# ---- sub_27bits_seq ----
### Port wiring, sub_27bits_seq

Drawn at 4 px/um.
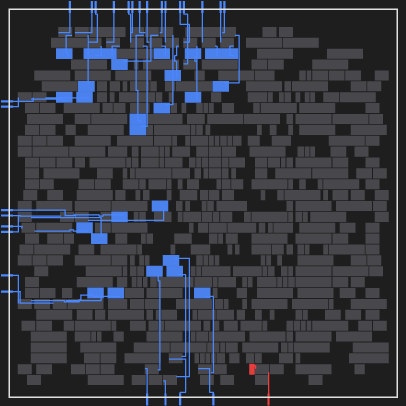

`config.mk`:
```
export PLATFORM = sky130hd
export DESIGN_NAME = sub_27bits_seq
export DESIGN_NICKNAME = d
export VERILOG_FILES = /design/src/rtl/sub_27bits_seq.sv
export SDC_FILE = /design/constraint.sdc
export NUM_CORES = 1
export LEC_CHECK = 0
export CAP_MARGIN = 20
export CORE_MARGIN = 1.5
export CORE_UTILIZATION = 55
export DETAILED_ROUTE_END_ITERATION = 16
export GPL_TIMING_DRIVEN = 0
export PLACE_DENSITY_LB_ADDON = 0.2
export SETUP_SLACK_MARGIN = 0.15
export SLEW_MARGIN = 0
export SYNTH_ARGS = -nofsm -noshare
export SYNTH_HDL_FRONTEND = slang
export SYNTH_SLANG_ARGS = --single-unit
export TNS_END_PERCENT = 100
```
`constraint.sdc`:
```
create_clock -name i_clk -period 5.45 [get_ports i_clk]
set_clock_uncertainty 0.1 [all_clocks]
set_input_delay 0.545 -clock i_clk [delete_from_list [all_inputs] [get_ports i_clk]]
set_output_delay 0.545 -clock i_clk [all_outputs]
set_load 0.02 [all_outputs]
```
`src/rtl/sub_27bits_seq.sv`:
```
// Multi-cycle 27-bit subtractor: a - b - borrow is computed as three 9-bit chunks,
// one chunk per clock, with a valid/ready handshake on the input and on the output.
module sub_27bits_seq (
  input  logic        i_clk,
  input  logic        i_rst_n,
  input  logic [26:0] i_data_one,
  input  logic [26:0] i_data_two,
  input  logic        i_borrow,
  input  logic        i_valid,
  output logic        o_ready,
  output logic [26:0] o_data,
  output logic        o_borrow,
  output logic        o_valid,
  input  logic        i_ready
);

  typedef enum logic [1:0] {IDLE, CALC, DONE} state_t;

  state_t      state, state_next;
  logic [26:0] op_one, op_two, acc;
  logic        borrow_run;
  logic [1:0]  cnt;
  logic [8:0]  chunk_one, chunk_two;
  logic [9:0]  chunk_diff;
  logic        accept, last_chunk;

  assign accept     = i_valid && o_ready;
  assign last_chunk = (cnt == 2'd2);

  // NOTE: every signal assigned in always_comb gets a default first, so no path can infer a latch.
  always_comb begin
    chunk_one = op_one[8:0];
    chunk_two = op_two[8:0];
    case (cnt)
      2'd1:    begin chunk_one = op_one[17:9];  chunk_two = op_two[17:9];  end
      2'd2:    begin chunk_one = op_one[26:18]; chunk_two = op_two[26:18]; end
      default: ;
    endcase
    // Bit 9 of the widened difference is the chunk's borrow-out.
    chunk_diff = {1'b0, chunk_one} - {1'b0, chunk_two} - {9'd0, borrow_run};
  end

  // NOTE: sequential state uses non-blocking assignments so all registers update together at the edge.
  always_ff @(posedge i_clk or negedge i_rst_n) begin
    if (!i_rst_n) state <= IDLE;
    else          state <= state_next;
  end

  always_comb begin
    state_next = state;
    o_ready    = 1'b0;
    o_valid    = 1'b0;
    case (state)
      IDLE: begin
        o_ready = 1'b1;
        if (i_valid) state_next = CALC;
      end
      CALC: if (last_chunk) state_next = DONE;
      DONE: begin
        o_valid = 1'b1;
        if (i_ready) state_next = IDLE;
      end
      default: state_next = IDLE;
    endcase
  end

  // NOTE: datapath registers are reset too, so an aborted operation leaves no partial result visible.
  always_ff @(posedge i_clk or negedge i_rst_n) begin
    if (!i_rst_n) begin
      op_one     <= '0;
      op_two     <= '0;
      borrow_run <= 1'b0;
      acc        <= '0;
      cnt        <= '0;
      o_data     <= '0;
      o_borrow   <= 1'b0;
    end else if (accept) begin
      op_one     <= i_data_one;
      op_two     <= i_data_two;
      borrow_run <= i_borrow;
      cnt        <= '0;
    end else if (state == CALC) begin
      borrow_run <= chunk_diff[9];
      case (cnt)
        2'd0:    acc[8:0]   <= chunk_diff[8:0];
        2'd1:    acc[17:9]  <= chunk_diff[8:0];
        default: acc[26:18] <= chunk_diff[8:0];
      endcase
      if (last_chunk) begin
        o_data   <= {chunk_diff[8:0], acc[17:0]};
        o_borrow <= chunk_diff[9];
      end else begin
        cnt <= cnt + 2'd1;
      end
    end
  end

endmodule

```
# ---- psum_accumulator ----
--- src/rtl/psum_accumulator_pkg.sv ---
// Shared configuration for the partial-sum accumulator.
// Default geometry and the controller state encoding.
package Config;

  localparam int SYS_COLS   = 2;
  localparam int P_BITWIDTH = 32;
  localparam int ACC_DEPTH  = 16;
  localparam int MAX_TILES  = 16;

  typedef enum logic [1:0] {
    IDLE,
    ACCUM,
    DRAIN
  } state_t;

endpackage

--- src/rtl/psum_accumulator_col_delay.sv ---
// Fixed-length delay line for one partial-sum column.
// DELAY of zero degenerates to a wire.
module col_delay #(
  parameter int W     = 32,
  parameter int DELAY = 1
) (
  input  logic         clk,
  input  logic         rst,
  input  logic [W-1:0] din,
  output logic [W-1:0] dout
);

  generate
    if (DELAY == 0) begin : g_wire
      logic unused_ok;
      assign unused_ok = clk ^ rst;
      assign dout = din;
    end else begin : g_pipe
      logic [W-1:0] pipe [DELAY];

      // shift the column along the delay line
      always_ff @(posedge clk or negedge rst) begin
        if (!rst) begin
          for (int i = 0; i < DELAY; i++)
            pipe[i] <= '0;
        end else begin
          pipe[0] <= din;
          for (int i = 1; i < DELAY; i++)
            pipe[i] <= pipe[i-1];
        end
      end

      assign dout = pipe[DELAY-1];
    end
  endgenerate

endmodule

--- src/rtl/psum_accumulator.sv ---
// Deskews column partial sums, accumulates K-tiles per output row,
// then drains finished rows through a valid/ready port.
module psum_accumulator #(
  parameter int sys_cols   = Config::SYS_COLS,
  parameter int P_BITWIDTH = Config::P_BITWIDTH,
  parameter int ACC_DEPTH  = Config::ACC_DEPTH,
  parameter int MAX_TILES  = Config::MAX_TILES
) (
  input  logic                             clk,
  input  logic                             rst,
  input  logic                             start,
  input  logic [$clog2(ACC_DEPTH+1)-1:0]   cfg_len,
  input  logic [$clog2(MAX_TILES+1)-1:0]   cfg_tiles,
  input  logic                             in_valid,
  input  logic [sys_cols*P_BITWIDTH-1:0]   of_data,
  output logic                             out_valid,
  input  logic                             out_ready,
  output logic [sys_cols*P_BITWIDTH-1:0]   out_data,
  output logic                             busy,
  output logic                             done,
  output logic                             err
);

  import Config::*;

  localparam int LEN_W = $clog2(ACC_DEPTH+1);
  localparam int TIL_W = $clog2(MAX_TILES+1);
  localparam int AW    = (ACC_DEPTH > 1) ? $clog2(ACC_DEPTH) : 1;
  localparam int ROW_W = sys_cols*P_BITWIDTH;

  function automatic logic [P_BITWIDTH-1:0] sat_add(
    input logic [P_BITWIDTH-1:0] a,
    input logic [P_BITWIDTH-1:0] b
  );
    logic [P_BITWIDTH:0] s;
    s = {a[P_BITWIDTH-1], a} + {b[P_BITWIDTH-1], b};
    if (s[P_BITWIDTH] != s[P_BITWIDTH-1])
      sat_add = s[P_BITWIDTH] ?
        {1'b1, {(P_BITWIDTH-1){1'b0}}} :
        {1'b0, {(P_BITWIDTH-1){1'b1}}};
    else
      sat_add = s[P_BITWIDTH-1:0];
  endfunction

  logic [ROW_W-1:0] a_data;
  logic             a_valid;

  genvar j;
  generate
    for (j = 0; j < sys_cols; j++) begin : g_col
      col_delay #(
        .W     (P_BITWIDTH),
        .DELAY (sys_cols-1-j)
      ) u_col (
        .clk  (clk),
        .rst  (rst),
        .din  (of_data[j*P_BITWIDTH +: P_BITWIDTH]),
        .dout (a_data[j*P_BITWIDTH +: P_BITWIDTH])
      );
    end
  endgenerate

  col_delay #(
    .W     (1),
    .DELAY (sys_cols-1)
  ) u_vld (
    .clk  (clk),
    .rst  (rst),
    .din  (in_valid),
    .dout (a_valid)
  );

  state_t           state;
  state_t           state_nx;
  logic [LEN_W-1:0] len_q;
  logic [TIL_W-1:0] tiles_q;
  logic [AW-1:0]    row_cnt;
  logic [TIL_W-1:0] tile_cnt;
  logic [AW-1:0]    rd_ptr;
  logic             err_q;
  logic             done_q;
  logic [ROW_W-1:0] acc_buf [ACC_DEPTH];
  logic [ROW_W-1:0] sum_row;

  logic cfg_ok;
  logic start_ok;
  logic row_last;
  logic tile_last;
  logic rd_last;
  logic acc_we;
  logic drain_hs;

  assign cfg_ok    = (cfg_len != '0) && (cfg_tiles != '0) &&
                     (int'(cfg_len) <= ACC_DEPTH) &&
                     (int'(cfg_tiles) <= MAX_TILES);
  assign start_ok  = start && (state == IDLE) && cfg_ok;
  assign row_last  = (LEN_W'(row_cnt) == len_q - LEN_W'(1));
  assign tile_last = (tile_cnt == tiles_q - TIL_W'(1));
  assign rd_last   = (LEN_W'(rd_ptr) == len_q - LEN_W'(1));
  assign acc_we    = (state == ACCUM) && a_valid;
  assign drain_hs  = (state == DRAIN) && out_ready;

  // next-state decode for the job controller
  always_comb begin
    state_nx = state;
    unique case (state)
      IDLE:  if (start_ok) state_nx = ACCUM;
      ACCUM: if (acc_we && row_last && tile_last) state_nx = DRAIN;
      DRAIN: if (drain_hs && rd_last) state_nx = IDLE;
      default: state_nx = IDLE;
    endcase
  end

  // first tile overwrites, later tiles saturate-add; the entry
  // written last cycle is already visible, so cfg_len=1 needs no stall
  always_comb begin
    sum_row = '0;
    for (int c = 0; c < sys_cols; c++) begin
      if (tile_cnt == '0)
        sum_row[c*P_BITWIDTH +: P_BITWIDTH] =
          a_data[c*P_BITWIDTH +: P_BITWIDTH];
      else
        sum_row[c*P_BITWIDTH +: P_BITWIDTH] = sat_add(
          acc_buf[row_cnt][c*P_BITWIDTH +: P_BITWIDTH],
          a_data[c*P_BITWIDTH +: P_BITWIDTH]);
    end
  end

  // controller state, counters and status flags
  always_ff @(posedge clk or negedge rst) begin
    if (!rst) begin
      state    <= IDLE;
      len_q    <= '0;
      tiles_q  <= '0;
      row_cnt  <= '0;
      tile_cnt <= '0;
      rd_ptr   <= '0;
      err_q    <= 1'b0;
      done_q   <= 1'b0;
    end else begin
      state  <= state_nx;
      done_q <= drain_hs && rd_last;
      if (start_ok) begin
        len_q    <= cfg_len;
        tiles_q  <= cfg_tiles;
        row_cnt  <= '0;
        tile_cnt <= '0;
        rd_ptr   <= '0;
      end else if (acc_we) begin
        if (row_last) begin
          row_cnt  <= '0;
          tile_cnt <= tile_cnt + TIL_W'(1);
        end else begin
          row_cnt  <= row_cnt + AW'(1);
        end
      end
      if (drain_hs)
        rd_ptr <= rd_ptr + AW'(1);
      if ((a_valid && state != ACCUM) ||
          (start && state == IDLE && !cfg_ok))
        err_q <= 1'b1;
      else if (start_ok)
        err_q <= 1'b0;
    end
  end

  // accumulator storage, contents undefined until written
  always_ff @(posedge clk) begin
    if (acc_we)
      acc_buf[row_cnt] <= sum_row;
  end

  assign out_valid = (state == DRAIN);
  assign out_data  = out_valid ? acc_buf[rd_ptr] : '0;
  assign busy      = (state != IDLE);
  assign done      = done_q;
  assign err       = err_q;

endmodule

--- config.mk ---
export PLATFORM = sky130hd
export DESIGN_NAME = psum_accumulator
export DESIGN_NICKNAME = d
export VERILOG_FILES = /design/src/rtl/psum_accumulator_pkg.sv /design/src/rtl/psum_accumulator_col_delay.sv /design/src/rtl/psum_accumulator.sv
export SDC_FILE = /design/constraint.sdc
export NUM_CORES = 2
export LEC_CHECK = 0
export CORE_MARGIN = 2
export CORE_UTILIZATION = 56
export DETAILED_ROUTE_END_ITERATION = 6
export GPL_TIMING_DRIVEN = 0
export PLACE_DENSITY = 0.77
export SLEW_MARGIN = 30
export SYNTH_ARGS = -nofsm -noshare
export SYNTH_HDL_FRONTEND = slang
export SYNTH_HIERARCHICAL = 1
export SYNTH_SLANG_ARGS = --single-unit
--- constraint.sdc ---
create_clock -name clk -period 6.8 [get_ports clk]
set_input_delay 1.02 -clock clk [delete_from_list [all_inputs] [get_ports clk]]
set_output_delay 1.02 -clock clk [all_outputs]
set_load 0.1 [all_outputs]
# ---- ram8x8_sync ----
`config.mk`:
```
export PLATFORM = sky130hd
export DESIGN_NAME = ram8x8_sync
export DESIGN_NICKNAME = d
export VERILOG_FILES = /design/src/rtl/ram8x8_sync.sv
export SDC_FILE = /design/constraint.sdc
export NUM_CORES = 1
export LEC_CHECK = 0
export CAP_MARGIN = 20
export CORE_ASPECT_RATIO = 0.8
export CORE_MARGIN = 2
export CORE_UTILIZATION = 25
export CTS_CLUSTER_DIAMETER = 40
export DETAILED_ROUTE_END_ITERATION = 6
export PLACE_DENSITY = 0.41
export SYNTH_ARGS = -nofsm -noshare
export SYNTH_HDL_FRONTEND = slang
export SYNTH_SLANG_ARGS = --single-unit
```
`constraint.sdc`:
```
create_clock -name clock -period 2.05 [get_ports clock]
set_input_delay 0.3075 -clock clock [delete_from_list [all_inputs] [get_ports clock]]
set_output_delay 0.3075 -clock clock [all_outputs]
set_load 0.05 [all_outputs]
```
`src/rtl/ram8x8_sync.sv`:
```
`default_nettype none
// +----------------------------------------------------------------------------+
// | ram8x8_sync : single-port 8x8 synchronous RAM with registered write-through |
// |               read data; optional per-word even parity (RAM_PARITY_EN).     |
// | Revision    : 1.0                                                           |
// +----------------------------------------------------------------------------+
module ram8x8_sync #(
    parameter int ADDR_W = 3,
    parameter int DATA_W = 8,
    parameter int DEPTH  = 1 << ADDR_W
) (
    input  logic              clock,
    input  logic              reset,
    input  logic [ADDR_W-1:0] adr,
    input  logic [DATA_W-1:0] data_in,
    input  logic              write_signal,
`ifdef RAM_PARITY_EN
    output logic [DATA_W-1:0] data_out,
    output logic              parity_err
`else
    output logic [DATA_W-1:0] data_out
`endif
);

    logic [DATA_W-1:0] mem_q [DEPTH];
    logic [DATA_W-1:0] mem_d [DEPTH];
    logic [DATA_W-1:0] dout_q;
    logic [DATA_W-1:0] dout_d;

    // Write-through: a write updates both the array and the output register.
    always_comb begin
        mem_d  = mem_q;
        dout_d = mem_q[adr];
        if (write_signal) begin
            mem_d[adr] = data_in;
            dout_d     = data_in;
        end
    end

    always_ff @(posedge clock) begin
        if (reset) begin
            for (int i = 0; i < DEPTH; i++) begin
                mem_q[i] <= '0;
            end
            dout_q <= '0;
        end else begin
            mem_q  <= mem_d;
            dout_q <= dout_d;
        end
    end

    assign data_out = dout_q;

`ifdef RAM_PARITY_EN
    logic [DEPTH-1:0] par_q;
    logic [DEPTH-1:0] par_d;
    logic             perr_q;
    logic             perr_d;

    always_comb begin
        par_d  = par_q;
        perr_d = ((^mem_q[adr]) != par_q[adr]);
        if (write_signal) begin
            par_d[adr] = ^data_in;
            perr_d     = 1'b0;
        end
    end

    always_ff @(posedge clock) begin
        if (reset) begin
            par_q  <= '0;
            perr_q <= 1'b0;
        end else begin
            par_q  <= par_d;
            perr_q <= perr_d;
        end
    end

    assign parity_err = perr_q;
`endif

endmodule
`default_nettype wire

```
### Routed metal, one color a layer, sub_27bits_seq

Drawn at 4 px/um.
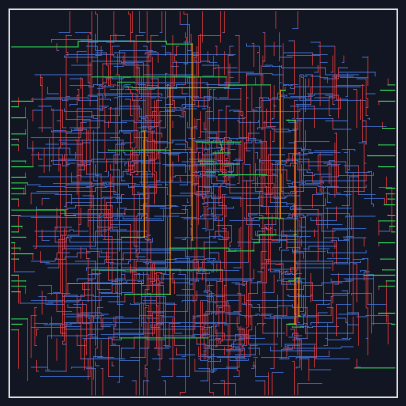
[red] met2 | wire length: 5130 um
[orange] met4 | wire length: 220 um
[blue] met1 | wire length: 4370 um
[green] met3 | wire length: 497 um
WL per Instance: 16.5 um
gr usage total: 23.3%
drt total wl: 10.2 mm
routed via count: 3428

Notes on 'Port wiring' of sub_27bits_seq above:
[blue] i_data_one | bits: 27 | direction: input | edge: 15 top, 8 left, 4 bottom | end cells: 27 | buffers: 27 | wire: 624 um
[red] o_valid | bits: 1 | direction: output | edge: bottom | end cells: 1 | buffers: 1 | wire: 7.00 um
port buffer count: 88
num ports: 89

==> out/metrics.csv, sub_27bits_seq <==
stage,metric,value,unit
worst_setup_path,critPathRequiredTime,5.63,ns
synthesis,ys_sh_xor,0.909,%
synthesis,synth_area_leader_cell,dfrtp_1,
worst_setup_path,critPathLaunchType,flip-flop,
cts,clock_latency,0.36,ns
layout,n_fill_cell,604,
synthesis,ys_warn_count,0,
routing,drt_iter0_drc,203,
placement,gp_congestion,0.814,
worst_setup_path,cpLargestDelayFamily,AND-OR/OR-AND gates,
run_status,violations,negative hold slack,
routing,wl_met3,497,um
global_routing,use_met3,4.05,%
global_routing,grt_max_degree,77,
synthesis,top_cells_by_count,"105 x dfrtp_1, 72 x mux2_2, 46 x nand2_1",
final_timing,slew_viol_final,0,
final_timing,timing.hold.ws,-0.000771,ns
routing,dr_wl_met2,5.13,mm
synthesis,logic_family,multiplexers,
synthesis,fa_ha_area_share,5.25,%
global_routing,grt_pass1_vias,3525,
worst_setup_path,cp_slowest_cell,or4_4,
cts,cts_max_path_buffers,2,
global_routing,grt_pass1_wl,17.2,mm
worst_setup_path,rrSetupSlack,0.92,ns
final_timing,hold_violations,3,
synthesis,yosys_area,0.00482,mm^2
worst_setup_path,cp_common_cell,ha_1,
synthesis,ys_ff,105,
placement,dpl_cell_area,0.00586,mm^2
run_status,status,"complete, but fails checks",
[sub_27bits_seq: cell type report]
class                           count  area, um^2  area share (%)
Sequential cell                   105        2630            43.4
Inverter                           25        93.8            1.55
Timing Repair Buffer               89         906            15.0
Buffer                             22        87.6            1.45
Clock inverter                      4        35.0           0.579
Tap cell                          105         131            2.17
Clock buffer                       12         165            2.73
Multi-Input combinational cell    257        2010            33.2
[sub_27bits_seq: stage by stage]
stage	hold WS [ns]	setup TNS, ns	std cells
floorplan	0.149	0	409
detailed placement	0.371	0	603
finish	-0.000771	0	619
global route	0.0135	0	619
CTS	0.00654	0	619
global placement	0.364	-1.60	602
[sub_27bits_seq: layout by cell type, fill, tap and decap left out, types with 3 or more instances in the layout]
cell and instances:
ha_1 17, clkbuf_1 14, clkbuf_8 12, buf_1 6, o21bai_1 3, o41ai_1 3
nor2_1 14, clkinv_4 3, o21ai_0 38, dfrtp_1 105, a21oi_1 13, mux2_2 72
clkdlybuf4s50_1 87, inv_1 25, nand2_1 46, xnor2_1 3, a22oi_1 17
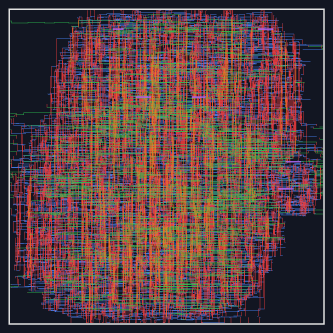
*Routed metal, one color a layer, psum_accumulator*
Drawn at 1 px/um.
[green] met3 | wire length: 24.8 mm
[orange] met4 | wire length: 11300 um
[red] met2 | wire length: 78.4 mm
[purple] met5 | wire length: 76.4 um
[blue] met1 | wire length: 54.8 mm
WL per Instance: 37.3 um
gr usage total: 35.0%
drt total wl: 169 mm
routed via count: 33700

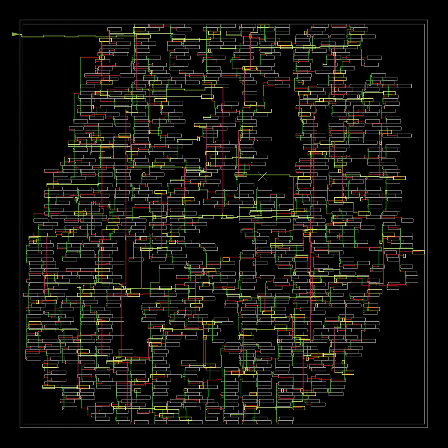
*Clock routing, psum_accumulator*
clk_skew: 0.0406 ns
Clock buffer cells: 144
Seq cells: 1084
clock sinks: 1084

==> out/metrics.csv, psum_accumulator <==
stage,metric,value,unit
run,tool_warnings,31,
final_timing,finalCritPeriodShare,99.4,%
floorplanning,die_x,313,um
cts,path_clk_slew,0.06,ns
synthesis,enable_flop_cells,1024,
synthesis,yosys_area,0.0535,mm^2
cts,cts_tree,yes,
worst_setup_path,r2r-end,acc_buf[15][3],
worst_setup_path,cp.depth,16,
run_status,status,"complete, but fails checks",
global_routing,grt_overflow,0,
worst_setup_path,worstSetupPathType,flip-flop to flip-flop,
worst_setup_path,critPathCaptureType,flip-flop,
run_status,violations,design-rule violations,
cts,cts_resized,99,
worst_setup_path,path_max_fanout,16,
global_routing,grt_pass1_wl,243,mm
floorplanning,die_h,313,um
synthesis,compound_area_share,3.83,%
cts,htree_levels,3,
routing,drc,1,
routing,wl_met3,24.8,mm
worst_setup_path,cp_slowest_cell,mux4_2,
placement,dp_hpwl,114,mm
worst_setup_path,path_buffers,4,
synthesis,ys_seq_share,60.2,%
run,drv_cap,0,
floorplanning,chip_area,0.0981,mm^2
layout,layout_top_cell,edfxtp_1,
worst_setup_path,arrival,7.10,ns
synthesis,synth_area_leader_cell,edfxtp_1,
layout,fin_nets,3338,
worst_setup_path,cp_common_cell,clkbuf_2,
psum_accumulator: layout make-up:
| cell class | count | area [um^2] |
|---|---|---|
| Clock inverter | 59 | 634 |
| Multi-Input combinational cell | 1503 | 20900 |
| Fill cell | 5856 | 31900 |
| Timing Repair Buffer | 238 | 3370 |
| Tap cell | 1265 | 1580 |
| Inverter | 29 | 109 |
| Buffer | 220 | 1190 |
| Sequential cell | 1084 | 32300 |
| Clock buffer | 144 | 2930 |
psum_accumulator: state kept, by name (all words and copies together) (netlist names):
signal	flops
acc_buf	1024
len_q	5
done	1
rd_ptr	4
tile_cnt	5
row_cnt	4
state	2
err	1
u_vld/dout	1
tiles_q	5
g_col.u_col/dout	32
psum_accumulator: stage by stage:
| stage | cell area (um^2) | setup slack [ns] | instances | setup TNS [ns] |
|---|---|---|---|---|
| after CTS | 62800 | 0.00439 | 4539 | 0 |
| after global routing | 62900 | 0.00510 | 4542 | 0 |
| after detailed placement | 58800 | -1.31 | 4336 | -682.95 |
| final | 62900 | 0.0388 | 4542 | 0 |
| after global placement | 56300 | -6.87 | 4215 | -4663.20 |
| after floorplan | 53500 | 0.274 | 2836 | 0 |
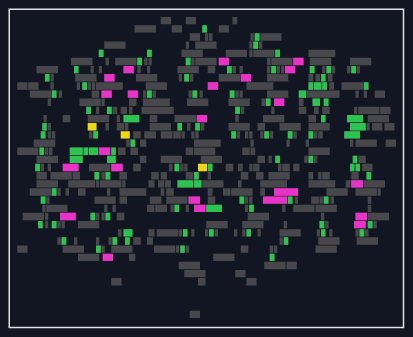
*Gate families picked out, ram8x8_sync*
Drawn at 3 px/um.
[magenta] multiplexers | cells: 23
[yellow] AND-OR and OR-AND gates | cells: 3
[green] inverting AOI/OAI gates | cells: 96
combinational share of cell area: 38.2%
most common cell after layout, fill and taps aside: nand2_1

==> out/metrics.csv, ram8x8_sync <==
stage,metric,value,unit
synthesis,synthCells,400,
cts,numCtsBuffers,9,
run_status,status,completed,
synthesis,fp_nets,414,
global_routing,use_met2,23.2,%
routing,vias,2820,
synthesis,synth_area_leader_cell,dfxtp_1,
final_timing,finalWorstSetupSlack,0.215,ns
placement,pre_cts_slack,-0.0745,ns
placement,dpl_cell_area,0.00388,mm^2
worst_setup_path,r2r_cells,4,
final_timing,finalSetupTns,0,ns
worst_setup_path,cp_slowest_stage_delay,0.83,ns
run,tool_warnings,26,
global_routing,grt_pass1_vias,2727,
worst_setup_path,r2r-end,data_out[1],
floorplanning,initial_core_util,25.3,%
final_timing,slew_viol_final,0,
placement,numPortBuffers,21,
routing,drtPass1Iterations,4,
routing,post_drt_wl_per_cell,15.9,um
synthesis,ys_sh_simple,22.4,%
layout,final_area,0.00419,mm^2
worst_setup_path,setup.worst_path.start,data_out[5],
floorplanning,core-area,0.0127,mm^2
global_routing,antenna_found_initial,0,
synthesis,compound_area_share,18.7,%
synthesis,ys_cells,400,
layout,fin_cells,623,
synthesis,enable_flop_cells,0,
layout,diodes,0,
final_timing,timing.hold.ws,0.453,ns
cts,htree_levels,3,
-- ram8x8_sync: cell families (layout without fill, tap and decap cells) --
family	count (synthesis)	after routing
buffers and inverters	37	85
multiplexers	23	23
AND-OR/OR-AND	99	99
flip-flops	72	72
AND/OR/NAND/NOR	169	169
-- ram8x8_sync: area by class of cell --
| class | count | share of cell area (%) |
|---|---|---|
| Multi-Input combinational cell | 291 | 38.2 |
| Timing Repair Buffer | 62 | 14.0 |
| Sequential cell | 72 | 34.4 |
| Clock inverter | 6 | 2.03 |
| Clock buffer | 9 | 5.38 |
| Tap cell | 175 | 5.23 |
| Inverter | 8 | 0.717 |
-- ram8x8_sync: worst register-to-register path, stage by stage (launching register included) --
cell and delay (ns):
dfxtp_1 0.31, mux2_2 0.25, a221oi_1 0.23, a21oi_1 0.07
o31a_1 0.29

# ---- dot_product_stream_loader ----
### Routed metal, one color a layer, dot_product_stream_loader

Drawn at 1.5 px/um.
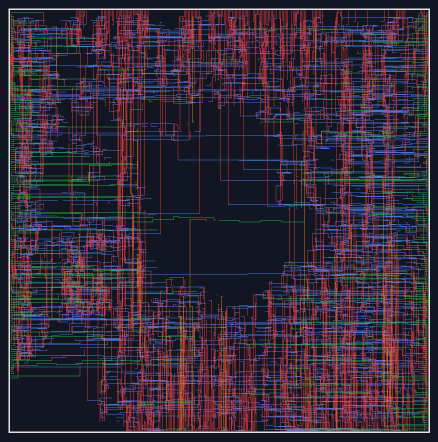

$ cat src/rtl/dot_product_pkg.sv
// Shared widths, payload types and loader state encoding for the dot-product front end.
package dot_product_pkg;

    localparam int unsigned N_ELEMS  = 8;
    localparam int unsigned DATA_W   = 32;
    localparam int unsigned RESULT_W = 64;
    localparam int unsigned IDX_W    = $clog2(N_ELEMS);

    typedef logic signed [DATA_W-1:0]   operand_t;
    typedef logic signed [RESULT_W-1:0] result_t;

    typedef enum logic [2:0] {
        LOAD,
        START,
        WAIT_LOW,
        WAIT_HIGH,
        OUTPUT
    } loader_state_t;

endpackage

$ cat src/rtl/dot_product_stream_loader_watchdog.sv
// Cycle watchdog: clearable, enabled counter that saturates and flags TIMEOUT_CYCLES-1.
module dp_watchdog #(
    parameter int unsigned TIMEOUT_CYCLES = 1024
) (
    input  logic clk,
    input  logic rst,
    input  logic clr_i,
    input  logic en_i,
    output logic expired_o
);

    localparam int unsigned CNT_W = $clog2(TIMEOUT_CYCLES) + 1;
    localparam logic [CNT_W-1:0] LIMIT = CNT_W'(TIMEOUT_CYCLES - 1);

    logic [CNT_W-1:0] count_q;
    logic [CNT_W-1:0] count_d;
    logic             expired_q;

    always_comb begin
        count_d = count_q;
        if (clr_i) begin
            count_d = '0;
        end else if (en_i && (count_q != LIMIT)) begin
            count_d = count_q + CNT_W'(1);
        end
    end

    // expired_q always mirrors (count_q == LIMIT) so the flag comes straight from a flop
    always_ff @(posedge clk) begin
        if (rst) begin
            count_q   <= '0;
            expired_q <= 1'b0;
        end else begin
            count_q   <= count_d;
            expired_q <= (count_d == LIMIT);
        end
    end

    assign expired_o = expired_q;

endmodule

$ cat src/rtl/dot_product_stream_loader.sv
// Stream front end for dot_product_accel: buffers up to 8 operand pairs, starts the
// accelerator, follows the done 1->0->1 handshake and returns the result on a stream.
module dot_product_stream_loader #(
    parameter int unsigned DATA_W         = dot_product_pkg::DATA_W,
    parameter int unsigned RESULT_W       = dot_product_pkg::RESULT_W,
    parameter int unsigned TIMEOUT_CYCLES = 1024
) (
    input  logic                clk,
    input  logic                rst,
    input  logic                s_valid,
    output logic                s_ready,
    input  logic [DATA_W-1:0]   s_a,
    input  logic [DATA_W-1:0]   s_b,
    input  logic                s_last,
    output logic                acc_start,
    output logic [DATA_W-1:0]   acc_a0,
    output logic [DATA_W-1:0]   acc_a1,
    output logic [DATA_W-1:0]   acc_a2,
    output logic [DATA_W-1:0]   acc_a3,
    output logic [DATA_W-1:0]   acc_a4,
    output logic [DATA_W-1:0]   acc_a5,
    output logic [DATA_W-1:0]   acc_a6,
    output logic [DATA_W-1:0]   acc_a7,
    output logic [DATA_W-1:0]   acc_b0,
    output logic [DATA_W-1:0]   acc_b1,
    output logic [DATA_W-1:0]   acc_b2,
    output logic [DATA_W-1:0]   acc_b3,
    output logic [DATA_W-1:0]   acc_b4,
    output logic [DATA_W-1:0]   acc_b5,
    output logic [DATA_W-1:0]   acc_b6,
    output logic [DATA_W-1:0]   acc_b7,
    input  logic                acc_done,
    input  logic [RESULT_W-1:0] acc_result,
    output logic                m_valid,
    input  logic                m_ready,
    output logic [RESULT_W-1:0] m_result,
    output logic                m_err,
    output logic                busy,
    output logic                timeout_err
);

    import dot_product_pkg::*;

    loader_state_t       state_q;
    loader_state_t       state_d;
    logic [IDX_W-1:0]    count_q;
    logic [DATA_W-1:0]   slot_a_q [N_ELEMS];
    logic [DATA_W-1:0]   slot_b_q [N_ELEMS];
    logic                acc_start_q;
    logic                m_valid_q;
    logic [RESULT_W-1:0] m_result_q;
    logic                m_err_q;
    logic                timeout_err_q;

    logic load_fire;
    logic vec_end;
    logic waiting;
    logic done_hit;
    logic timeout_hit;
    logic out_fire;
    logic wd_expired;

    assign load_fire   = s_valid && (state_q == LOAD);
    assign vec_end     = s_last || (count_q == IDX_W'(N_ELEMS - 1));
    assign waiting     = (state_q == WAIT_LOW) || (state_q == WAIT_HIGH);
    assign done_hit    = (state_q == WAIT_HIGH) && acc_done;
    // a completion seen in the same cycle as the watchdog limit takes priority
    assign timeout_hit = waiting && wd_expired && !done_hit;
    assign out_fire    = (state_q == OUTPUT) && m_valid_q && m_ready;

    dp_watchdog #(
        .TIMEOUT_CYCLES (TIMEOUT_CYCLES)
    ) u_watchdog (
        .clk       (clk),
        .rst       (rst),
        .clr_i     (state_q == START),
        .en_i      (waiting),
        .expired_o (wd_expired)
    );

    always_comb begin
        state_d = state_q;
        case (state_q)
            LOAD:      if (load_fire && vec_end) state_d = START;
            START:     state_d = WAIT_LOW;
            WAIT_LOW: begin
                if (timeout_hit)    state_d = OUTPUT;
                else if (!acc_done) state_d = WAIT_HIGH;
            end
            WAIT_HIGH: if (done_hit || timeout_hit) state_d = OUTPUT;
            OUTPUT:    if (out_fire) state_d = LOAD;
            default:   state_d = LOAD;
        endcase
    end

    always_ff @(posedge clk) begin
        if (rst) begin
            state_q       <= LOAD;
            count_q       <= '0;
            acc_start_q   <= 1'b0;
            m_valid_q     <= 1'b0;
            m_result_q    <= '0;
            m_err_q       <= 1'b0;
            timeout_err_q <= 1'b0;
            for (int i = 0; i < N_ELEMS; i++) begin
                slot_a_q[i] <= '0;
                slot_b_q[i] <= '0;
            end
        end else begin
            state_q     <= state_d;
            acc_start_q <= (state_d == START);
            if (load_fire) begin
                slot_a_q[count_q] <= s_a;
                slot_b_q[count_q] <= s_b;
                count_q           <= count_q + IDX_W'(1);
            end
            if (done_hit) begin
                m_result_q <= acc_result;
                m_err_q    <= 1'b0;
                m_valid_q  <= 1'b1;
            end else if (timeout_hit) begin
                m_result_q    <= '0;
                m_err_q       <= 1'b1;
                m_valid_q     <= 1'b1;
                timeout_err_q <= 1'b1;
            end
            // clearing the slots here is what zero-pads the next short vector
            if (out_fire) begin
                m_valid_q <= 1'b0;
                count_q   <= '0;
                for (int i = 0; i < N_ELEMS; i++) begin
                    slot_a_q[i] <= '0;
                    slot_b_q[i] <= '0;
                end
            end
        end
    end

    assign s_ready     = (state_q == LOAD);
    assign busy        = (state_q != LOAD);
    assign acc_start   = acc_start_q;
    assign m_valid     = m_valid_q;
    assign m_result    = m_result_q;
    assign m_err       = m_err_q;
    assign timeout_err = timeout_err_q;

    assign acc_a0 = slot_a_q[0];
    assign acc_a1 = slot_a_q[1];
    assign acc_a2 = slot_a_q[2];
    assign acc_a3 = slot_a_q[3];
    assign acc_a4 = slot_a_q[4];
    assign acc_a5 = slot_a_q[5];
    assign acc_a6 = slot_a_q[6];
    assign acc_a7 = slot_a_q[7];
    assign acc_b0 = slot_b_q[0];
    assign acc_b1 = slot_b_q[1];
    assign acc_b2 = slot_b_q[2];
    assign acc_b3 = slot_b_q[3];
    assign acc_b4 = slot_b_q[4];
    assign acc_b5 = slot_b_q[5];
    assign acc_b6 = slot_b_q[6];
    assign acc_b7 = slot_b_q[7];

endmodule

$ cat config.mk
export PLATFORM = sky130hd
export DESIGN_NAME = dot_product_stream_loader
export DESIGN_NICKNAME = d
export VERILOG_FILES = /design/src/rtl/dot_product_pkg.sv /design/src/rtl/dot_product_stream_loader_watchdog.sv /design/src/rtl/dot_product_stream_loader.sv
export SDC_FILE = /design/constraint.sdc
export NUM_CORES = 1
export LEC_CHECK = 0
export ABC_AREA = 1
export CORE_AREA = 2 2 277 279
export DETAILED_ROUTE_END_ITERATION = 6
export DIE_AREA = 0 0 279 281
export PLACE_DENSITY = 0.5
export SETUP_SLACK_MARGIN = 0.15
export SLEW_MARGIN = 15
export SYNTH_ARGS = -nofsm -noshare
export SYNTH_HDL_FRONTEND = slang
export SYNTH_SLANG_ARGS = --single-unit
$ cat constraint.sdc
create_clock -name clk -period 7.6 [get_ports clk]
set_input_delay 1.14 -clock clk [delete_from_list [all_inputs] [get_ports clk]]
set_output_delay 1.14 -clock clk [all_outputs]
set_load 0.05 [all_outputs]
# ---- forwarding_scoreboard ----
[config.mk]
export PLATFORM = sky130hd
export DESIGN_NAME = forwarding_scoreboard
export DESIGN_NICKNAME = d
export VERILOG_FILES = /design/src/rtl/forwarding_scoreboard.sv
export SDC_FILE = /design/constraint.sdc
export NUM_CORES = 1
export LEC_CHECK = 0
export ABC_AREA = 1
export CORE_ASPECT_RATIO = 0.8
export CORE_MARGIN = 2
export CORE_UTILIZATION = 52
export CTS_CLUSTER_DIAMETER = 100
export CTS_CLUSTER_SIZE = 30
export DETAILED_ROUTE_END_ITERATION = 7
export GPL_ROUTABILITY_DRIVEN = 0
export PLACE_DENSITY_LB_ADDON = 0.3
export SLEW_MARGIN = 20
export SYNTH_ARGS = -nofsm -noshare
export SYNTH_HDL_FRONTEND = slang
export SYNTH_SLANG_ARGS = --single-unit
[constraint.sdc]
create_clock -name clk_i -period 2.19 [get_ports clk_i]
set_input_delay 0.3285 -clock clk_i [delete_from_list [all_inputs] [get_ports clk_i]]
set_output_delay 0.3285 -clock clk_i [all_outputs]
set_load 0.05 [all_outputs]
[src/rtl/forwarding_scoreboard.sv]
// Forwarding and load-use hazard unit for the EX stage.
// A shift-register scoreboard tracks in-flight destination registers, one
// entry per post-EX stage. Each source operand picks the youngest matching
// entry as its forward source. A load-use stall is raised when that youngest
// match cannot supply its data yet.

// Per-operand match: scans entries youngest first.
// Returns the forward select and whether the winning entry is not ready.
module forwarding_scoreboard_match #(
    parameter int ADDR_W = 5,
    parameter int DEPTH  = 3,
    parameter int SEL_W  = $clog2(DEPTH + 1)
) (
    input  logic [DEPTH-1:0]             ent_wr,
    input  logic [DEPTH-1:0]             ent_ready,
    input  logic [DEPTH-1:0][ADDR_W-1:0] ent_rd,
    input  logic [ADDR_W-1:0]            src,
    output logic [SEL_W-1:0]             sel,
    output logic                         blocked
);

    // Youngest match wins. A younger unready entry masks any older ready one.
    // Register 0 is hard-wired, so it never matches.
    always_comb begin
        logic found;
        sel     = '0;
        blocked = 1'b0;
        found   = 1'b0;
        for (int k = 0; k < DEPTH; k++) begin
            if (!found && ent_wr[k] && (ent_rd[k] != '0) && (ent_rd[k] == src)) begin
                found   = 1'b1;
                sel     = SEL_W'(k + 1);
                blocked = ~ent_ready[k];
            end
        end
    end

endmodule

module forwarding_scoreboard #(
    parameter int ADDR_W   = 5,
    parameter int DEPTH    = 3,
    parameter int NUM_SRC  = 2,
    parameter int LOAD_LAT = 1,
    parameter int SEL_W    = $clog2(DEPTH + 1),
    parameter int CNT_W    = 16
) (
    input  logic                      clk_i,
    input  logic                      rst_i,
    input  logic                      hold_i,
    input  logic                      flush_i,
    input  logic                      ex_valid_i,
    input  logic                      ex_regwrite_i,
    input  logic                      ex_is_load_i,
    input  logic [ADDR_W-1:0]         ex_rd_i,
    input  logic [NUM_SRC*ADDR_W-1:0] ex_src_i,
    output logic [NUM_SRC*SEL_W-1:0]  fwd_sel_o,
    output logic                      stall_o,
    output logic [CNT_W-1:0]          stall_cnt_o
);

    // Scoreboard: entry 0 is the youngest (EX/MEM), entry DEPTH-1 the oldest.
    logic [DEPTH-1:0]             ent_wr;
    logic [DEPTH-1:0]             ent_ld;
    logic [DEPTH-1:0][ADDR_W-1:0] ent_rd;
    logic [DEPTH-1:0]             ent_ready;

    logic [NUM_SRC-1:0]           op_blocked;
    logic                         capture;
    logic [CNT_W-1:0]             cnt;

    // Load data only becomes forwardable from entry LOAD_LAT onward;
    // non-load results are forwardable from every entry.
    genvar gk;
    generate
        for (gk = 0; gk < DEPTH; gk++) begin : g_ready
            if (gk >= LOAD_LAT) begin : g_late
                assign ent_ready[gk] = 1'b1;
            end else begin : g_early
                assign ent_ready[gk] = ~ent_ld[gk];
            end
        end
    endgenerate

    // One match unit per source operand.
    genvar gn;
    generate
        for (gn = 0; gn < NUM_SRC; gn++) begin : g_op
            forwarding_scoreboard_match #(
                .ADDR_W (ADDR_W),
                .DEPTH  (DEPTH),
                .SEL_W  (SEL_W)
            ) u_match (
                .ent_wr    (ent_wr),
                .ent_ready (ent_ready),
                .ent_rd    (ent_rd),
                .src       (ex_src_i[gn*ADDR_W +: ADDR_W]),
                .sel       (fwd_sel_o[gn*SEL_W +: SEL_W]),
                .blocked   (op_blocked[gn])
            );
        end
    endgenerate

    // A squashed or empty EX slot never stalls; flush also wins over stall.
    assign stall_o = ex_valid_i & ~flush_i & (|op_blocked);

    // Stall or flush injects a bubble instead of the EX instruction.
    assign capture = ~stall_o & ~flush_i;

    // Scoreboard shift: entries age by one stage on every unfrozen edge.
    always_ff @(posedge clk_i or posedge rst_i) begin
        if (rst_i) begin
            ent_wr <= '0;
            ent_ld <= '0;
            ent_rd <= '0;
        end else if (!hold_i) begin
            for (int k = DEPTH - 1; k >= 1; k--) begin
                ent_wr[k] <= ent_wr[k-1];
                ent_ld[k] <= ent_ld[k-1];
                ent_rd[k] <= ent_rd[k-1];
            end
            if (capture) begin
                ent_wr[0] <= ex_valid_i & ex_regwrite_i;
                ent_ld[0] <= ex_is_load_i;
                ent_rd[0] <= ex_rd_i;
            end else begin
                ent_wr[0] <= 1'b0;
                ent_ld[0] <= 1'b0;
                ent_rd[0] <= '0;
            end
        end
    end

    // Stall cycle counter, saturating at all-ones.
    always_ff @(posedge clk_i or posedge rst_i) begin
        if (rst_i) begin
            cnt <= '0;
        end else if (!hold_i && stall_o && (cnt != {CNT_W{1'b1}})) begin
            cnt <= cnt + 1'b1;
        end
    end

    assign stall_cnt_o = cnt;

endmodule


==> notes/layouts.md <==
Pictures saved along the way, in no particular order.

Gate families picked out.
(a)
Drawn at 4 px/um.
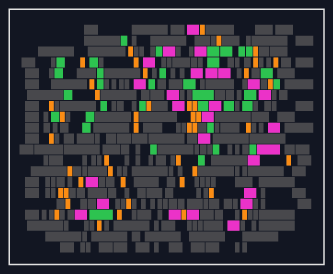
(b)
Drawn at 1.5 px/um.
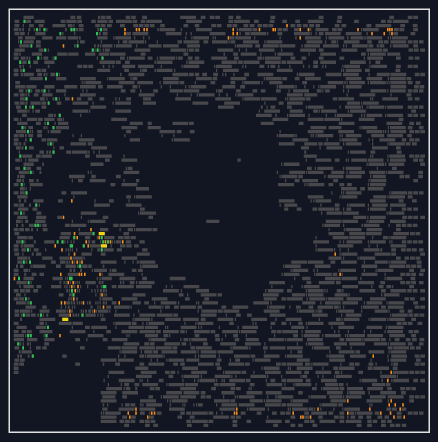
(b): dot_product_stream_loader
(a): forwarding_scoreboard
The one with the largest die is (b).
The one with the most cells is (b).

### Sequential cells grouped by signal name, dot_product_stream_loader

Drawn at 1 px/um.
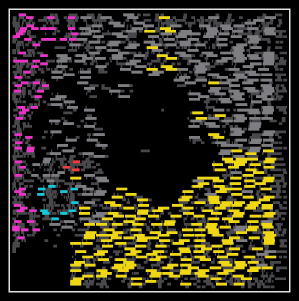
[magenta] m_result | sequential cells: 64 | where: a vertical strip on the left
[yellow] slot_a_q | sequential cells: 256
[cyan] u_watchdog.count_q | sequential cells: 11
[red] count_q | sequential cells: 3
not colored: 264
Seq area share: 54.0%
final core occ: 42.0%

About 'Routed metal, one color a layer' of dot_product_stream_loader:
[orange] met4 | wire length: 2450 um
[red] met2 | wire length: 38.8 mm
[blue] met1 | wire length: 31.0 mm
[green] met3 | wire length: 7840 um
gr usage total: 19.7%
routed via count: 15300

==> out/metrics.csv, dot_product_stream_loader <==
stage,metric,value,unit
global_routing,use_met2,33.3,%
synthesis,ys_seq_share,79.7,%
placement,gp_congestion,0.809,
worst_setup_path,r2r-end,slot_a_q[5][27],
final_timing,finalCritPeriodShare,48.5,%
synthesis,syn_area,0.0215,mm^2
worst_setup_path,cp_slowest_stage_delay,0.60,ns
synthesis,synthFlopType,edfxtp_1,
final_timing,slew_viol_final,0,
worst_setup_path,r2r_cells,8,
worst_setup_path,arrival,3.91,ns
hold_path,hold_path_end,m_result[16],
worst_setup_path,critPathLaunchType,primary input,
routing,wl_met3,7.84,mm
layout,comb_area,0.00358,mm^2
run_status,status,completed,
worst_setup_path,setup.worst_path.start,s_valid,
layout,seqCellArea,0.0171,mm^2
synthesis,ys_cells,1628,
placement,dp_cells,3240,
floorplanning,initial_core_util,28.4,%
==> dot_product_stream_loader: worst min-delay path, delay by kind of cell (launching register included) <==
family / cells / cell delay, ns
AND-OR/OR-AND: 1 / 0.05
flip-flops: 1 / 0.31
AND/OR/NAND/NOR: 1 / 0.06
==> dot_product_stream_loader: cells by family (layout without fill, tap and decap cells) <==
group | after synthesis | count (layout) | share of synthesized area, %
other cells | 0 | 2 | 0
buf+inv | 184 | 943 | 4.20
compound gates | 80 | 80 | 1.91
xor+xnor | 1 | 1 | 0.0408
flops | 598 | 598 | 79.7
fa+ha+maj | 3 | 3 | 0.175
simple gates | 762 | 762 | 14.0
==> dot_product_stream_loader: layout make-up <==
type	instances	area share [%]
tap	978	3.86
clock buffer	90	5.77
clock inverter	35	1.25
multi-input combinational	846	11.3
antenna	2	0.0158
inverter	98	1.16
sequential	598	54.0
timing repair buffer	720	22.7
==> dot_product_stream_loader: power breakdown <==
part	internal, mW	leakage [nW]	switching [mW]
Clock	1.92	1.07	1.37
Sequential	3.72	6.00	0.0651
Combinational	0.311	4.82	0.844
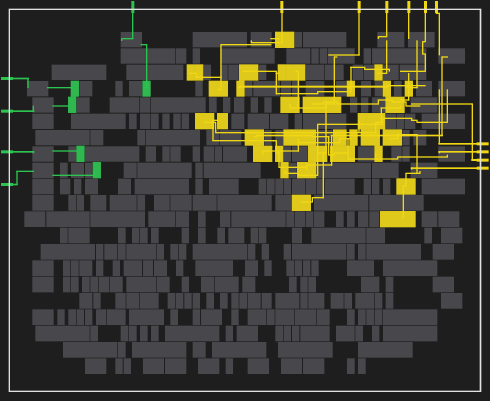
*Port wiring, forwarding_scoreboard*
Drawn at 6 px/um.
[green] ex_rd_i | bits: 5 | direction: input | edge: 4 left, 1 top | end cells: 5 | buffers: 5 | wire: 51.8 um
[yellow] ex_src_i | bits: 10 | direction: input | edge: 6 top, 4 right | end cells: 37 | buffers: 13 | wire: 521 um
num ports: 43
port buffer count: 42

==> out/metrics.csv, forwarding_scoreboard <==
stage,metric,value,unit
routing,drtPass1Iterations,5,
routing,vias,2201,
routing,drc,0,
synthesis,enable_flop_cells,0,
run_status,status,completed,
pwr,power_density,486,mW/mm^2
synthesis,syn_area,0.00230,mm^2
worst_setup_path,path_buffers,3,
synthesis,yosysUniqueCellTypes,33,
global_routing,antenna_found_initial,0,
synthesis,top_cells_by_count,"95 x nand2_1, 40 x inv_1, 35 x dfrtp_1",
layout,final-clk-cell-share,2.88,%
layout,sh_comb_area,42.2,%
worst_setup_path,cp.depth,7,
worst_setup_path,setup.worst_path.start,ex_src_i[1],
final_timing,finalSetupTns,0,ns
hold_path,hold_class,primary input to async pin,
global_routing,grt_max_degree,36,
synthesis,fp_nets,333,
forwarding_scoreboard: timing repair:
item                                    4_1_cts  5_1_grt
gates cloned                                  0        0
pin swaps                                     0        5
endpoints found under the setup margin        1        5
setup buffers                                 0        0
resized                                       1       24
forwarding_scoreboard: sequential cells by signal (all words and copies together), names as in the netlist:
| signal | cells |
|---|---|
| ent_rd | 15 |
| stall_cnt_o | 16 |
| ent_ld | 1 |
| ent_wr | 3 |
forwarding_scoreboard: report_power, final:
group / total (mW) / leakage (nW) / internal [mW] / switching, mW
Sequential: 0.724 / 0.471 / 0.680 / 0.0439
Clock: 0.490 / 0.0470 / 0.247 / 0.243
Combinational: 0.266 / 0.909 / 0.115 / 0.151
Total: 1.48 / 1.43 / 1.04 / 0.438
forwarding_scoreboard: per-stage QoR:
stage               hold slack, ns  setup slack [ns]  cell area (um^2)
CTS                          0.460           0.00416              2980
global route                 0.509           -0.0131              3040
finish                       0.432            0.0729              3040
global placement             0.465            0.0185              2880
detailed placement           0.483           -0.0550              2880
floorplan                    0.453             0.226              2300

# ---- mmio_ctrl_flat ----
### Routed metal, one color a layer, mmio_ctrl_flat

Drawn at 4 px/um.
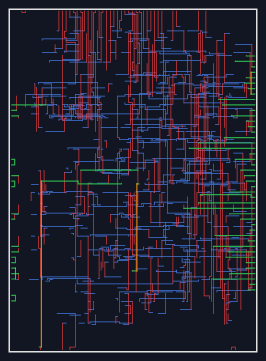

File: config.mk
export PLATFORM = sky130hd
export DESIGN_NAME = mmio_ctrl_flat
export DESIGN_NICKNAME = d
export VERILOG_FILES = /design/src/rtl/mmio_ctrl_pkg.sv /design/src/rtl/mmio_ctrl_if.sv /design/src/rtl/mmio_ctrl_sw_debounce.sv /design/src/rtl/mmio_ctrl.sv /design/src/flat_wrapper.sv
export SDC_FILE = /design/constraint.sdc
export NUM_CORES = 1
export LEC_CHECK = 0
export CORE_ASPECT_RATIO = 1.4
export CORE_UTILIZATION = 44
export CTS_CLUSTER_SIZE = 8
export DETAILED_ROUTE_END_ITERATION = 6
export GPL_ROUTABILITY_DRIVEN = 0
export PLACE_DENSITY = 0.92
export RECOVER_POWER = 25
export SYNTH_ARGS = -nofsm -noshare
export SYNTH_HDL_FRONTEND = slang
export SYNTH_HIERARCHICAL = 1
export SYNTH_SLANG_ARGS = --single-unit
File: constraint.sdc
create_clock -name clk -period 4.2 [get_ports clk]
set_clock_uncertainty 0.2 [all_clocks]
set_input_delay 0.84 -clock clk [delete_from_list [all_inputs] [get_ports clk]]
set_output_delay 0.84 -clock clk [all_outputs]
set_load 0.01 [all_outputs]
File: src/rtl/mmio_ctrl_pkg.sv
// Shared definitions for the lab MMIO controller and its CPU.
package mmio_ctrl_pkg;

    localparam int ADDR_W_DEF = 9;
    localparam int DATA_W_DEF = 16;

    localparam logic [1:0] MNONE  = 2'b00;
    localparam logic [1:0] MREAD  = 2'b01;
    localparam logic [1:0] MWRITE = 2'b10;

    localparam logic [8:0] LED_ADDR_DEF = 9'h100;
    localparam logic [8:0] SW_ADDR_DEF  = 9'h140;

    typedef enum logic [1:0] {
        SEL_NONE,
        SEL_RAM,
        SEL_LED,
        SEL_SW
    } sel_e;

endpackage

File: src/rtl/mmio_ctrl_if.sv
// CPU memory port bundle: command, address and data in both directions.
interface mmio_ctrl_if
    import mmio_ctrl_pkg::*;
#(
    parameter int ADDR_W = ADDR_W_DEF,
    parameter int DATA_W = DATA_W_DEF
);
    logic [1:0]        mem_cmd;
    logic [ADDR_W-1:0] mem_addr;
    logic [DATA_W-1:0] write_data;
    logic [DATA_W-1:0] read_data;

    modport master (
        output mem_cmd,
        output mem_addr,
        output write_data,
        input  read_data
    );

    modport slave (
        input  mem_cmd,
        input  mem_addr,
        input  write_data,
        output read_data
    );
endinterface

File: src/rtl/mmio_ctrl_sw_debounce.sv
// Two-flop synchroniser followed by a stability counter for slide switches.
module sw_debounce #(
    parameter int WIDTH           = 8,
    parameter int DEBOUNCE_CYCLES = 4
) (
    input  logic             clk,
    input  logic             reset,
    input  logic [WIDTH-1:0] sw_in,
    output logic [WIDTH-1:0] sw_stable
);
    localparam int CW = (DEBOUNCE_CYCLES > 1) ? $clog2(DEBOUNCE_CYCLES) : 1;
    localparam logic [CW-1:0] CNT_LAST = CW'(DEBOUNCE_CYCLES - 1);

    logic [WIDTH-1:0] s1;
    logic [WIDTH-1:0] s2;
    logic [WIDTH-1:0] cand;
    logic [CW-1:0]    cnt;

    always_ff @(posedge clk) begin
        if (reset) begin
            s1        <= '0;
            s2        <= '0;
            cand      <= '0;
            cnt       <= '0;
            sw_stable <= '0;
        end else begin
            s1 <= sw_in;
            s2 <= s1;
            // any change at s2 restarts the stability window
            if (s2 != cand) begin
                cand <= s2;
                cnt  <= '0;
            end else if (cnt == CNT_LAST) begin
                sw_stable <= cand;
            end else begin
                cnt <= cnt + 1'b1;
            end
        end
    end
endmodule

File: src/rtl/mmio_ctrl.sv
// Address decode for RAM, LED register and switches with one-cycle read data.
module mmio_ctrl
    import mmio_ctrl_pkg::*;
#(
    parameter int               ADDR_W          = ADDR_W_DEF,
    parameter int               DATA_W          = DATA_W_DEF,
    parameter logic [ADDR_W-1:0] LED_ADDR       = LED_ADDR_DEF,
    parameter logic [ADDR_W-1:0] SW_ADDR        = SW_ADDR_DEF,
    parameter int               DEBOUNCE_CYCLES = 4
) (
    input  logic              clk,
    input  logic              reset,
    mmio_ctrl_if.slave        bus,
    output logic [7:0]        ram_addr,
    output logic              ram_we,
    output logic [DATA_W-1:0] ram_wdata,
    input  logic [DATA_W-1:0] ram_rdata,
    input  logic [7:0]        sw_in,
    output logic [7:0]        ledr,
    output logic              bad_access
);
    logic [7:0] sw_stable;
    sel_e       sel_d;
    sel_e       sel_q;
    logic       is_ram;
    logic       is_led;
    logic       is_sw;
    logic       is_rd;
    logic       is_wr;
    logic       bad_d;

    sw_debounce #(
        .WIDTH           (8),
        .DEBOUNCE_CYCLES (DEBOUNCE_CYCLES)
    ) u_deb (
        .clk       (clk),
        .reset     (reset),
        .sw_in     (sw_in),
        .sw_stable (sw_stable)
    );

    assign is_ram = ~bus.mem_addr[ADDR_W-1];
    assign is_led = bus.mem_addr == LED_ADDR;
    assign is_sw  = bus.mem_addr == SW_ADDR;
    assign is_rd  = bus.mem_cmd == MREAD;
    assign is_wr  = bus.mem_cmd == MWRITE;

    assign ram_addr  = bus.mem_addr[7:0];
    assign ram_wdata = bus.write_data;
    assign ram_we    = is_wr & is_ram;

    always_comb begin
        sel_d = SEL_NONE;
        if (is_rd) begin
            unique case (1'b1)
                is_ram:  sel_d = SEL_RAM;
                is_led:  sel_d = SEL_LED;
                is_sw:   sel_d = SEL_SW;
                default: sel_d = SEL_NONE;
            endcase
        end
    end

    // 2'b11 behaves as MNONE but is still reported
    assign bad_d = (is_wr & is_sw)
                 | ((is_rd | is_wr) & ~is_ram & ~is_led & ~is_sw)
                 | (bus.mem_cmd == 2'b11);

    always_ff @(posedge clk) begin
        if (reset) begin
            sel_q      <= SEL_NONE;
            ledr       <= '0;
            bad_access <= 1'b0;
        end else begin
            sel_q <= sel_d;
            if (is_wr & is_led) ledr <= bus.write_data[7:0];
            if (bad_d) bad_access <= 1'b1;
        end
    end

    always_comb begin
        bus.read_data = '0;
        unique case (sel_q)
            SEL_RAM:  bus.read_data = ram_rdata;
            SEL_LED:  bus.read_data = {{(DATA_W-8){1'b0}}, ledr};
            SEL_SW:   bus.read_data = {{(DATA_W-8){1'b0}}, sw_stable};
            default:  bus.read_data = '0;
        endcase
    end
endmodule

File: src/flat_wrapper.sv
// flat-port wrapper written by rule: the top's interface ports become plain ports
module mmio_ctrl_flat import mmio_ctrl_pkg::*;
#(
    parameter int               ADDR_W          = ADDR_W_DEF,
    parameter int               DATA_W          = DATA_W_DEF,
    parameter logic [ADDR_W-1:0] LED_ADDR       = LED_ADDR_DEF,
    parameter logic [ADDR_W-1:0] SW_ADDR        = SW_ADDR_DEF,
    parameter int               DEBOUNCE_CYCLES = 4
)
  (clk, reset, ram_addr, ram_we, ram_wdata, ram_rdata, sw_in, ledr, bad_access, bus_mem_cmd, bus_mem_addr, bus_write_data, bus_read_data);
  mmio_ctrl_if #(.ADDR_W(ADDR_W), .DATA_W(DATA_W)) bus_i ();
  input  logic clk;
  input  logic reset;
  output logic [7:0] ram_addr;
  output logic ram_we;
  output logic [DATA_W-1:0] ram_wdata;
  input  logic [DATA_W-1:0] ram_rdata;
  input  logic [7:0] sw_in;
  output logic [7:0] ledr;
  output logic bad_access;
  input wire logic [$bits(bus_i.mem_cmd)-1:0] bus_mem_cmd;
  input wire logic [$bits(bus_i.mem_addr)-1:0] bus_mem_addr;
  input wire logic [$bits(bus_i.write_data)-1:0] bus_write_data;
  output wire logic [$bits(bus_i.read_data)-1:0] bus_read_data;
  assign bus_i.mem_cmd = bus_mem_cmd;
  assign bus_i.mem_addr = bus_mem_addr;
  assign bus_i.write_data = bus_write_data;
  assign bus_read_data = bus_i.read_data;
  mmio_ctrl #(.ADDR_W(ADDR_W), .DATA_W(DATA_W), .LED_ADDR(LED_ADDR), .SW_ADDR(SW_ADDR), .DEBOUNCE_CYCLES(DEBOUNCE_CYCLES)) u_core (.clk(clk), .reset(reset), .bus(bus_i), .ram_addr(ram_addr), .ram_we(ram_we), .ram_wdata(ram_wdata), .ram_rdata(ram_rdata), .sw_in(sw_in), .ledr(ledr), .bad_access(bad_access));
endmodule
# ---- sum_product_pipe_flat ----
==> src/rtl/sum_product_pipe_pkg.sv <==
// Shared widths and parameter limits for the (a+b)*(c+d) pipeline.
// Imported by the interface-facing top and its delay line.
package sum_product_pkg;

  localparam int IN_W_MIN       = 2;
  localparam int IN_W_MAX       = 16;
  localparam int MUL_STAGES_MIN = 1;
  localparam int MUL_STAGES_MAX = 4;

  function automatic int sp_sum_w(input int in_w);
    return in_w + 1;
  endfunction

  function automatic int sp_prod_w(input int in_w);
    return 2 * in_w + 2;
  endfunction

endpackage

==> src/rtl/sum_product_pipe_if.sv <==
// Operand/result handshake bundle for sum_product_pipe.
// master = operand source plus result consumer; slave = the pipeline.
interface sum_product_if #(
  parameter int IN_W  = 3,
  parameter int OUT_W = 8
);

  logic            in_valid;
  logic            in_ready;
  logic            in_acc;
  logic [IN_W-1:0] a;
  logic [IN_W-1:0] b;
  logic [IN_W-1:0] c;
  logic [IN_W-1:0] d;
  logic             out_valid;
  logic             out_ready;
  logic [OUT_W-1:0] y;
  logic             ovf;

  modport master (
    output in_valid,
    output in_acc,
    output a,
    output b,
    output c,
    output d,
    output out_ready,
    input  in_ready,
    input  out_valid,
    input  y,
    input  ovf
  );

  modport slave (
    input  in_valid,
    input  in_acc,
    input  a,
    input  b,
    input  c,
    input  d,
    input  out_ready,
    output in_ready,
    output out_valid,
    output y,
    output ovf
  );

endinterface

==> src/rtl/sum_product_pipe_delay.sv <==
// Enable-gated shift register with a valid bit per entry.
// Carries the product and its acc tag through the multiplier stages.
module sp_delay_line #(
  parameter int W     = 8,
  parameter int DEPTH = 1
) (
  input  logic         clock,
  input  logic         reset,
  input  logic         i_en,
  input  logic         i_valid,
  input  logic [W-1:0] i_data,
  output logic         o_valid,
  output logic [W-1:0] o_data
);

  logic [DEPTH-1:0] r_v;
  logic [W-1:0]     r_d [DEPTH];

  always_ff @(posedge clock) begin
    if (reset) begin
      r_v <= '0;
      for (int i = 0; i < DEPTH; i++) begin
        r_d[i] <= '0;
      end
    end else if (i_en) begin
      r_v[0] <= i_valid;
      r_d[0] <= i_data;
      for (int i = 1; i < DEPTH; i++) begin
        r_v[i] <= r_v[i-1];
        r_d[i] <= r_d[i-1];
      end
    end
  end

  assign o_valid = r_v[DEPTH-1];
  assign o_data  = r_d[DEPTH-1];

endmodule

==> src/rtl/sum_product_pipe.sv <==
// y = (a+b)*(c+d) with global-stall flow control and accumulate mode.
// Stages: operand capture, sums, product delay line, output register.
module sum_product_pipe
  import sum_product_pkg::*;
#(
  parameter int IN_W       = 3,
  parameter int MUL_STAGES = 1,
  parameter int OUT_W      = 8
) (
  input logic          clock,
  input logic          reset,
  sum_product_if.slave bus
);

  localparam int SUM_W  = sp_sum_w(IN_W);
  localparam int PROD_W = sp_prod_w(IN_W);
  localparam int DL_W   = PROD_W + 1;
  localparam int ACC_W  = OUT_W + 1;

  if (IN_W < IN_W_MIN || IN_W > IN_W_MAX) begin : g_bad_in_w
    $error("sum_product_pipe: IN_W out of range");
  end
  if (MUL_STAGES < MUL_STAGES_MIN ||
      MUL_STAGES > MUL_STAGES_MAX) begin : g_bad_stages
    $error("sum_product_pipe: MUL_STAGES out of range");
  end
  if (OUT_W < PROD_W) begin : g_bad_out_w
    $error("sum_product_pipe: OUT_W below 2*IN_W+2");
  end

  logic            w_adv;
  logic            r_op_v;
  logic            r_op_acc;
  logic [IN_W-1:0] r_a;
  logic [IN_W-1:0] r_b;
  logic [IN_W-1:0] r_c;
  logic [IN_W-1:0] r_d;

  logic             r_s0_v;
  logic             r_s0_acc;
  logic [SUM_W-1:0] r_s0;
  logic [SUM_W-1:0] r_s1;

  logic [PROD_W-1:0] w_prod;
  logic              w_dl_v;
  logic [DL_W-1:0]   w_dl_data;
  logic              w_p_acc;
  logic [PROD_W-1:0] w_p;
  logic [ACC_W-1:0]  w_acc_sum;

  logic             r_out_valid;
  logic             r_ovf;
  logic [OUT_W-1:0] r_y;

  assign w_adv        = !r_out_valid || bus.out_ready;
  assign bus.in_ready = w_adv;

  always_ff @(posedge clock) begin
    if (reset) begin
      r_op_v   <= 1'b0;
      r_op_acc <= 1'b0;
      r_a      <= '0;
      r_b      <= '0;
      r_c      <= '0;
      r_d      <= '0;
    end else if (w_adv) begin
      r_op_v <= bus.in_valid;
      if (bus.in_valid) begin
        r_op_acc <= bus.in_acc;
        r_a      <= bus.a;
        r_b      <= bus.b;
        r_c      <= bus.c;
        r_d      <= bus.d;
      end
    end
  end

  always_ff @(posedge clock) begin
    if (reset) begin
      r_s0_v   <= 1'b0;
      r_s0_acc <= 1'b0;
      r_s0     <= '0;
      r_s1     <= '0;
    end else if (w_adv) begin
      r_s0_v   <= r_op_v;
      r_s0_acc <= r_op_acc;
      r_s0     <= {1'b0, r_a} + {1'b0, r_b};
      r_s1     <= {1'b0, r_c} + {1'b0, r_d};
    end
  end

  assign w_prod = PROD_W'(r_s0) * PROD_W'(r_s1);

  sp_delay_line #(
    .W     (DL_W),
    .DEPTH (MUL_STAGES)
  ) u_mul_dly (
    .clock   (clock),
    .reset   (reset),
    .i_en    (w_adv),
    .i_valid (r_s0_v),
    .i_data  ({r_s0_acc, w_prod}),
    .o_valid (w_dl_v),
    .o_data  (w_dl_data)
  );

  assign w_p_acc   = w_dl_data[PROD_W];
  assign w_p       = w_dl_data[PROD_W-1:0];
  // Base is the held y even if it was already consumed.
  assign w_acc_sum = {1'b0, r_y} + ACC_W'(w_p);

  always_ff @(posedge clock) begin
    if (reset) begin
      r_out_valid <= 1'b0;
      r_y         <= '0;
      r_ovf       <= 1'b0;
    end else if (w_adv) begin
      r_out_valid <= w_dl_v;
      if (w_dl_v) begin
        if (w_p_acc) begin
          r_y   <= w_acc_sum[OUT_W-1:0];
          r_ovf <= r_ovf | w_acc_sum[OUT_W];
        end else begin
          r_y   <= OUT_W'(w_p);
          r_ovf <= 1'b0;
        end
      end
    end
  end

  assign bus.out_valid = r_out_valid;
  assign bus.y         = r_y;
  assign bus.ovf       = r_ovf;

endmodule

==> src/flat_wrapper.sv <==
// flat-port wrapper written by rule: the top's interface ports become plain ports
module sum_product_pipe_flat import sum_product_pkg::*;
#(
  parameter int IN_W       = 3,
  parameter int MUL_STAGES = 1,
  parameter int OUT_W      = 8
)
  (clock, reset, bus_in_valid, bus_in_acc, bus_a, bus_b, bus_c, bus_d, bus_out_ready, bus_in_ready, bus_out_valid, bus_y, bus_ovf);
  sum_product_if #(.IN_W(IN_W), .OUT_W(OUT_W)) bus_i ();
  input logic clock;
  input logic reset;
  input wire logic [$bits(bus_i.in_valid)-1:0] bus_in_valid;
  input wire logic [$bits(bus_i.in_acc)-1:0] bus_in_acc;
  input wire logic [$bits(bus_i.a)-1:0] bus_a;
  input wire logic [$bits(bus_i.b)-1:0] bus_b;
  input wire logic [$bits(bus_i.c)-1:0] bus_c;
  input wire logic [$bits(bus_i.d)-1:0] bus_d;
  input wire logic [$bits(bus_i.out_ready)-1:0] bus_out_ready;
  output wire logic [$bits(bus_i.in_ready)-1:0] bus_in_ready;
  output wire logic [$bits(bus_i.out_valid)-1:0] bus_out_valid;
  output wire logic [$bits(bus_i.y)-1:0] bus_y;
  output wire logic [$bits(bus_i.ovf)-1:0] bus_ovf;
  assign bus_i.in_valid = bus_in_valid;
  assign bus_i.in_acc = bus_in_acc;
  assign bus_i.a = bus_a;
  assign bus_i.b = bus_b;
  assign bus_i.c = bus_c;
  assign bus_i.d = bus_d;
  assign bus_i.out_ready = bus_out_ready;
  assign bus_in_ready = bus_i.in_ready;
  assign bus_out_valid = bus_i.out_valid;
  assign bus_y = bus_i.y;
  assign bus_ovf = bus_i.ovf;
  sum_product_pipe #(.IN_W(IN_W), .MUL_STAGES(MUL_STAGES), .OUT_W(OUT_W)) u_core (.clock(clock), .reset(reset), .bus(bus_i));
endmodule
==> config.mk <==
export PLATFORM = sky130hd
export DESIGN_NAME = sum_product_pipe_flat
export DESIGN_NICKNAME = d
export VERILOG_FILES = /design/src/rtl/sum_product_pipe_pkg.sv /design/src/rtl/sum_product_pipe_if.sv /design/src/rtl/sum_product_pipe_delay.sv /design/src/rtl/sum_product_pipe.sv /design/src/flat_wrapper.sv
export SDC_FILE = /design/constraint.sdc
export NUM_CORES = 1
export LEC_CHECK = 0
export ABC_AREA = 1
export CORE_MARGIN = 4
export CORE_UTILIZATION = 35
export CTS_BUF_LIST = sky130_fd_sc_hd__clkbuf_4
export CTS_CLUSTER_DIAMETER = 50
export CTS_CLUSTER_SIZE = 16
export DETAILED_ROUTE_END_ITERATION = 12
export PLACE_DENSITY = 0.59
export SYNTH_ARGS = -nofsm -noshare
export SYNTH_HDL_FRONTEND = slang
export SYNTH_HIERARCHICAL = 1
export SYNTH_SLANG_ARGS = --single-unit
export TNS_END_PERCENT = 30
==> constraint.sdc <==
create_clock -name clock -period 8.95 [get_ports clock]
set_clock_uncertainty 0.2 [all_clocks]
set_input_delay 1.3425 -clock clock [delete_from_list [all_inputs] [get_ports clock]]
set_output_delay 1.3425 -clock clock [all_outputs]
set_load 0.02 [all_outputs]
# ---- cordic_vec_engine_flat ----
--- src/rtl/cordic_pkg.sv ---
// cordic_pkg: shared defaults, direction encoding and FSM state type for the CORDIC vectoring engine
package cordic_pkg;
    localparam int DEF_CORDIC_WIDTH = 22;
    localparam int DEF_N_STAGES = 16;
    localparam logic DIR_CW = 1'b0;
    localparam logic DIR_ACW = 1'b1;

    typedef enum logic [1:0] {IDLE, ITER, DONE} vec_state_t;

    function automatic int cnt_w(input int n);
        return (n > 1) ? $clog2(n) : 1;
    endfunction
endpackage

--- src/rtl/cordic_vec_engine_if.sv ---
// cordic_vec_engine_if: input-vector / result handshake bundle of the vectoring engine
interface cordic_vec_engine_if import cordic_pkg::*; #(
    parameter int W = DEF_CORDIC_WIDTH,
    parameter int N = DEF_N_STAGES
);
    logic in_valid, in_ready, out_valid, out_ready, flip_out;
    logic signed [W-1:0] x_in, y_in, x_out, y_out;
    logic [N-1:0] dir_out;

    modport master (
        output in_valid, x_in, y_in, out_ready,
        input in_ready, out_valid, x_out, y_out, dir_out, flip_out
    );
    modport slave (
        input in_valid, x_in, y_in, out_ready,
        output in_ready, out_valid, x_out, y_out, dir_out, flip_out
    );
endinterface

--- src/rtl/cordic_vec_cell.sv ---
// cordic_vec_cell: one combinational vectoring micro-rotation toward the +x axis
module cordic_vec_cell import cordic_pkg::*; #(
    parameter int W = DEF_CORDIC_WIDTH,
    parameter int SW = 4
) (
    input  logic signed [W-1:0] x_i,
    input  logic signed [W-1:0] y_i,
    input  logic [SW-1:0]       shift_i,
    output logic signed [W-1:0] x_o,
    output logic signed [W-1:0] y_o,
    output logic                dir_o
);
    // rotate against the sign of y; both updates use the old x and y
    always_comb begin
        dir_o = y_i[W-1] ? DIR_ACW : DIR_CW;
        x_o = y_i[W-1] ? x_i - (y_i >>> shift_i) : x_i + (y_i >>> shift_i);
        y_o = y_i[W-1] ? y_i + (x_i >>> shift_i) : y_i - (x_i >>> shift_i);
    end
endmodule

--- src/rtl/cordic_vec_engine.sv ---
// cordic_vec_engine: iterative CORDIC vectoring, one micro-rotation per cycle, emits directions and scaled magnitude
module cordic_vec_engine import cordic_pkg::*; #(
    parameter int CORDIC_WIDTH = DEF_CORDIC_WIDTH,
    parameter int N_STAGES = DEF_N_STAGES
) (
    input logic clk,
    input logic nreset,
    cordic_vec_engine_if.slave io
);
    localparam int CW = cnt_w(N_STAGES);

    vec_state_t state_q, state_d;
    logic [CW-1:0] k_q, k_d;
    logic signed [CORDIC_WIDTH-1:0] x_q, x_d, y_q, y_d, x_rot, y_rot;
    logic [N_STAGES-1:0] dir_q, dir_d;
    logic flip_q, flip_d, dir_rot;

    cordic_vec_cell #(.W(CORDIC_WIDTH), .SW(CW)) u_cell (
        .x_i(x_q), .y_i(y_q), .shift_i(k_q),
        .x_o(x_rot), .y_o(y_rot), .dir_o(dir_rot)
    );

    // next state: load (pre-rotated by 180 deg when x<0), iterate, then hold the result until taken
    always_comb begin
        state_d = state_q;
        k_d = k_q;
        x_d = x_q;
        y_d = y_q;
        dir_d = dir_q;
        flip_d = flip_q;
        case (state_q)
            IDLE: if (io.in_valid) begin
                flip_d = io.x_in[CORDIC_WIDTH-1];
                x_d = flip_d ? -io.x_in : io.x_in;
                y_d = flip_d ? -io.y_in : io.y_in;
                k_d = '0;
                dir_d = '0;
                state_d = ITER;
            end
            ITER: begin
                x_d = x_rot;
                y_d = y_rot;
                dir_d = {dir_rot, dir_q[N_STAGES-1:1]};
                k_d = k_q + CW'(1);
                state_d = (k_q == CW'(N_STAGES - 1)) ? DONE : ITER;
            end
            DONE: state_d = io.out_ready ? IDLE : DONE;
            default: state_d = IDLE;
        endcase
    end

    // state registers with synchronous active-low reset
    always_ff @(posedge clk) begin
        if (!nreset) begin
            state_q <= IDLE;
            k_q <= '0;
            x_q <= '0;
            y_q <= '0;
            dir_q <= '0;
            flip_q <= 1'b0;
        end else begin
            state_q <= state_d;
            k_q <= k_d;
            x_q <= x_d;
            y_q <= y_d;
            dir_q <= dir_d;
            flip_q <= flip_d;
        end
    end

    assign io.in_ready = (state_q == IDLE);
    assign io.out_valid = (state_q == DONE);
    assign io.x_out = x_q;
    assign io.y_out = y_q;
    assign io.dir_out = dir_q;
    assign io.flip_out = flip_q;
endmodule

--- src/flat_wrapper.sv ---
// flat-port wrapper written by rule: the top's interface ports become plain ports
module cordic_vec_engine_flat import cordic_pkg::*;
#(
    parameter int CORDIC_WIDTH = DEF_CORDIC_WIDTH,
    parameter int N_STAGES = DEF_N_STAGES
)
  (clk, nreset, io_in_valid, io_x_in, io_y_in, io_out_ready, io_in_ready, io_out_valid, io_x_out, io_y_out, io_dir_out, io_flip_out);
  cordic_vec_engine_if #(.W((22)), .N((16))) io_i ();
  input logic clk;
  input logic nreset;
  input wire logic [$bits(io_i.in_valid)-1:0] io_in_valid;
  input wire logic [$bits(io_i.x_in)-1:0] io_x_in;
  input wire logic [$bits(io_i.y_in)-1:0] io_y_in;
  input wire logic [$bits(io_i.out_ready)-1:0] io_out_ready;
  output wire logic [$bits(io_i.in_ready)-1:0] io_in_ready;
  output wire logic [$bits(io_i.out_valid)-1:0] io_out_valid;
  output wire logic [$bits(io_i.x_out)-1:0] io_x_out;
  output wire logic [$bits(io_i.y_out)-1:0] io_y_out;
  output wire logic [$bits(io_i.dir_out)-1:0] io_dir_out;
  output wire logic [$bits(io_i.flip_out)-1:0] io_flip_out;
  assign io_i.in_valid = io_in_valid;
  assign io_i.x_in = io_x_in;
  assign io_i.y_in = io_y_in;
  assign io_i.out_ready = io_out_ready;
  assign io_in_ready = io_i.in_ready;
  assign io_out_valid = io_i.out_valid;
  assign io_x_out = io_i.x_out;
  assign io_y_out = io_i.y_out;
  assign io_dir_out = io_i.dir_out;
  assign io_flip_out = io_i.flip_out;
  cordic_vec_engine #(.CORDIC_WIDTH(CORDIC_WIDTH), .N_STAGES(N_STAGES)) u_core (.clk(clk), .nreset(nreset), .io(io_i));
endmodule
--- config.mk ---
export PLATFORM = sky130hd
export DESIGN_NAME = cordic_vec_engine_flat
export DESIGN_NICKNAME = d
export VERILOG_FILES = /design/src/rtl/cordic_pkg.sv /design/src/rtl/cordic_vec_engine_if.sv /design/src/rtl/cordic_vec_cell.sv /design/src/rtl/cordic_vec_engine.sv /design/src/flat_wrapper.sv
export SDC_FILE = /design/constraint.sdc
export NUM_CORES = 1
export LEC_CHECK = 0
export CAP_MARGIN = 10
export CORE_AREA = 2 2 130 132
export DETAILED_ROUTE_END_ITERATION = 16
export DIE_AREA = 0 0 132 134
export PLACE_DENSITY = 0.81
export SETUP_SLACK_MARGIN = 0.15
export SYNTH_ARGS = -nofsm -noshare
export SYNTH_HDL_FRONTEND = slang
export SYNTH_SLANG_ARGS = --single-unit
--- constraint.sdc ---
create_clock -name clk -period 6.08 [get_ports clk]
set_clock_uncertainty 0.2 [all_clocks]
set_input_delay 1.216 -clock clk [delete_from_list [all_inputs] [get_ports clk]]
set_output_delay 1.216 -clock clk [all_outputs]
set_load 0.03 [all_outputs]
# ---- countdown_timer_flat ----
### src/rtl/countdown_timer_pkg.sv
// rtl/countdown_timer_pkg.sv - shared types and widths for the countdown timer
package countdown_timer_pkg;

    // Operating modes of the timer
    typedef enum logic [1:0] {
        ST_IDLE  = 2'd0,
        ST_RUN   = 2'd1,
        ST_PAUSE = 2'd2,
        ST_DONE  = 2'd3
    } state_t;

    localparam int COUNT_W = 4;

    // Width of the tick counter that spans 0..tick_cycles-1
    function automatic int tick_width(input int tick_cycles);
        return $clog2(tick_cycles);
    endfunction

    // Width of a debounce counter that can hold db_cycles
    function automatic int db_width(input int db_cycles);
        return $clog2(db_cycles + 1);
    endfunction

endpackage

### src/rtl/countdown_timer_if.sv
// rtl/countdown_timer_if.sv - operator-facing signals of the countdown timer
interface countdown_timer_if;
    import countdown_timer_pkg::*;

    logic [COUNT_W-1:0] load_val;
    logic               btn_load;
    logic               btn_start;
    logic [COUNT_W-1:0] led;
    logic               running;
    logic               done;

    modport master (
        output load_val, btn_load, btn_start,
        input  led, running, done
    );

    modport slave (
        input  load_val, btn_load, btn_start,
        output led, running, done
    );
endinterface

### src/rtl/countdown_timer_btn_debounce.sv
// rtl/countdown_timer_btn_debounce.sv - button synchroniser, debouncer and press pulse
module btn_debounce
    import countdown_timer_pkg::*;
#(
    parameter int DEBOUNCE_CYCLES = 120000
) (
    input  logic clk,
    input  logic rst_n,
    input  logic btn,
    output logic pulse
);
    localparam int DB_W = db_width(DEBOUNCE_CYCLES);
    localparam logic [DB_W-1:0] DB_LAST = DB_W'(DEBOUNCE_CYCLES - 1);

    logic            sync1;
    logic            sync2;
    logic            level;
    logic [DB_W-1:0] cnt;

    // Two-flop synchroniser for the raw asynchronous button
    always_ff @(posedge clk or negedge rst_n) begin
        if (!rst_n) begin
            sync1 <= 1'b0;
            sync2 <= 1'b0;
        end else begin
            sync1 <= btn;
            sync2 <= sync1;
        end
    end

    // Accept a new level after DEBOUNCE_CYCLES consecutive differing samples; pulse on press only
    always_ff @(posedge clk or negedge rst_n) begin
        if (!rst_n) begin
            level <= 1'b0;
            cnt   <= '0;
            pulse <= 1'b0;
        end else if (sync2 == level) begin
            cnt   <= '0;
            pulse <= 1'b0;
        end else if (cnt == DB_LAST) begin
            level <= sync2;
            cnt   <= '0;
            pulse <= sync2;
        end else begin
            cnt   <= cnt + 1'b1;
            pulse <= 1'b0;
        end
    end
endmodule

### src/rtl/countdown_timer.sv
// rtl/countdown_timer.sv - loadable 4-bit once-per-tick countdown timer
module countdown_timer
    import countdown_timer_pkg::*;
#(
    parameter int CLK_HZ          = 12000000,
    parameter int TICK_HZ         = 1,
    parameter int DEBOUNCE_CYCLES = 120000
) (
    input  logic              clk,
    input  logic              rst_n,
    countdown_timer_if.slave  tif
);
    localparam int TICK_CYCLES = CLK_HZ / TICK_HZ;
    localparam int TICK_W      = tick_width(TICK_CYCLES);
    localparam logic [TICK_W-1:0] TICK_LAST = TICK_W'(TICK_CYCLES - 1);

    logic               load_p;
    logic               start_p;
    logic               tick;
    state_t             state, state_nxt;
    logic [COUNT_W-1:0] led_q, led_nxt;
    logic [TICK_W-1:0]  tick_cnt, tick_nxt;
    logic               running_q;
    logic               done_q;

    btn_debounce #(.DEBOUNCE_CYCLES(DEBOUNCE_CYCLES)) u_db_load (
        .clk   (clk),
        .rst_n (rst_n),
        .btn   (tif.btn_load),
        .pulse (load_p)
    );

    btn_debounce #(.DEBOUNCE_CYCLES(DEBOUNCE_CYCLES)) u_db_start (
        .clk   (clk),
        .rst_n (rst_n),
        .btn   (tif.btn_start),
        .pulse (start_p)
    );

    // Next state, count and tick counter; LOAD beats START beats tick
    always_comb begin
        state_nxt = state;
        led_nxt   = led_q;
        tick_nxt  = tick_cnt;
        tick      = (state == ST_RUN) && (tick_cnt == TICK_LAST);

        if (state == ST_RUN) begin
            tick_nxt = tick ? '0 : tick_cnt + 1'b1;
        end

        if (load_p) begin
            led_nxt   = tif.load_val;
            state_nxt = ST_IDLE;
            tick_nxt  = '0;
        end else if (start_p) begin
            case (state)
                ST_IDLE: begin
                    tick_nxt  = '0;
                    state_nxt = (led_q != '0) ? ST_RUN : ST_DONE;
                end
                ST_RUN: begin
                    // Pausing discards a coincident tick and freezes the phase
                    tick_nxt  = tick_cnt;
                    state_nxt = ST_PAUSE;
                end
                ST_PAUSE: state_nxt = ST_RUN;
                default:  state_nxt = state;
            endcase
        end else if (tick) begin
            if (led_q > COUNT_W'(1)) begin
                led_nxt = led_q - 1'b1;
            end else begin
                led_nxt   = '0;
                state_nxt = ST_DONE;
            end
        end
    end

    // State, count and status registers; status flags track the next state
    always_ff @(posedge clk or negedge rst_n) begin
        if (!rst_n) begin
            state     <= ST_IDLE;
            led_q     <= '0;
            tick_cnt  <= '0;
            running_q <= 1'b0;
            done_q    <= 1'b0;
        end else begin
            state     <= state_nxt;
            led_q     <= led_nxt;
            tick_cnt  <= tick_nxt;
            running_q <= (state_nxt == ST_RUN);
            done_q    <= (state_nxt == ST_DONE);
        end
    end

    assign tif.led     = led_q;
    assign tif.running = running_q;
    assign tif.done    = done_q;
endmodule

### src/flat_wrapper.sv
// flat-port wrapper written by rule: the top's interface ports become plain ports
module countdown_timer_flat import countdown_timer_pkg::*;
#(
    parameter int CLK_HZ          = 12000000,
    parameter int TICK_HZ         = 1,
    parameter int DEBOUNCE_CYCLES = 120000
)
  (clk, rst_n, tif_load_val, tif_btn_load, tif_btn_start, tif_led, tif_running, tif_done);
  countdown_timer_if tif_i ();
  input  logic clk;
  input  logic rst_n;
  input wire logic [$bits(tif_i.load_val)-1:0] tif_load_val;
  input wire logic [$bits(tif_i.btn_load)-1:0] tif_btn_load;
  input wire logic [$bits(tif_i.btn_start)-1:0] tif_btn_start;
  output wire logic [$bits(tif_i.led)-1:0] tif_led;
  output wire logic [$bits(tif_i.running)-1:0] tif_running;
  output wire logic [$bits(tif_i.done)-1:0] tif_done;
  assign tif_i.load_val = tif_load_val;
  assign tif_i.btn_load = tif_btn_load;
  assign tif_i.btn_start = tif_btn_start;
  assign tif_led = tif_i.led;
  assign tif_running = tif_i.running;
  assign tif_done = tif_i.done;
  countdown_timer #(.CLK_HZ(CLK_HZ), .TICK_HZ(TICK_HZ), .DEBOUNCE_CYCLES(DEBOUNCE_CYCLES)) u_core (.clk(clk), .rst_n(rst_n), .tif(tif_i));
endmodule
### config.mk
export PLATFORM = sky130hd
export DESIGN_NAME = countdown_timer_flat
export DESIGN_NICKNAME = d
export VERILOG_FILES = /design/src/rtl/countdown_timer_pkg.sv /design/src/rtl/countdown_timer_if.sv /design/src/rtl/countdown_timer_btn_debounce.sv /design/src/rtl/countdown_timer.sv /design/src/flat_wrapper.sv
export SDC_FILE = /design/constraint.sdc
export NUM_CORES = 1
export LEC_CHECK = 0
export CORE_UTILIZATION = 55
export DETAILED_ROUTE_END_ITERATION = 6
export GPL_TIMING_DRIVEN = 0
export PLACE_DENSITY = 0.76
export SYNTH_ARGS = -nofsm -noshare
export SYNTH_HDL_FRONTEND = slang
export SYNTH_SLANG_ARGS = --single-unit
### constraint.sdc
create_clock -name clk -period 2.1 [get_ports clk]
set_input_delay 0.21 -clock clk [delete_from_list [all_inputs] [get_ports clk]]
set_output_delay 0.21 -clock clk [all_outputs]
set_load 0.1 [all_outputs]

==> screenshots <==
Clock routing.
Plate I
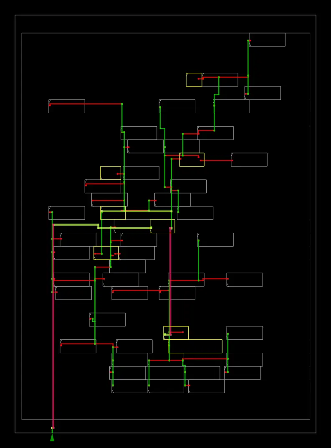
Plate II
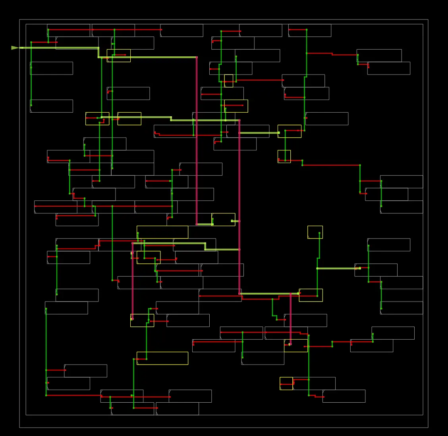
Plate III
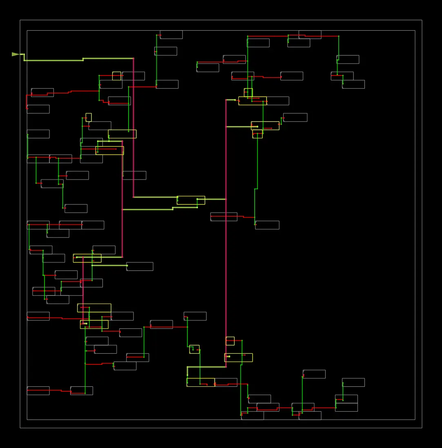
Plate IV
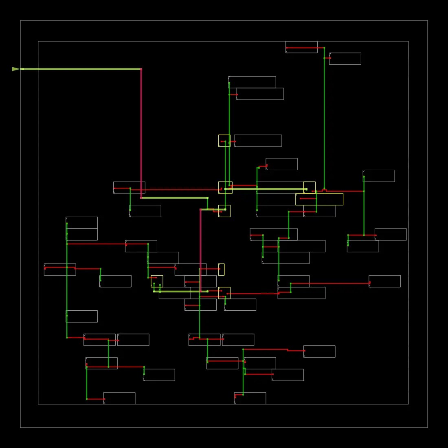
| picture | from |
|---|---|
| Plate IV | sum_product_pipe_flat |
| Plate III | cordic_vec_engine_flat |
| Plate II | countdown_timer_flat |
| Plate I | mmio_ctrl_flat |

### Gate families picked out, sum_product_pipe_flat

Drawn at 4 px/um.
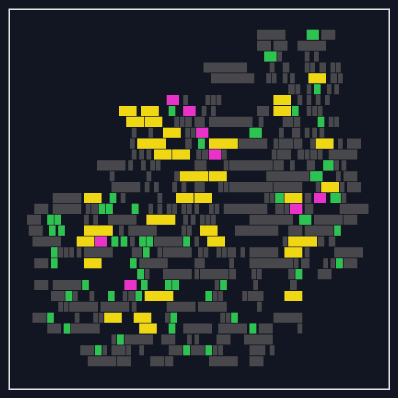
[magenta] XOR/XNOR gates | cells: 8
[yellow] adder and majority cells | cells: 33
[green] inverting AOI/OAI gates | cells: 53
most common cell after layout, fill and taps aside: nor2_1
combinational share of cell area: 46.2%
count of non-filler cells in the finished layout: 456

==> out/metrics.csv, sum_product_pipe_flat <==
stage,metric,value,unit
floorplanning,nWellTaps,99,
global_routing,grt_overflow,0,
synthesis,yosysUniqueCellTypes,33,
layout,diodes,0,
worst_setup_path,critPathRequiredTime,7.41,ns
cts,htree_levels,2,
routing,vias,2067,
cts,clock_latency,0.36,ns
synthesis,yosysTopAreaCellShare,26.7,%
cts,cts_max_path_buffers,2,
synthesis,synthCells,328,
run,tool_warnings,26,
floorplanning,rows,31,
layout,sh_seq_area,31.7,%
worst_setup_path,endpoint,bus_in_ready,
worst_setup_path,r2r_cells,13,
routing,drc,0,
global_routing,antenna_found_initial,0,
cts,cts_resized,0,
layout,layout_top_cells,"50 x nor2_1, 48 x nand2_1, 47 x inv_1, 35 x dfxtp_1, 27 x clkdlybuf4s50_1",
synthesis,synthFlopType,dfxtp_1,
layout,logic_gates,225,
worst_setup_path,setup.worst_path.start,bus_out_ready,
run_status,status,completed,
routing,routed_wl,4.85,mm
synthesis,top_cell,nor2_1,
cts,root_buffer,clkbuf_4,
cts,path_clk_slew,0.14,ns
routing,post_drt_wl_per_cell,10.6,um
[sum_product_pipe_flat: metrics by stage]
stage                     area (um^2)  power [mW]  setup WS, ns
after global placement           2980       0.277          4.71
after CTS                        3060       0.407          4.70
after detailed placement         2980       0.278          4.71
after floorplan                  2630       0.259          5.70
final                            3060       0.399          4.71
after global routing             3060       0.422          4.65
[sum_product_pipe_flat: where the power goes]
group	internal, mW	total (mW)	switching, mW
sequential	0.213	0.222	0.00902
clock	0.0585	0.127	0.0682
combinational	0.0231	0.0507	0.0275
total	0.294	0.399	0.105
[sum_product_pipe_flat: layer usage]
metal	global-route usage, %	vias up	share of wire [%]
met4	3.61	0	0.99
met2	21.5	20	50
met1	14.1	935	46
li1	-	1108	-
met5	0	-	0
met3	2.71	4	3.1
[sum_product_pipe_flat: state kept, by name, indices dropped and copies added (netlist names), 3 cells and up]
register / flops
u_core/r_c: 3
u_core/bus.y: 8
u_core/u_mul_dly/r_d: 9
u_core/r_a: 3
u_core/r_d: 3
u_core/r_s1: 4
u_core/r_s0: 4
u_core/r_b: 3
[sum_product_pipe_flat: critical path, stage by stage]
cell	delay [ns]
clkdlybuf4s50_1	0.47
inv_2	0.04
nand2_4	0.18
clkdlybuf4s50_1	0.65
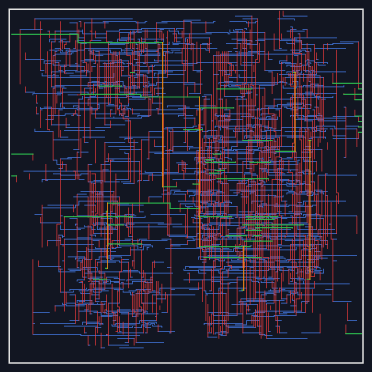
*Routed metal, one color a layer, countdown_timer_flat*
Drawn at 4 px/um.
[blue] met1 | wire length: 4080 um
[green] met3 | wire length: 327 um
[red] met2 | wire length: 4340 um
[orange] met4 | wire length: 155 um
gr usage total: 24.6%
drt total wl: 8.90 mm
routed via count: 3461
WL per Instance: 15.7 um

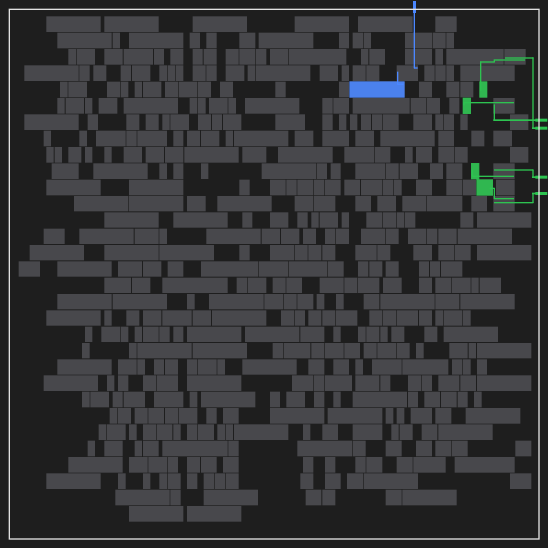
*Port wiring, countdown_timer_flat*
Drawn at 6 px/um.
[green] tif_load_val | bits: 4 | direction: input | edge: right | end cells: 4 | buffers: 4 | wire: 78.3 um
[blue] tif_done | bits: 1 | direction: output | edge: top | end cells: 1 | buffers: 1 | wire: 12.9 um
num ports: 14
port buffer count: 13

==> out/metrics.csv, countdown_timer_flat <==
stage,metric,value,unit
run_status,status,completed,
pwr,power_density,596,mW/mm^2
layout,fin_nets,476,
synthesis,syn_area,0.00407,mm^2
synthesis,ys_warn_count,0,
routing,drtPass1Iterations,5,
pwr,peakVddDrop,0.000432,V
global_routing,grt.met1_usage,32.1,%
synthesis,top_cells_by_count,"74 x dfrtp_1, 41 x nor2_1, 27 x nand2_1",
worst_setup_path,cp_slowest_stage_delay,0.58,ns
floorplanning,core-area,0.00721,mm^2
global_routing,grt_pass1_wl,15.0,mm
routing,dr_wl_met2,4.34,mm
pwr,p_sw_share,22.9,%
synthesis,yosys_area,0.00407,mm^2
synthesis,fp_nets,439,
worst_setup_path,crit_chain,buf_6 -> nand3_4 -> or4_4 -> buf_8 -> or4_4 -> a211oi_2,
layout,seqCellArea,0.00186,mm^2
synthesis,ys_ff,74,
cts,cts_hold_buf,1,
worst_setup_path,rrSetupSlack,0.06,ns
pwr,maxPowerGroup,registers,
final_timing,timing.hold.ws,0.285,ns
pwr,pg_comb,124,uW
layout,fin_util,65.9,%
layout,ff_count,74,
cts,post-cts-setup-buffers,3,
global_routing,use_met2,40.5,%
cts,cts_resized,11,
final_timing,setup_viol,0,
worst_setup_path,worstSetupPathType,flip-flop to flip-flop,
synthesis,async_flop_share,100,%
routing,wl_met3,326,um
floorplanning,rows,31,
synthesis,top_cell,dfrtp_1,
routing,drt_iter0_drc,243,
final_timing,min_period,2.04,ns
cts,numCtsBuffers,9,
worst_setup_path,cp.depth,6,
global_routing,grt_pass1_vias,3244,
global_routing,grt_max_degree,51,
routing,wl_met1,4.08,mm
layout,comb_area,0.00216,mm^2
layout,diodes,0,
-- countdown_timer_flat: sequential cells by signal (all words and copies together), names as in the netlist, 2 cells and up --
signal and count:
u_core.u_db_start.cnt 17, u_core.tif.led 4, u_core.tick_cnt 24, u_core.u_db_load.cnt 17
u_core.state 2
-- countdown_timer_flat: layout by cell type (no fill, tap or decap), drive strengths merged, types with 8 or more instances in the layout --
cell            n
nor3           18
nand3          22
or4            10
nor2           41
nand4          24
clkdlybuf4s50   8
or3            12
nand2          27
dfrtp          74
o21ai          17
o31ai          14
inv            13
a211oi         10
clkbuf         18
buf            20
xnor2          22
xor2           14
a21oi          11
nor4           14
-- countdown_timer_flat: cell families (layout without fill, tap and decap cells) --
group / Yosys count / in the layout / synth area share [%]
adders and majority gates: 5 / 5 / 1.54
buffers and inverters: 28 / 70 / 3.07
AOI/OAI and AO/OA: 69 / 69 / 11.3
DFF: 74 / 74 / 45.5
muxes: 4 / 4 / 1.08
xor gates and xnor gates: 36 / 36 / 7.74
and+or+nand+nor: 210 / 210 / 29.8
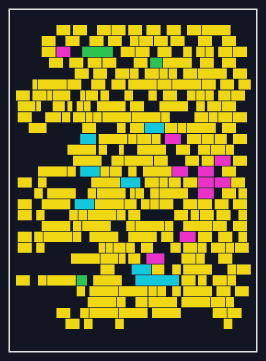
*Cells by drive strength, mmio_ctrl_flat*
Drawn at 4 px/um.
[green] drive 3 to 4 | cells: 3 | share: 1.1%
[cyan] drive 6 and up | cells: 7 | share: 2.5%
[yellow] drive 1 or less | cells: 256 | share: 93%
[magenta] drive 2 | cells: 10 | share: 3.6%
Finished Cell Area: 0.00300 mm^2
Setup WS post-layout: 0.918 ns
Area Growth Syn to Fin: 37.8%
Non-CTS buffers: 87

## Picture notes: 'Routed metal, one color a layer' of mmio_ctrl_flat
[red] met2 | wire length: 2270 um
[orange] met4 | wire length: 71.4 um
[green] met3 | wire length: 291 um
[blue] met1 | wire length: 1610 um
WL per Instance: 12.5 um
routed via count: 1573

==> out/metrics.csv, mmio_ctrl_flat <==
stage,metric,value,unit
run_status,status,completed,
pwr,power_density,297,mW/mm^2
worst_setup_path,critPathLaunchType,primary input,
layout,n_fill_cell,388,
layout,clkbuf_count,5,
layout,inv_count,3,
cts,cts_hold_buf,0,
layout,seqCellArea,901,um^2
placement,dpl_cell_area,0.00289,mm^2
synthesis,synth_area_leader_cell,dfxtp_1,
synthesis,ys_ff,45,
synthesis,synthFlopType,dfxtp_1,
pwr,p_int,699,uW
placement,pre_cts_slack,0.914,ns
synthesis,ys_sh_xor,3.62,%
floorplanning,nWellTaps,62,
[mmio_ctrl_flat: registers in the layout, summed over array words and instances (netlist names)]
signal                  cells
u_core/ledr                 8
u_core/u_deb/cand           8
u_core/u_deb/s1             8
u_core/u_deb/s2             8
u_core/u_deb/sw_stable      8
u_core/sel_q                2
u_core/u_deb/cnt            2
u_core/bad_access           1
[mmio_ctrl_flat: cell families after synthesis]
kind of cell | count (synthesis)
buffers and inverters | 38
AND/OR/NAND/NOR | 84
adder cells (fa/ha/maj) | 4
flip-flops | 45
multiplexers | 25
XOR/XNOR | 9
AND-OR/OR-AND | 11
[mmio_ctrl_flat: power by group through the flow]
| stage | clock (mW) | sequential [mW] | combinational, mW |
|---|---|---|---|
| after global placement | 0 | 0.453 | 0.118 |
| after global routing | 0.358 | 0.445 | 0.130 |
| final | 0.330 | 0.444 | 0.120 |
| after CTS | 0.341 | 0.444 | 0.122 |
| after floorplan | 0 | 0.453 | 0.0647 |
| after detailed placement | 0 | 0.454 | 0.122 |
[mmio_ctrl_flat: routing by layer]
layer	vias up	routed length (um)	track usage (%)
met1	706	1610	17.0
met5	-	0	0
met4	0	71	8.89
met3	8	290	3.20
met2	57	2270	29.6
li1	802	-	-
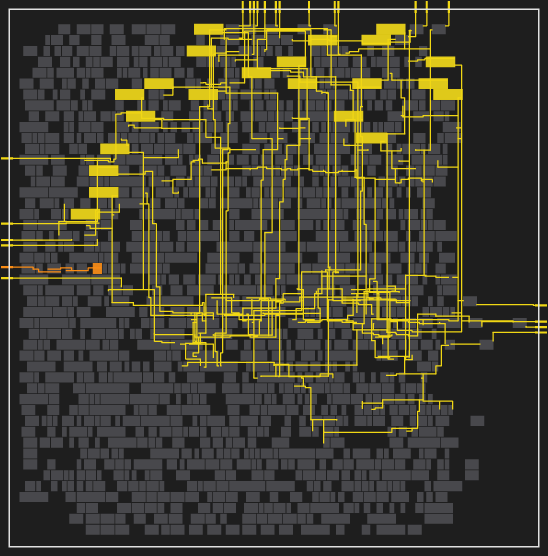
*Port wiring, cordic_vec_engine_flat*
Drawn at 4 px/um.
[orange] io_out_valid | bits: 1 | direction: output | edge: left | end cells: 1 | buffers: 1 | wire: 29.8 um
[yellow] io_y_out | bits: 22 | direction: output | edge: 13 top, 5 left, 4 right | end cells: 22 | buffers: 24 | wire: 3530 um
num ports: 111
port buffer count: 110

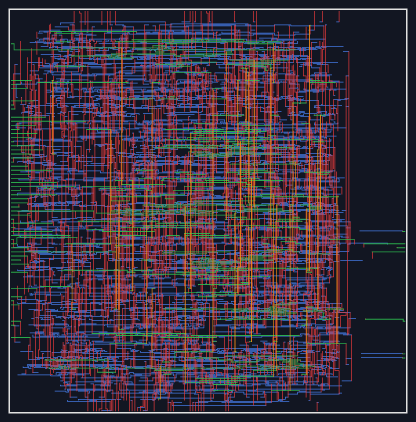
*Routed metal, one color a layer, cordic_vec_engine_flat*
Drawn at 3 px/um.
[orange] met4 | wire length: 1490 um
[blue] met1 | wire length: 12200 um
[red] met2 | wire length: 12500 um
[green] met3 | wire length: 3090 um
gr usage total: 32.6%
WL per Instance: 20.5 um
drt total wl: 29.3 mm

==> out/metrics.csv, cordic_vec_engine_flat <==
stage,metric,value,unit
run_status,status,completed,
floorplanning,initial_core_util,56.9,%
run,drv_cap,0,
floorplanning,core-area,0.0163,mm^2
worst_setup_path,path_max_fanout,24,
placement,dp_hpwl,21.3,mm
cts,clock_latency,0.35,ns
synthesis,syn_area_per_cell,8.07,um^2
cts,htree_levels,3,
final_timing,min_period,5.50,ns
cts,cts_hold_buf,0,
floorplanning,die_h,134,um
worst_setup_path,worstSetupPathType,flip-flop to flip-flop,
layout,diodes,0,
placement,dp_cells,1415,
synthesis,ys_cells,1147,
==> cordic_vec_engine_flat: final cells by class <==
type	instances	area, um^2
clock buffers	9	225
clock inverters	7	75.1
fillers	1371	5670
inverters	21	78.8
multi-input cells	978	7370
flip-flops and latches	67	1350
well taps	220	275
repair buffers	129	1240
==> cordic_vec_engine_flat: placed cells by master (no fill, tap or decap), types with 9 or more instances in the layout <==
master / count
nand2_1: 112
clkdlybuf4s50_1: 109
a21oi_1: 91
nor2b_1: 33
o22ai_1: 12
mux2i_1: 28
o21a_1: 19
xnor2_1: 44
xor2_1: 58
ha_1: 50
o211ai_1: 15
inv_1: 21
o21ai_0: 55
and3_1: 11
nor2_1: 100
clkbuf_16: 9
mux2_2: 19
a21boi_0: 24
o31ai_1: 19
buf_4: 18
a211oi_1: 23
dfxtp_1: 62
mux4_2: 37
nor3_1: 13
a31oi_1: 15
a21o_1: 20
nand3_1: 35
==> cordic_vec_engine_flat: flip-flops by register name, summed over array words and instances (netlist names) <==
signal / flops
u_core.io.x_out: 22
u_core.k_q: 4
u_core.io.dir_out: 16
u_core.state_q: 2
u_core.io.y_out: 22
u_core.io.flip_out: 1

# ---- period_meter ----
==> src/rtl/period_meter_pkg.sv <==
`default_nettype none
// ============================================================================
// Module   : period_meter_pkg
// Desc     : Shared state encoding and default sizes for the period meter.
// Revision : 1.0 - initial release
// ============================================================================
package period_meter_pkg;

  localparam int unsigned c_cnt_width_def   = 32;
  localparam int unsigned c_sync_stages_def = 2;
  localparam int unsigned c_timeout_def     = 50_000_000;

  typedef enum logic [1:0] {
    S_IDLE  = 2'd0,
    S_FIRST = 2'd1,
    S_COUNT = 2'd2,
    S_STUCK = 2'd3
  } state_t;

endpackage
`default_nettype wire

==> src/rtl/period_meter_sync_edge_detect.sv <==
`default_nettype none
// ============================================================================
// Module   : sync_edge_detect
// Desc     : Multi-stage synchronizer for an asynchronous input followed by a
//            registered rising-edge detector. Rise is a one-cycle pulse,
//            SYNC_STAGES+1 cycles after the input rises.
// Revision : 1.0 - initial release
// ============================================================================
module sync_edge_detect
  import period_meter_pkg::*;
#(
  parameter int SYNC_STAGES = c_sync_stages_def
) (
  input  logic Clk,
  input  logic nReset,
  input  logic D,
  output logic Rise
);

  logic [SYNC_STAGES-1:0] r_sync;
  logic                   r_dly;
  logic                   r_rise;

  // Synchronizer chain; the input enters at bit 0 and leaves at the MSB.
  always_ff @(posedge Clk or negedge nReset) begin
    if (!nReset) begin
      r_sync <= '0;
    end else begin
      r_sync <= {r_sync[SYNC_STAGES-2:0], D};
    end
  end

  // Delayed copy of the synchronized level and registered rising-edge pulse.
  always_ff @(posedge Clk or negedge nReset) begin
    if (!nReset) begin
      r_dly  <= 1'b0;
      r_rise <= 1'b0;
    end else begin
      r_dly  <= r_sync[SYNC_STAGES-1];
      r_rise <= r_sync[SYNC_STAGES-1] & ~r_dly;
    end
  end

  assign Rise = r_rise;

endmodule
`default_nettype wire

==> src/rtl/period_meter.sv <==
`default_nettype none
// ============================================================================
// Module   : period_meter
// Desc     : Measures the period of a slow asynchronous square wave in Clk
//            cycles, strobes each new result, range-checks it and flags an
//            input that has stopped toggling.
// Revision : 1.0 - initial release
// ============================================================================
module period_meter
  import period_meter_pkg::*;
#(
  parameter int unsigned CNT_WIDTH   = c_cnt_width_def,
  parameter int unsigned TIMEOUT     = c_timeout_def,
  parameter int unsigned SYNC_STAGES = c_sync_stages_def
) (
  input  logic                 Clk,
  input  logic                 nReset,
  input  logic                 Enable,
  input  logic                 Sig_in,
  input  logic [CNT_WIDTH-1:0] Min_period,
  input  logic [CNT_WIDTH-1:0] Max_period,
  output logic [CNT_WIDTH-1:0] Period,
  output logic                 Period_valid,
  output logic                 Freq_ok,
  output logic                 Stuck
);

  localparam logic [CNT_WIDTH-1:0] c_timeout = CNT_WIDTH'(TIMEOUT);
  localparam logic [CNT_WIDTH-1:0] c_one     = CNT_WIDTH'(1);

  state_t               r_state;
  logic [CNT_WIDTH-1:0] r_cnt;
  logic                 w_edge;
  logic                 w_in_range;

  sync_edge_detect #(
    .SYNC_STAGES (SYNC_STAGES)
  ) u_sync_edge (
    .Clk    (Clk),
    .nReset (nReset),
    .D      (Sig_in),
    .Rise   (w_edge)
  );

  // Inclusive unsigned window; an inverted window can never be satisfied.
  assign w_in_range = (r_cnt >= Min_period) && (r_cnt <= Max_period);

  // Measurement FSM with counter and registered outputs. The counter is also
  // used as the timeout timer while waiting for the first edge, so it is
  // loaded with 1 on entry and compared against the same limit.
  always_ff @(posedge Clk or negedge nReset) begin
    if (!nReset) begin
      r_state      <= S_IDLE;
      r_cnt        <= '0;
      Period       <= '0;
      Period_valid <= 1'b0;
      Freq_ok      <= 1'b0;
      Stuck        <= 1'b0;
    end else begin
      Period_valid <= 1'b0;
      if (!Enable) begin
        // Disable wins over any edge in the same cycle; Period is kept.
        r_state <= S_IDLE;
        r_cnt   <= '0;
        Freq_ok <= 1'b0;
        Stuck   <= 1'b0;
      end else begin
        case (r_state)
          S_IDLE: begin
            r_state <= S_FIRST;
            r_cnt   <= c_one;
          end
          S_FIRST: begin
            if (w_edge) begin
              r_state <= S_COUNT;
              r_cnt   <= c_one;
            end else if (r_cnt == c_timeout) begin
              r_state <= S_STUCK;
              Stuck   <= 1'b1;
              Freq_ok <= 1'b0;
            end else begin
              r_cnt <= r_cnt + c_one;
            end
          end
          S_COUNT: begin
            // An edge arriving exactly at the timeout still counts.
            if (w_edge) begin
              Period       <= r_cnt;
              Period_valid <= 1'b1;
              Freq_ok      <= w_in_range;
              Stuck        <= 1'b0;
              r_cnt        <= c_one;
            end else if (r_cnt == c_timeout) begin
              r_state <= S_STUCK;
              Stuck   <= 1'b1;
              Freq_ok <= 1'b0;
            end else begin
              r_cnt <= r_cnt + c_one;
            end
          end
          S_STUCK: begin
            // Stuck stays set until a full period has been measured again.
            Stuck   <= 1'b1;
            Freq_ok <= 1'b0;
            if (w_edge) begin
              r_state <= S_COUNT;
              r_cnt   <= c_one;
            end
          end
          default: begin
            r_state <= S_IDLE;
            r_cnt   <= '0;
          end
        endcase
      end
    end
  end

endmodule
`default_nettype wire

==> config.mk <==
export PLATFORM = sky130hd
export DESIGN_NAME = period_meter
export DESIGN_NICKNAME = d
export VERILOG_FILES = /design/src/rtl/period_meter_pkg.sv /design/src/rtl/period_meter_sync_edge_detect.sv /design/src/rtl/period_meter.sv
export SDC_FILE = /design/constraint.sdc
export NUM_CORES = 1
export LEC_CHECK = 0
export CAP_MARGIN = 0
export CORE_MARGIN = 2
export CORE_UTILIZATION = 45
export DETAILED_ROUTE_END_ITERATION = 10
export PLACE_DENSITY = 0.75
export SLEW_MARGIN = 15
export SYNTH_ARGS = -nofsm -noshare
export SYNTH_HDL_FRONTEND = slang
export SYNTH_HIERARCHICAL = 1
export SYNTH_SLANG_ARGS = --single-unit
==> constraint.sdc <==
create_clock -name Clk -period 3.4 [get_ports Clk]
set_input_delay 0.51 -clock Clk [delete_from_list [all_inputs] [get_ports Clk]]
set_output_delay 0.51 -clock Clk [all_outputs]
set_load 0.005 [all_outputs]
# ---- if_fetch_unit_flat ----
===== config.mk =====
export PLATFORM = sky130hd
export DESIGN_NAME = if_fetch_unit_flat
export DESIGN_NICKNAME = d
export VERILOG_FILES = /design/src/rtl/if_fetch_unit_if.sv /design/src/rtl/if_fetch_unit.sv /design/src/flat_wrapper.sv
export SDC_FILE = /design/constraint.sdc
export NUM_CORES = 1
export LEC_CHECK = 0
export CAP_MARGIN = 20
export CORE_ASPECT_RATIO = 0.9
export CORE_MARGIN = 4
export CORE_UTILIZATION = 45
export CTS_BUF_LIST = sky130_fd_sc_hd__clkbuf_16
export CTS_CLUSTER_DIAMETER = 120
export DETAILED_ROUTE_END_ITERATION = 16
export DONT_BUFFER_PORTS = 1
export GPL_TIMING_DRIVEN = 0
export PLACE_DENSITY = 0.56
export SYNTH_ARGS = -nofsm -noshare
export SYNTH_HDL_FRONTEND = slang
export SYNTH_SLANG_ARGS = --single-unit
export TNS_END_PERCENT = 20

===== constraint.sdc =====
create_clock -name clk -period 5.9 [get_ports clk]
set_input_delay 0.885 -clock clk [delete_from_list [all_inputs] [get_ports clk]]
set_output_delay 0.885 -clock clk [all_outputs]
set_load 0.05 [all_outputs]

===== src/rtl/if_fetch_unit_if.sv =====
// Instruction-memory bus between the fetch unit (master) and the instruction memory (slave).
// The protocol is a request strobe with an address, answered later by a response strobe with data.
interface if_fetch_unit_if #(
    parameter int N = 32
);
    logic         imem_req;
    logic [N-1:0] imem_addr;
    logic         imem_rvalid;
    logic [N-1:0] imem_rdata;

    modport master (
        output imem_req,
        output imem_addr,
        input  imem_rvalid,
        input  imem_rdata
    );

    modport slave (
        input  imem_req,
        input  imem_addr,
        output imem_rvalid,
        output imem_rdata
    );
endinterface


===== src/rtl/if_fetch_unit.sv =====
// Instruction-fetch front end: owns the PC, keeps a single imem request outstanding, and
// buffers returned words (plus one skid entry) for the IF/ID register, dropping wrong-path fetches.
module if_fetch_unit #(
    parameter int           N        = 32,
    parameter logic [N-1:0] RESET_PC = '0,
    parameter int           PC_STEP  = 4
) (
    input  logic            clk,
    input  logic            rstn,
    input  logic            freeze,
    input  logic            redirect_valid,
    input  logic [N-1:0]    redirect_pc,
    if_fetch_unit_if.master imem,
    output logic [N-1:0]    pc_o,
    output logic [N-1:0]    instr_o,
    output logic            flush_o
);

    localparam logic [N-1:0] STEP = N'(PC_STEP);

    typedef enum logic [1:0] {
        S_ISSUE,
        S_WAIT,
        S_FULL,
        S_DROP
    } state_e;

    state_e       state_q,      state_d;
    logic [N-1:0] pc_q,         pc_d;
    logic         buf_valid_q,  buf_valid_d;
    logic [N-1:0] buf_pc_q,     buf_pc_d;
    logic [N-1:0] buf_instr_q,  buf_instr_d;
    logic         skid_valid_q, skid_valid_d;
    logic [N-1:0] skid_pc_q,    skid_pc_d;
    logic [N-1:0] skid_instr_q, skid_instr_d;

    logic issue_req;
    logic consume;

    // IF/ID takes the buffered word on any edge where it is valid and neither held nor squashed.
    assign consume = buf_valid_q & ~freeze & ~redirect_valid;

    always_ff @(posedge clk) begin
        // NOTE: non-blocking assignments so every register samples pre-edge values of the others.
        if (!rstn) begin
            state_q      <= S_ISSUE;
            pc_q         <= RESET_PC;
            buf_valid_q  <= 1'b0;
            buf_pc_q     <= '0;
            buf_instr_q  <= '0;
            skid_valid_q <= 1'b0;
            skid_pc_q    <= '0;
            skid_instr_q <= '0;
        end else begin
            state_q      <= state_d;
            pc_q         <= pc_d;
            buf_valid_q  <= buf_valid_d;
            buf_pc_q     <= buf_pc_d;
            buf_instr_q  <= buf_instr_d;
            skid_valid_q <= skid_valid_d;
            skid_pc_q    <= skid_pc_d;
            skid_instr_q <= skid_instr_d;
        end
    end

    always_comb begin
        // NOTE: every output of this block gets a default first, so no path can infer a latch.
        state_d      = state_q;
        pc_d         = pc_q;
        buf_valid_d  = buf_valid_q;
        buf_pc_d     = buf_pc_q;
        buf_instr_d  = buf_instr_q;
        skid_valid_d = skid_valid_q;
        skid_pc_d    = skid_pc_q;
        skid_instr_d = skid_instr_q;
        issue_req    = 1'b0;

        if (consume) begin
            buf_valid_d = 1'b0;
        end

        if (redirect_valid) begin
            pc_d         = redirect_pc;
            buf_valid_d  = 1'b0;
            skid_valid_d = 1'b0;
            // A request still in flight must drain through DROP; otherwise restart at the target.
            if ((state_q == S_WAIT || state_q == S_DROP) && !imem.imem_rvalid) begin
                state_d = S_DROP;
            end else begin
                state_d = S_ISSUE;
            end
        end else begin
            unique case (state_q)
                S_ISSUE: begin
                    issue_req = 1'b1;
                    state_d   = S_WAIT;
                end
                S_WAIT: begin
                    if (imem.imem_rvalid) begin
                        pc_d = pc_q + STEP;
                        if (!buf_valid_q || consume) begin
                            buf_pc_d    = pc_q;
                            buf_instr_d = imem.imem_rdata;
                            buf_valid_d = 1'b1;
                            state_d     = S_ISSUE;
                        end else begin
                            skid_pc_d    = pc_q;
                            skid_instr_d = imem.imem_rdata;
                            skid_valid_d = 1'b1;
                            state_d      = S_FULL;
                        end
                    end
                end
                S_FULL: begin
                    if (!freeze) begin
                        buf_pc_d     = skid_pc_q;
                        buf_instr_d  = skid_instr_q;
                        buf_valid_d  = skid_valid_q;
                        skid_valid_d = 1'b0;
                        state_d      = S_ISSUE;
                    end
                end
                S_DROP: begin
                    if (imem.imem_rvalid) begin
                        state_d = S_ISSUE;
                    end
                end
                default: begin
                    state_d = S_ISSUE;
                end
            endcase
        end
    end

    // A redirect in ISSUE suppresses the wrong-path request so the target issues next cycle
    // without ever having two requests in flight.
    assign imem.imem_req  = issue_req & rstn;
    assign imem.imem_addr = pc_q;

    assign pc_o    = buf_pc_q;
    assign instr_o = buf_instr_q;
    assign flush_o = ~buf_valid_q | redirect_valid;

endmodule


===== src/flat_wrapper.sv =====
// flat-port wrapper written by rule: the top's interface ports become plain ports
module if_fetch_unit_flat 
#(
    parameter int           N        = 32,
    parameter logic [N-1:0] RESET_PC = '0,
    parameter int           PC_STEP  = 4
)
  (clk, rstn, freeze, redirect_valid, redirect_pc, pc_o, instr_o, flush_o, imem_imem_req, imem_imem_addr, imem_imem_rvalid, imem_imem_rdata);
  if_fetch_unit_if #(.N(N)) imem_i ();
  input  logic clk;
  input  logic rstn;
  input  logic freeze;
  input  logic redirect_valid;
  input  logic [N-1:0] redirect_pc;
  output logic [N-1:0] pc_o;
  output logic [N-1:0] instr_o;
  output logic flush_o;
  output wire logic [$bits(imem_i.imem_req)-1:0] imem_imem_req;
  output wire logic [$bits(imem_i.imem_addr)-1:0] imem_imem_addr;
  input wire logic [$bits(imem_i.imem_rvalid)-1:0] imem_imem_rvalid;
  input wire logic [$bits(imem_i.imem_rdata)-1:0] imem_imem_rdata;
  assign imem_imem_req = imem_i.imem_req;
  assign imem_imem_addr = imem_i.imem_addr;
  assign imem_i.imem_rvalid = imem_imem_rvalid;
  assign imem_i.imem_rdata = imem_imem_rdata;
  if_fetch_unit #(.N(N), .RESET_PC(RESET_PC), .PC_STEP(PC_STEP)) u_core (.clk(clk), .rstn(rstn), .freeze(freeze), .redirect_valid(redirect_valid), .redirect_pc(redirect_pc), .imem(imem_i), .pc_o(pc_o), .instr_o(instr_o), .flush_o(flush_o));
endmodule

### Gate families picked out, if_fetch_unit_flat

Drawn at 3 px/um.
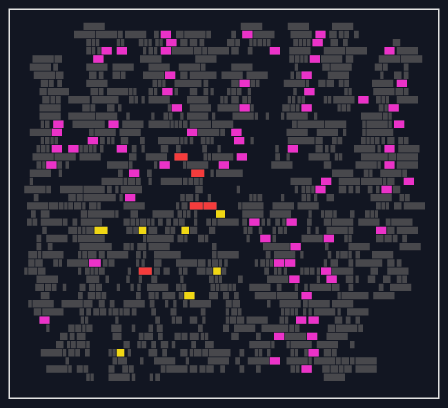
[yellow] AND-OR and OR-AND gates | cells: 7 | where: middle
[red] adder and majority cells | cells: 5 | where: middle
[magenta] multiplexers | cells: 68 | where: spread over the die
most common cell after layout, fill and taps aside: dfxtp_1
combinational share of cell area: 45.1%

==> out/metrics.csv, if_fetch_unit_flat <==
stage,metric,value,unit
run_status,status,completed,
pwr,p_sw_share,29.5,%
routing,drtPass1Iterations,5,
placement,pre_cts_slack,2.38,ns
synthesis,ys_sh_xor,0.954,%
synthesis,ys_top_cells_by_area,"dfxtp_1 45%, a21oi_1 9.7%, mux2i_1 9.1%",
worst_setup_path,arrival,2.66,ns
global_routing,use_met2,39.2,%
layout,final_area,0.00818,mm^2
placement,gp_congestion,0.875,
synthesis,syn_area_per_cell,8.33,um^2
cts,cts_resized,0,
pwr,pg_comb,211,uW
layout,layout_top_cells,"164 x dfxtp_1, 156 x nand2_1, 143 x a21oi_1, 74 x a211oi_1, 68 x clkbuf_1",
routing,drtAntennaViolNets,0,
cts,htree_levels,4,
synthesis,ys_cells,882,
pwr,powerClk,1.09,mW
global_routing,grt_pass1_vias,6421,
synthesis,ys_ff,164,
pwr,maxPowerGroup,registers,
global_routing,grt_pass1_wl,34.9,mm
routing,vias,6611,
global_routing,grt_use_total,24.2,%
global_routing,use_met3,8.78,%
floorplanning,die_h,129,um
pwr,power_leakage,2.49,nW
cts,cts_hold_buf,0,
run,drv_cap,0,
synthesis,yosysUniqueCellTypes,49,
layout,areaGrowthSynthToFinish,11.4,%
final_timing,finalSetupTns,0,ns
routing,wl_met3,2.16,mm
routing,wl_met1,9.43,mm
final_timing,max_freq,282,MHz
==> if_fetch_unit_flat: worst max-delay path, cell delays in order <==
cell and delay, ns:
clkbuf_1 0.22, inv_1 0.18, clkbuf_1 0.41, clkbuf_1 0.47, nand2_1 0.49
==> if_fetch_unit_flat: final timing paths <==
kind	start	endpoint	slack, ns	cells after the start
hold reg to reg	u_core.skid_instr_q[24]	u_core.skid_instr_q[24]	0.46	2
hold / removal	u_core.skid_instr_q[24]	u_core.skid_instr_q[24]	0.46	2
setup reg to reg	u_core.imem.imem_addr[19]	u_core.imem.imem_addr[31]	3.18	4
setup / recovery	redirect_valid	flush_o	2.36	5
==> if_fetch_unit_flat: cell families after synthesis <==
kind of cell / count (synthesis)
buffers and inverters: 94
AND/OR/NAND/NOR: 272
multiplexers: 68
AND-OR/OR-AND: 271
adder cells (fa/ha/maj): 5
XOR/XNOR: 8
flip-flops: 164
==> if_fetch_unit_flat: final cells by class <==
type                            instances  area [um^2]
Buffer                                 83          329
Clock inverter                         14          145
Clock buffer                           17          425
Multi-Input combinational cell        624         3690
Tap cell                              207          259
Fill cell                            1551         7900
Timing Repair Buffer                    1         5.00
Inverter                               11         41.3
Sequential cell                       164         3280
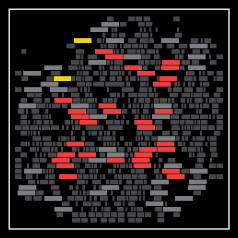
*Sequential cells grouped by signal name, period_meter*
Drawn at 2 px/um.
[red] r_cnt | sequential cells: 32
[yellow] r_state | sequential cells: 2
not colored: 39
final core occ: 58.7%
FF+latch area: 0.00183 mm^2
Sequential Power: 885 uW
Seq area share: 28.8%

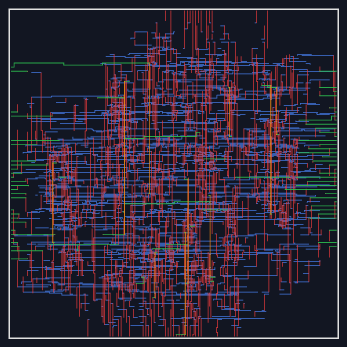
*Routed metal, one color a layer, period_meter*
Drawn at 3 px/um.
[orange] met4 | wire length: 307 um
[green] met3 | wire length: 591 um
[blue] met1 | wire length: 5360 um
[red] met2 | wire length: 5680 um
WL per Instance: 15.3 um
drt total wl: 11.9 mm

==> out/metrics.csv, period_meter <==
stage,metric,value,unit
worst_setup_path,critPathCaptureType,flip-flop,
floorplanning,die_h,109,um
layout,layout_top_cells,"101 x clkdlybuf4s50_1, 75 x inv_1, 73 x dfrtp_1, 71 x ha_1, 46 x nand2_1",
cts,numCtsBuffers,9,
run_status,status,completed,
placement,dpl_cell_area,0.00615,mm^2
final_timing,tightest_slew,0.928,ns
worst_setup_path,reg2reg_from,r_cnt[25],
run,tool_warnings,31,
synthesis,ys_top_cells_by_area,"dfrtp_1 37%, ha_1 18%, inv_1 5.7%",
final_timing,finalCritPeriodShare,80.7,%
synthesis,synthFlopType,dfrtp_1,
synthesis,syn_area_per_cell,9.37,um^2
synthesis,mux_area_share,5.63,%
cts,post-cts-setup-buffers,0,
pwr,p_comb_share,12.8,%
routing,drtAntennaViolNets,0,
period_meter: power groups by stage:
| stage | Sequential, mW | Clock, mW | Combinational, mW |
|---|---|---|---|
| after floorplan | 0.899 | 0 | 0.102 |
| after global placement | 0.902 | 0 | 0.218 |
| after detailed placement | 0.902 | 0 | 0.228 |
| after CTS | 0.885 | 0.665 | 0.230 |
| after global routing | 0.886 | 0.706 | 0.256 |
| final | 0.885 | 0.654 | 0.227 |
period_meter: routing by layer:
layer | wire (um) | GRT usage (%) | vias up
li1 | - | - | 2046
met2 | 5680 | 35.1 | 105
met3 | 590 | 3.41 | 25
met4 | 306 | 9.43 | 0
met5 | 0 | 0 | -
met1 | 5360 | 27.0 | 1989
period_meter: per-stage QoR:
step	hold slack (ns)	instances	setup WS, ns
after floorplan	0.214	531	1.01
after global placement	0.333	765	0.287
after detailed placement	0.341	765	0.239
after CTS	0.319	781	0.631
after global routing	0.347	781	0.536
final	0.266	781	0.657
period_meter: area by class of cell:
cell class                 count  area, um^2  area share, %
timing repair buffer         104        1030           16.3
clock inverter                 6        48.8          0.770
inverter                      75         282           4.44
multi-input combinational    373        2840           44.7
clock buffer                  10         138           2.17
sequential                    73        1830           28.8
tap                          140         175           2.76


==> notes/layouts.md <==
Pictures saved along the way, in no particular order.

Gate families picked out.
picture 1
Drawn at 4 px/um.
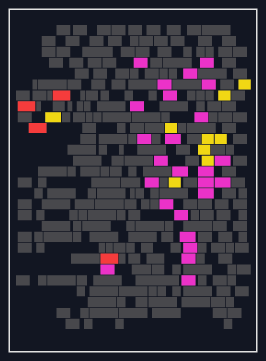
picture 2
Drawn at 3 px/um.
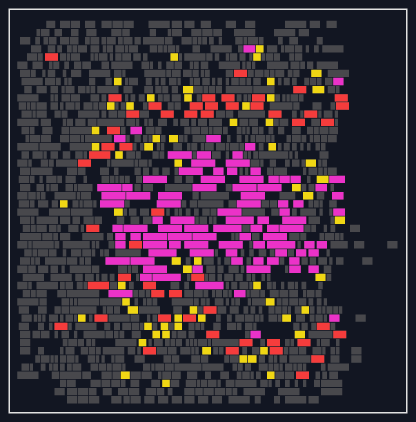
picture 3
Drawn at 4 px/um.
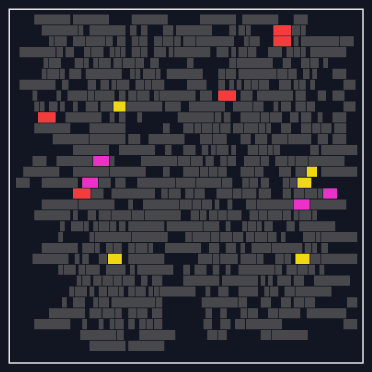
picture 4
Drawn at 4 px/um.
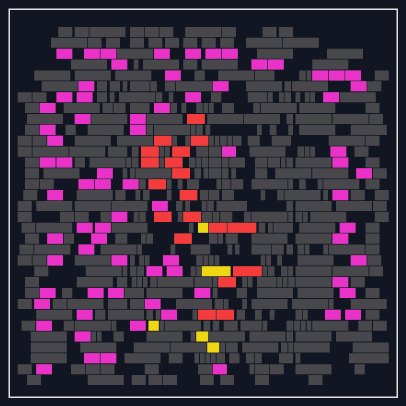
picture 5
Drawn at 3 px/um.
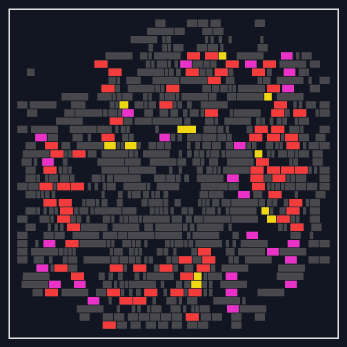
Of these, largest die: picture 2
Of these, fewest cells: picture 1
picture 3 -> countdown_timer_flat
picture 2 -> cordic_vec_engine_flat
picture 5 -> period_meter
picture 4 -> sub_27bits_seq
picture 1 -> mmio_ctrl_flat


==> layout pictures side by side <==
Sequential cells grouped by signal name.
image #1
Drawn at 1 px/um.
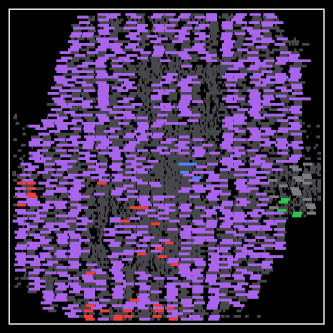
image #2
Drawn at 3 px/um.
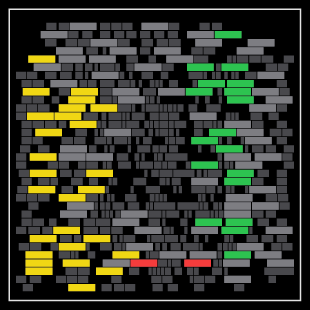
image #3
Drawn at 3 px/um.
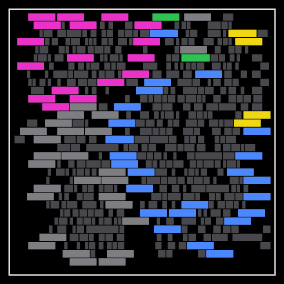
image #4
Drawn at 2 px/um.
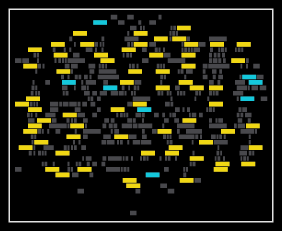
image #5
Drawn at 4 px/um.
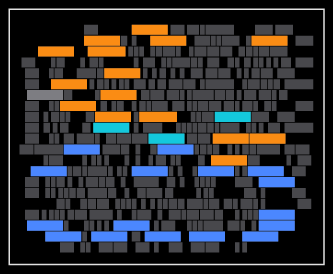
image #6
Drawn at 3 px/um.
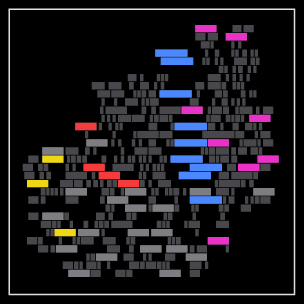
- fewest sequential cells: image #5
Image #4 is ram8x8_sync.
Image #3 is countdown_timer_flat.
Image #6 is sum_product_pipe_flat.
Image #5 is forwarding_scoreboard.
Image #1 is psum_accumulator.
Image #2 is sub_27bits_seq.

Power figures rest on the tool's default switching activity, not on a simulated workload.
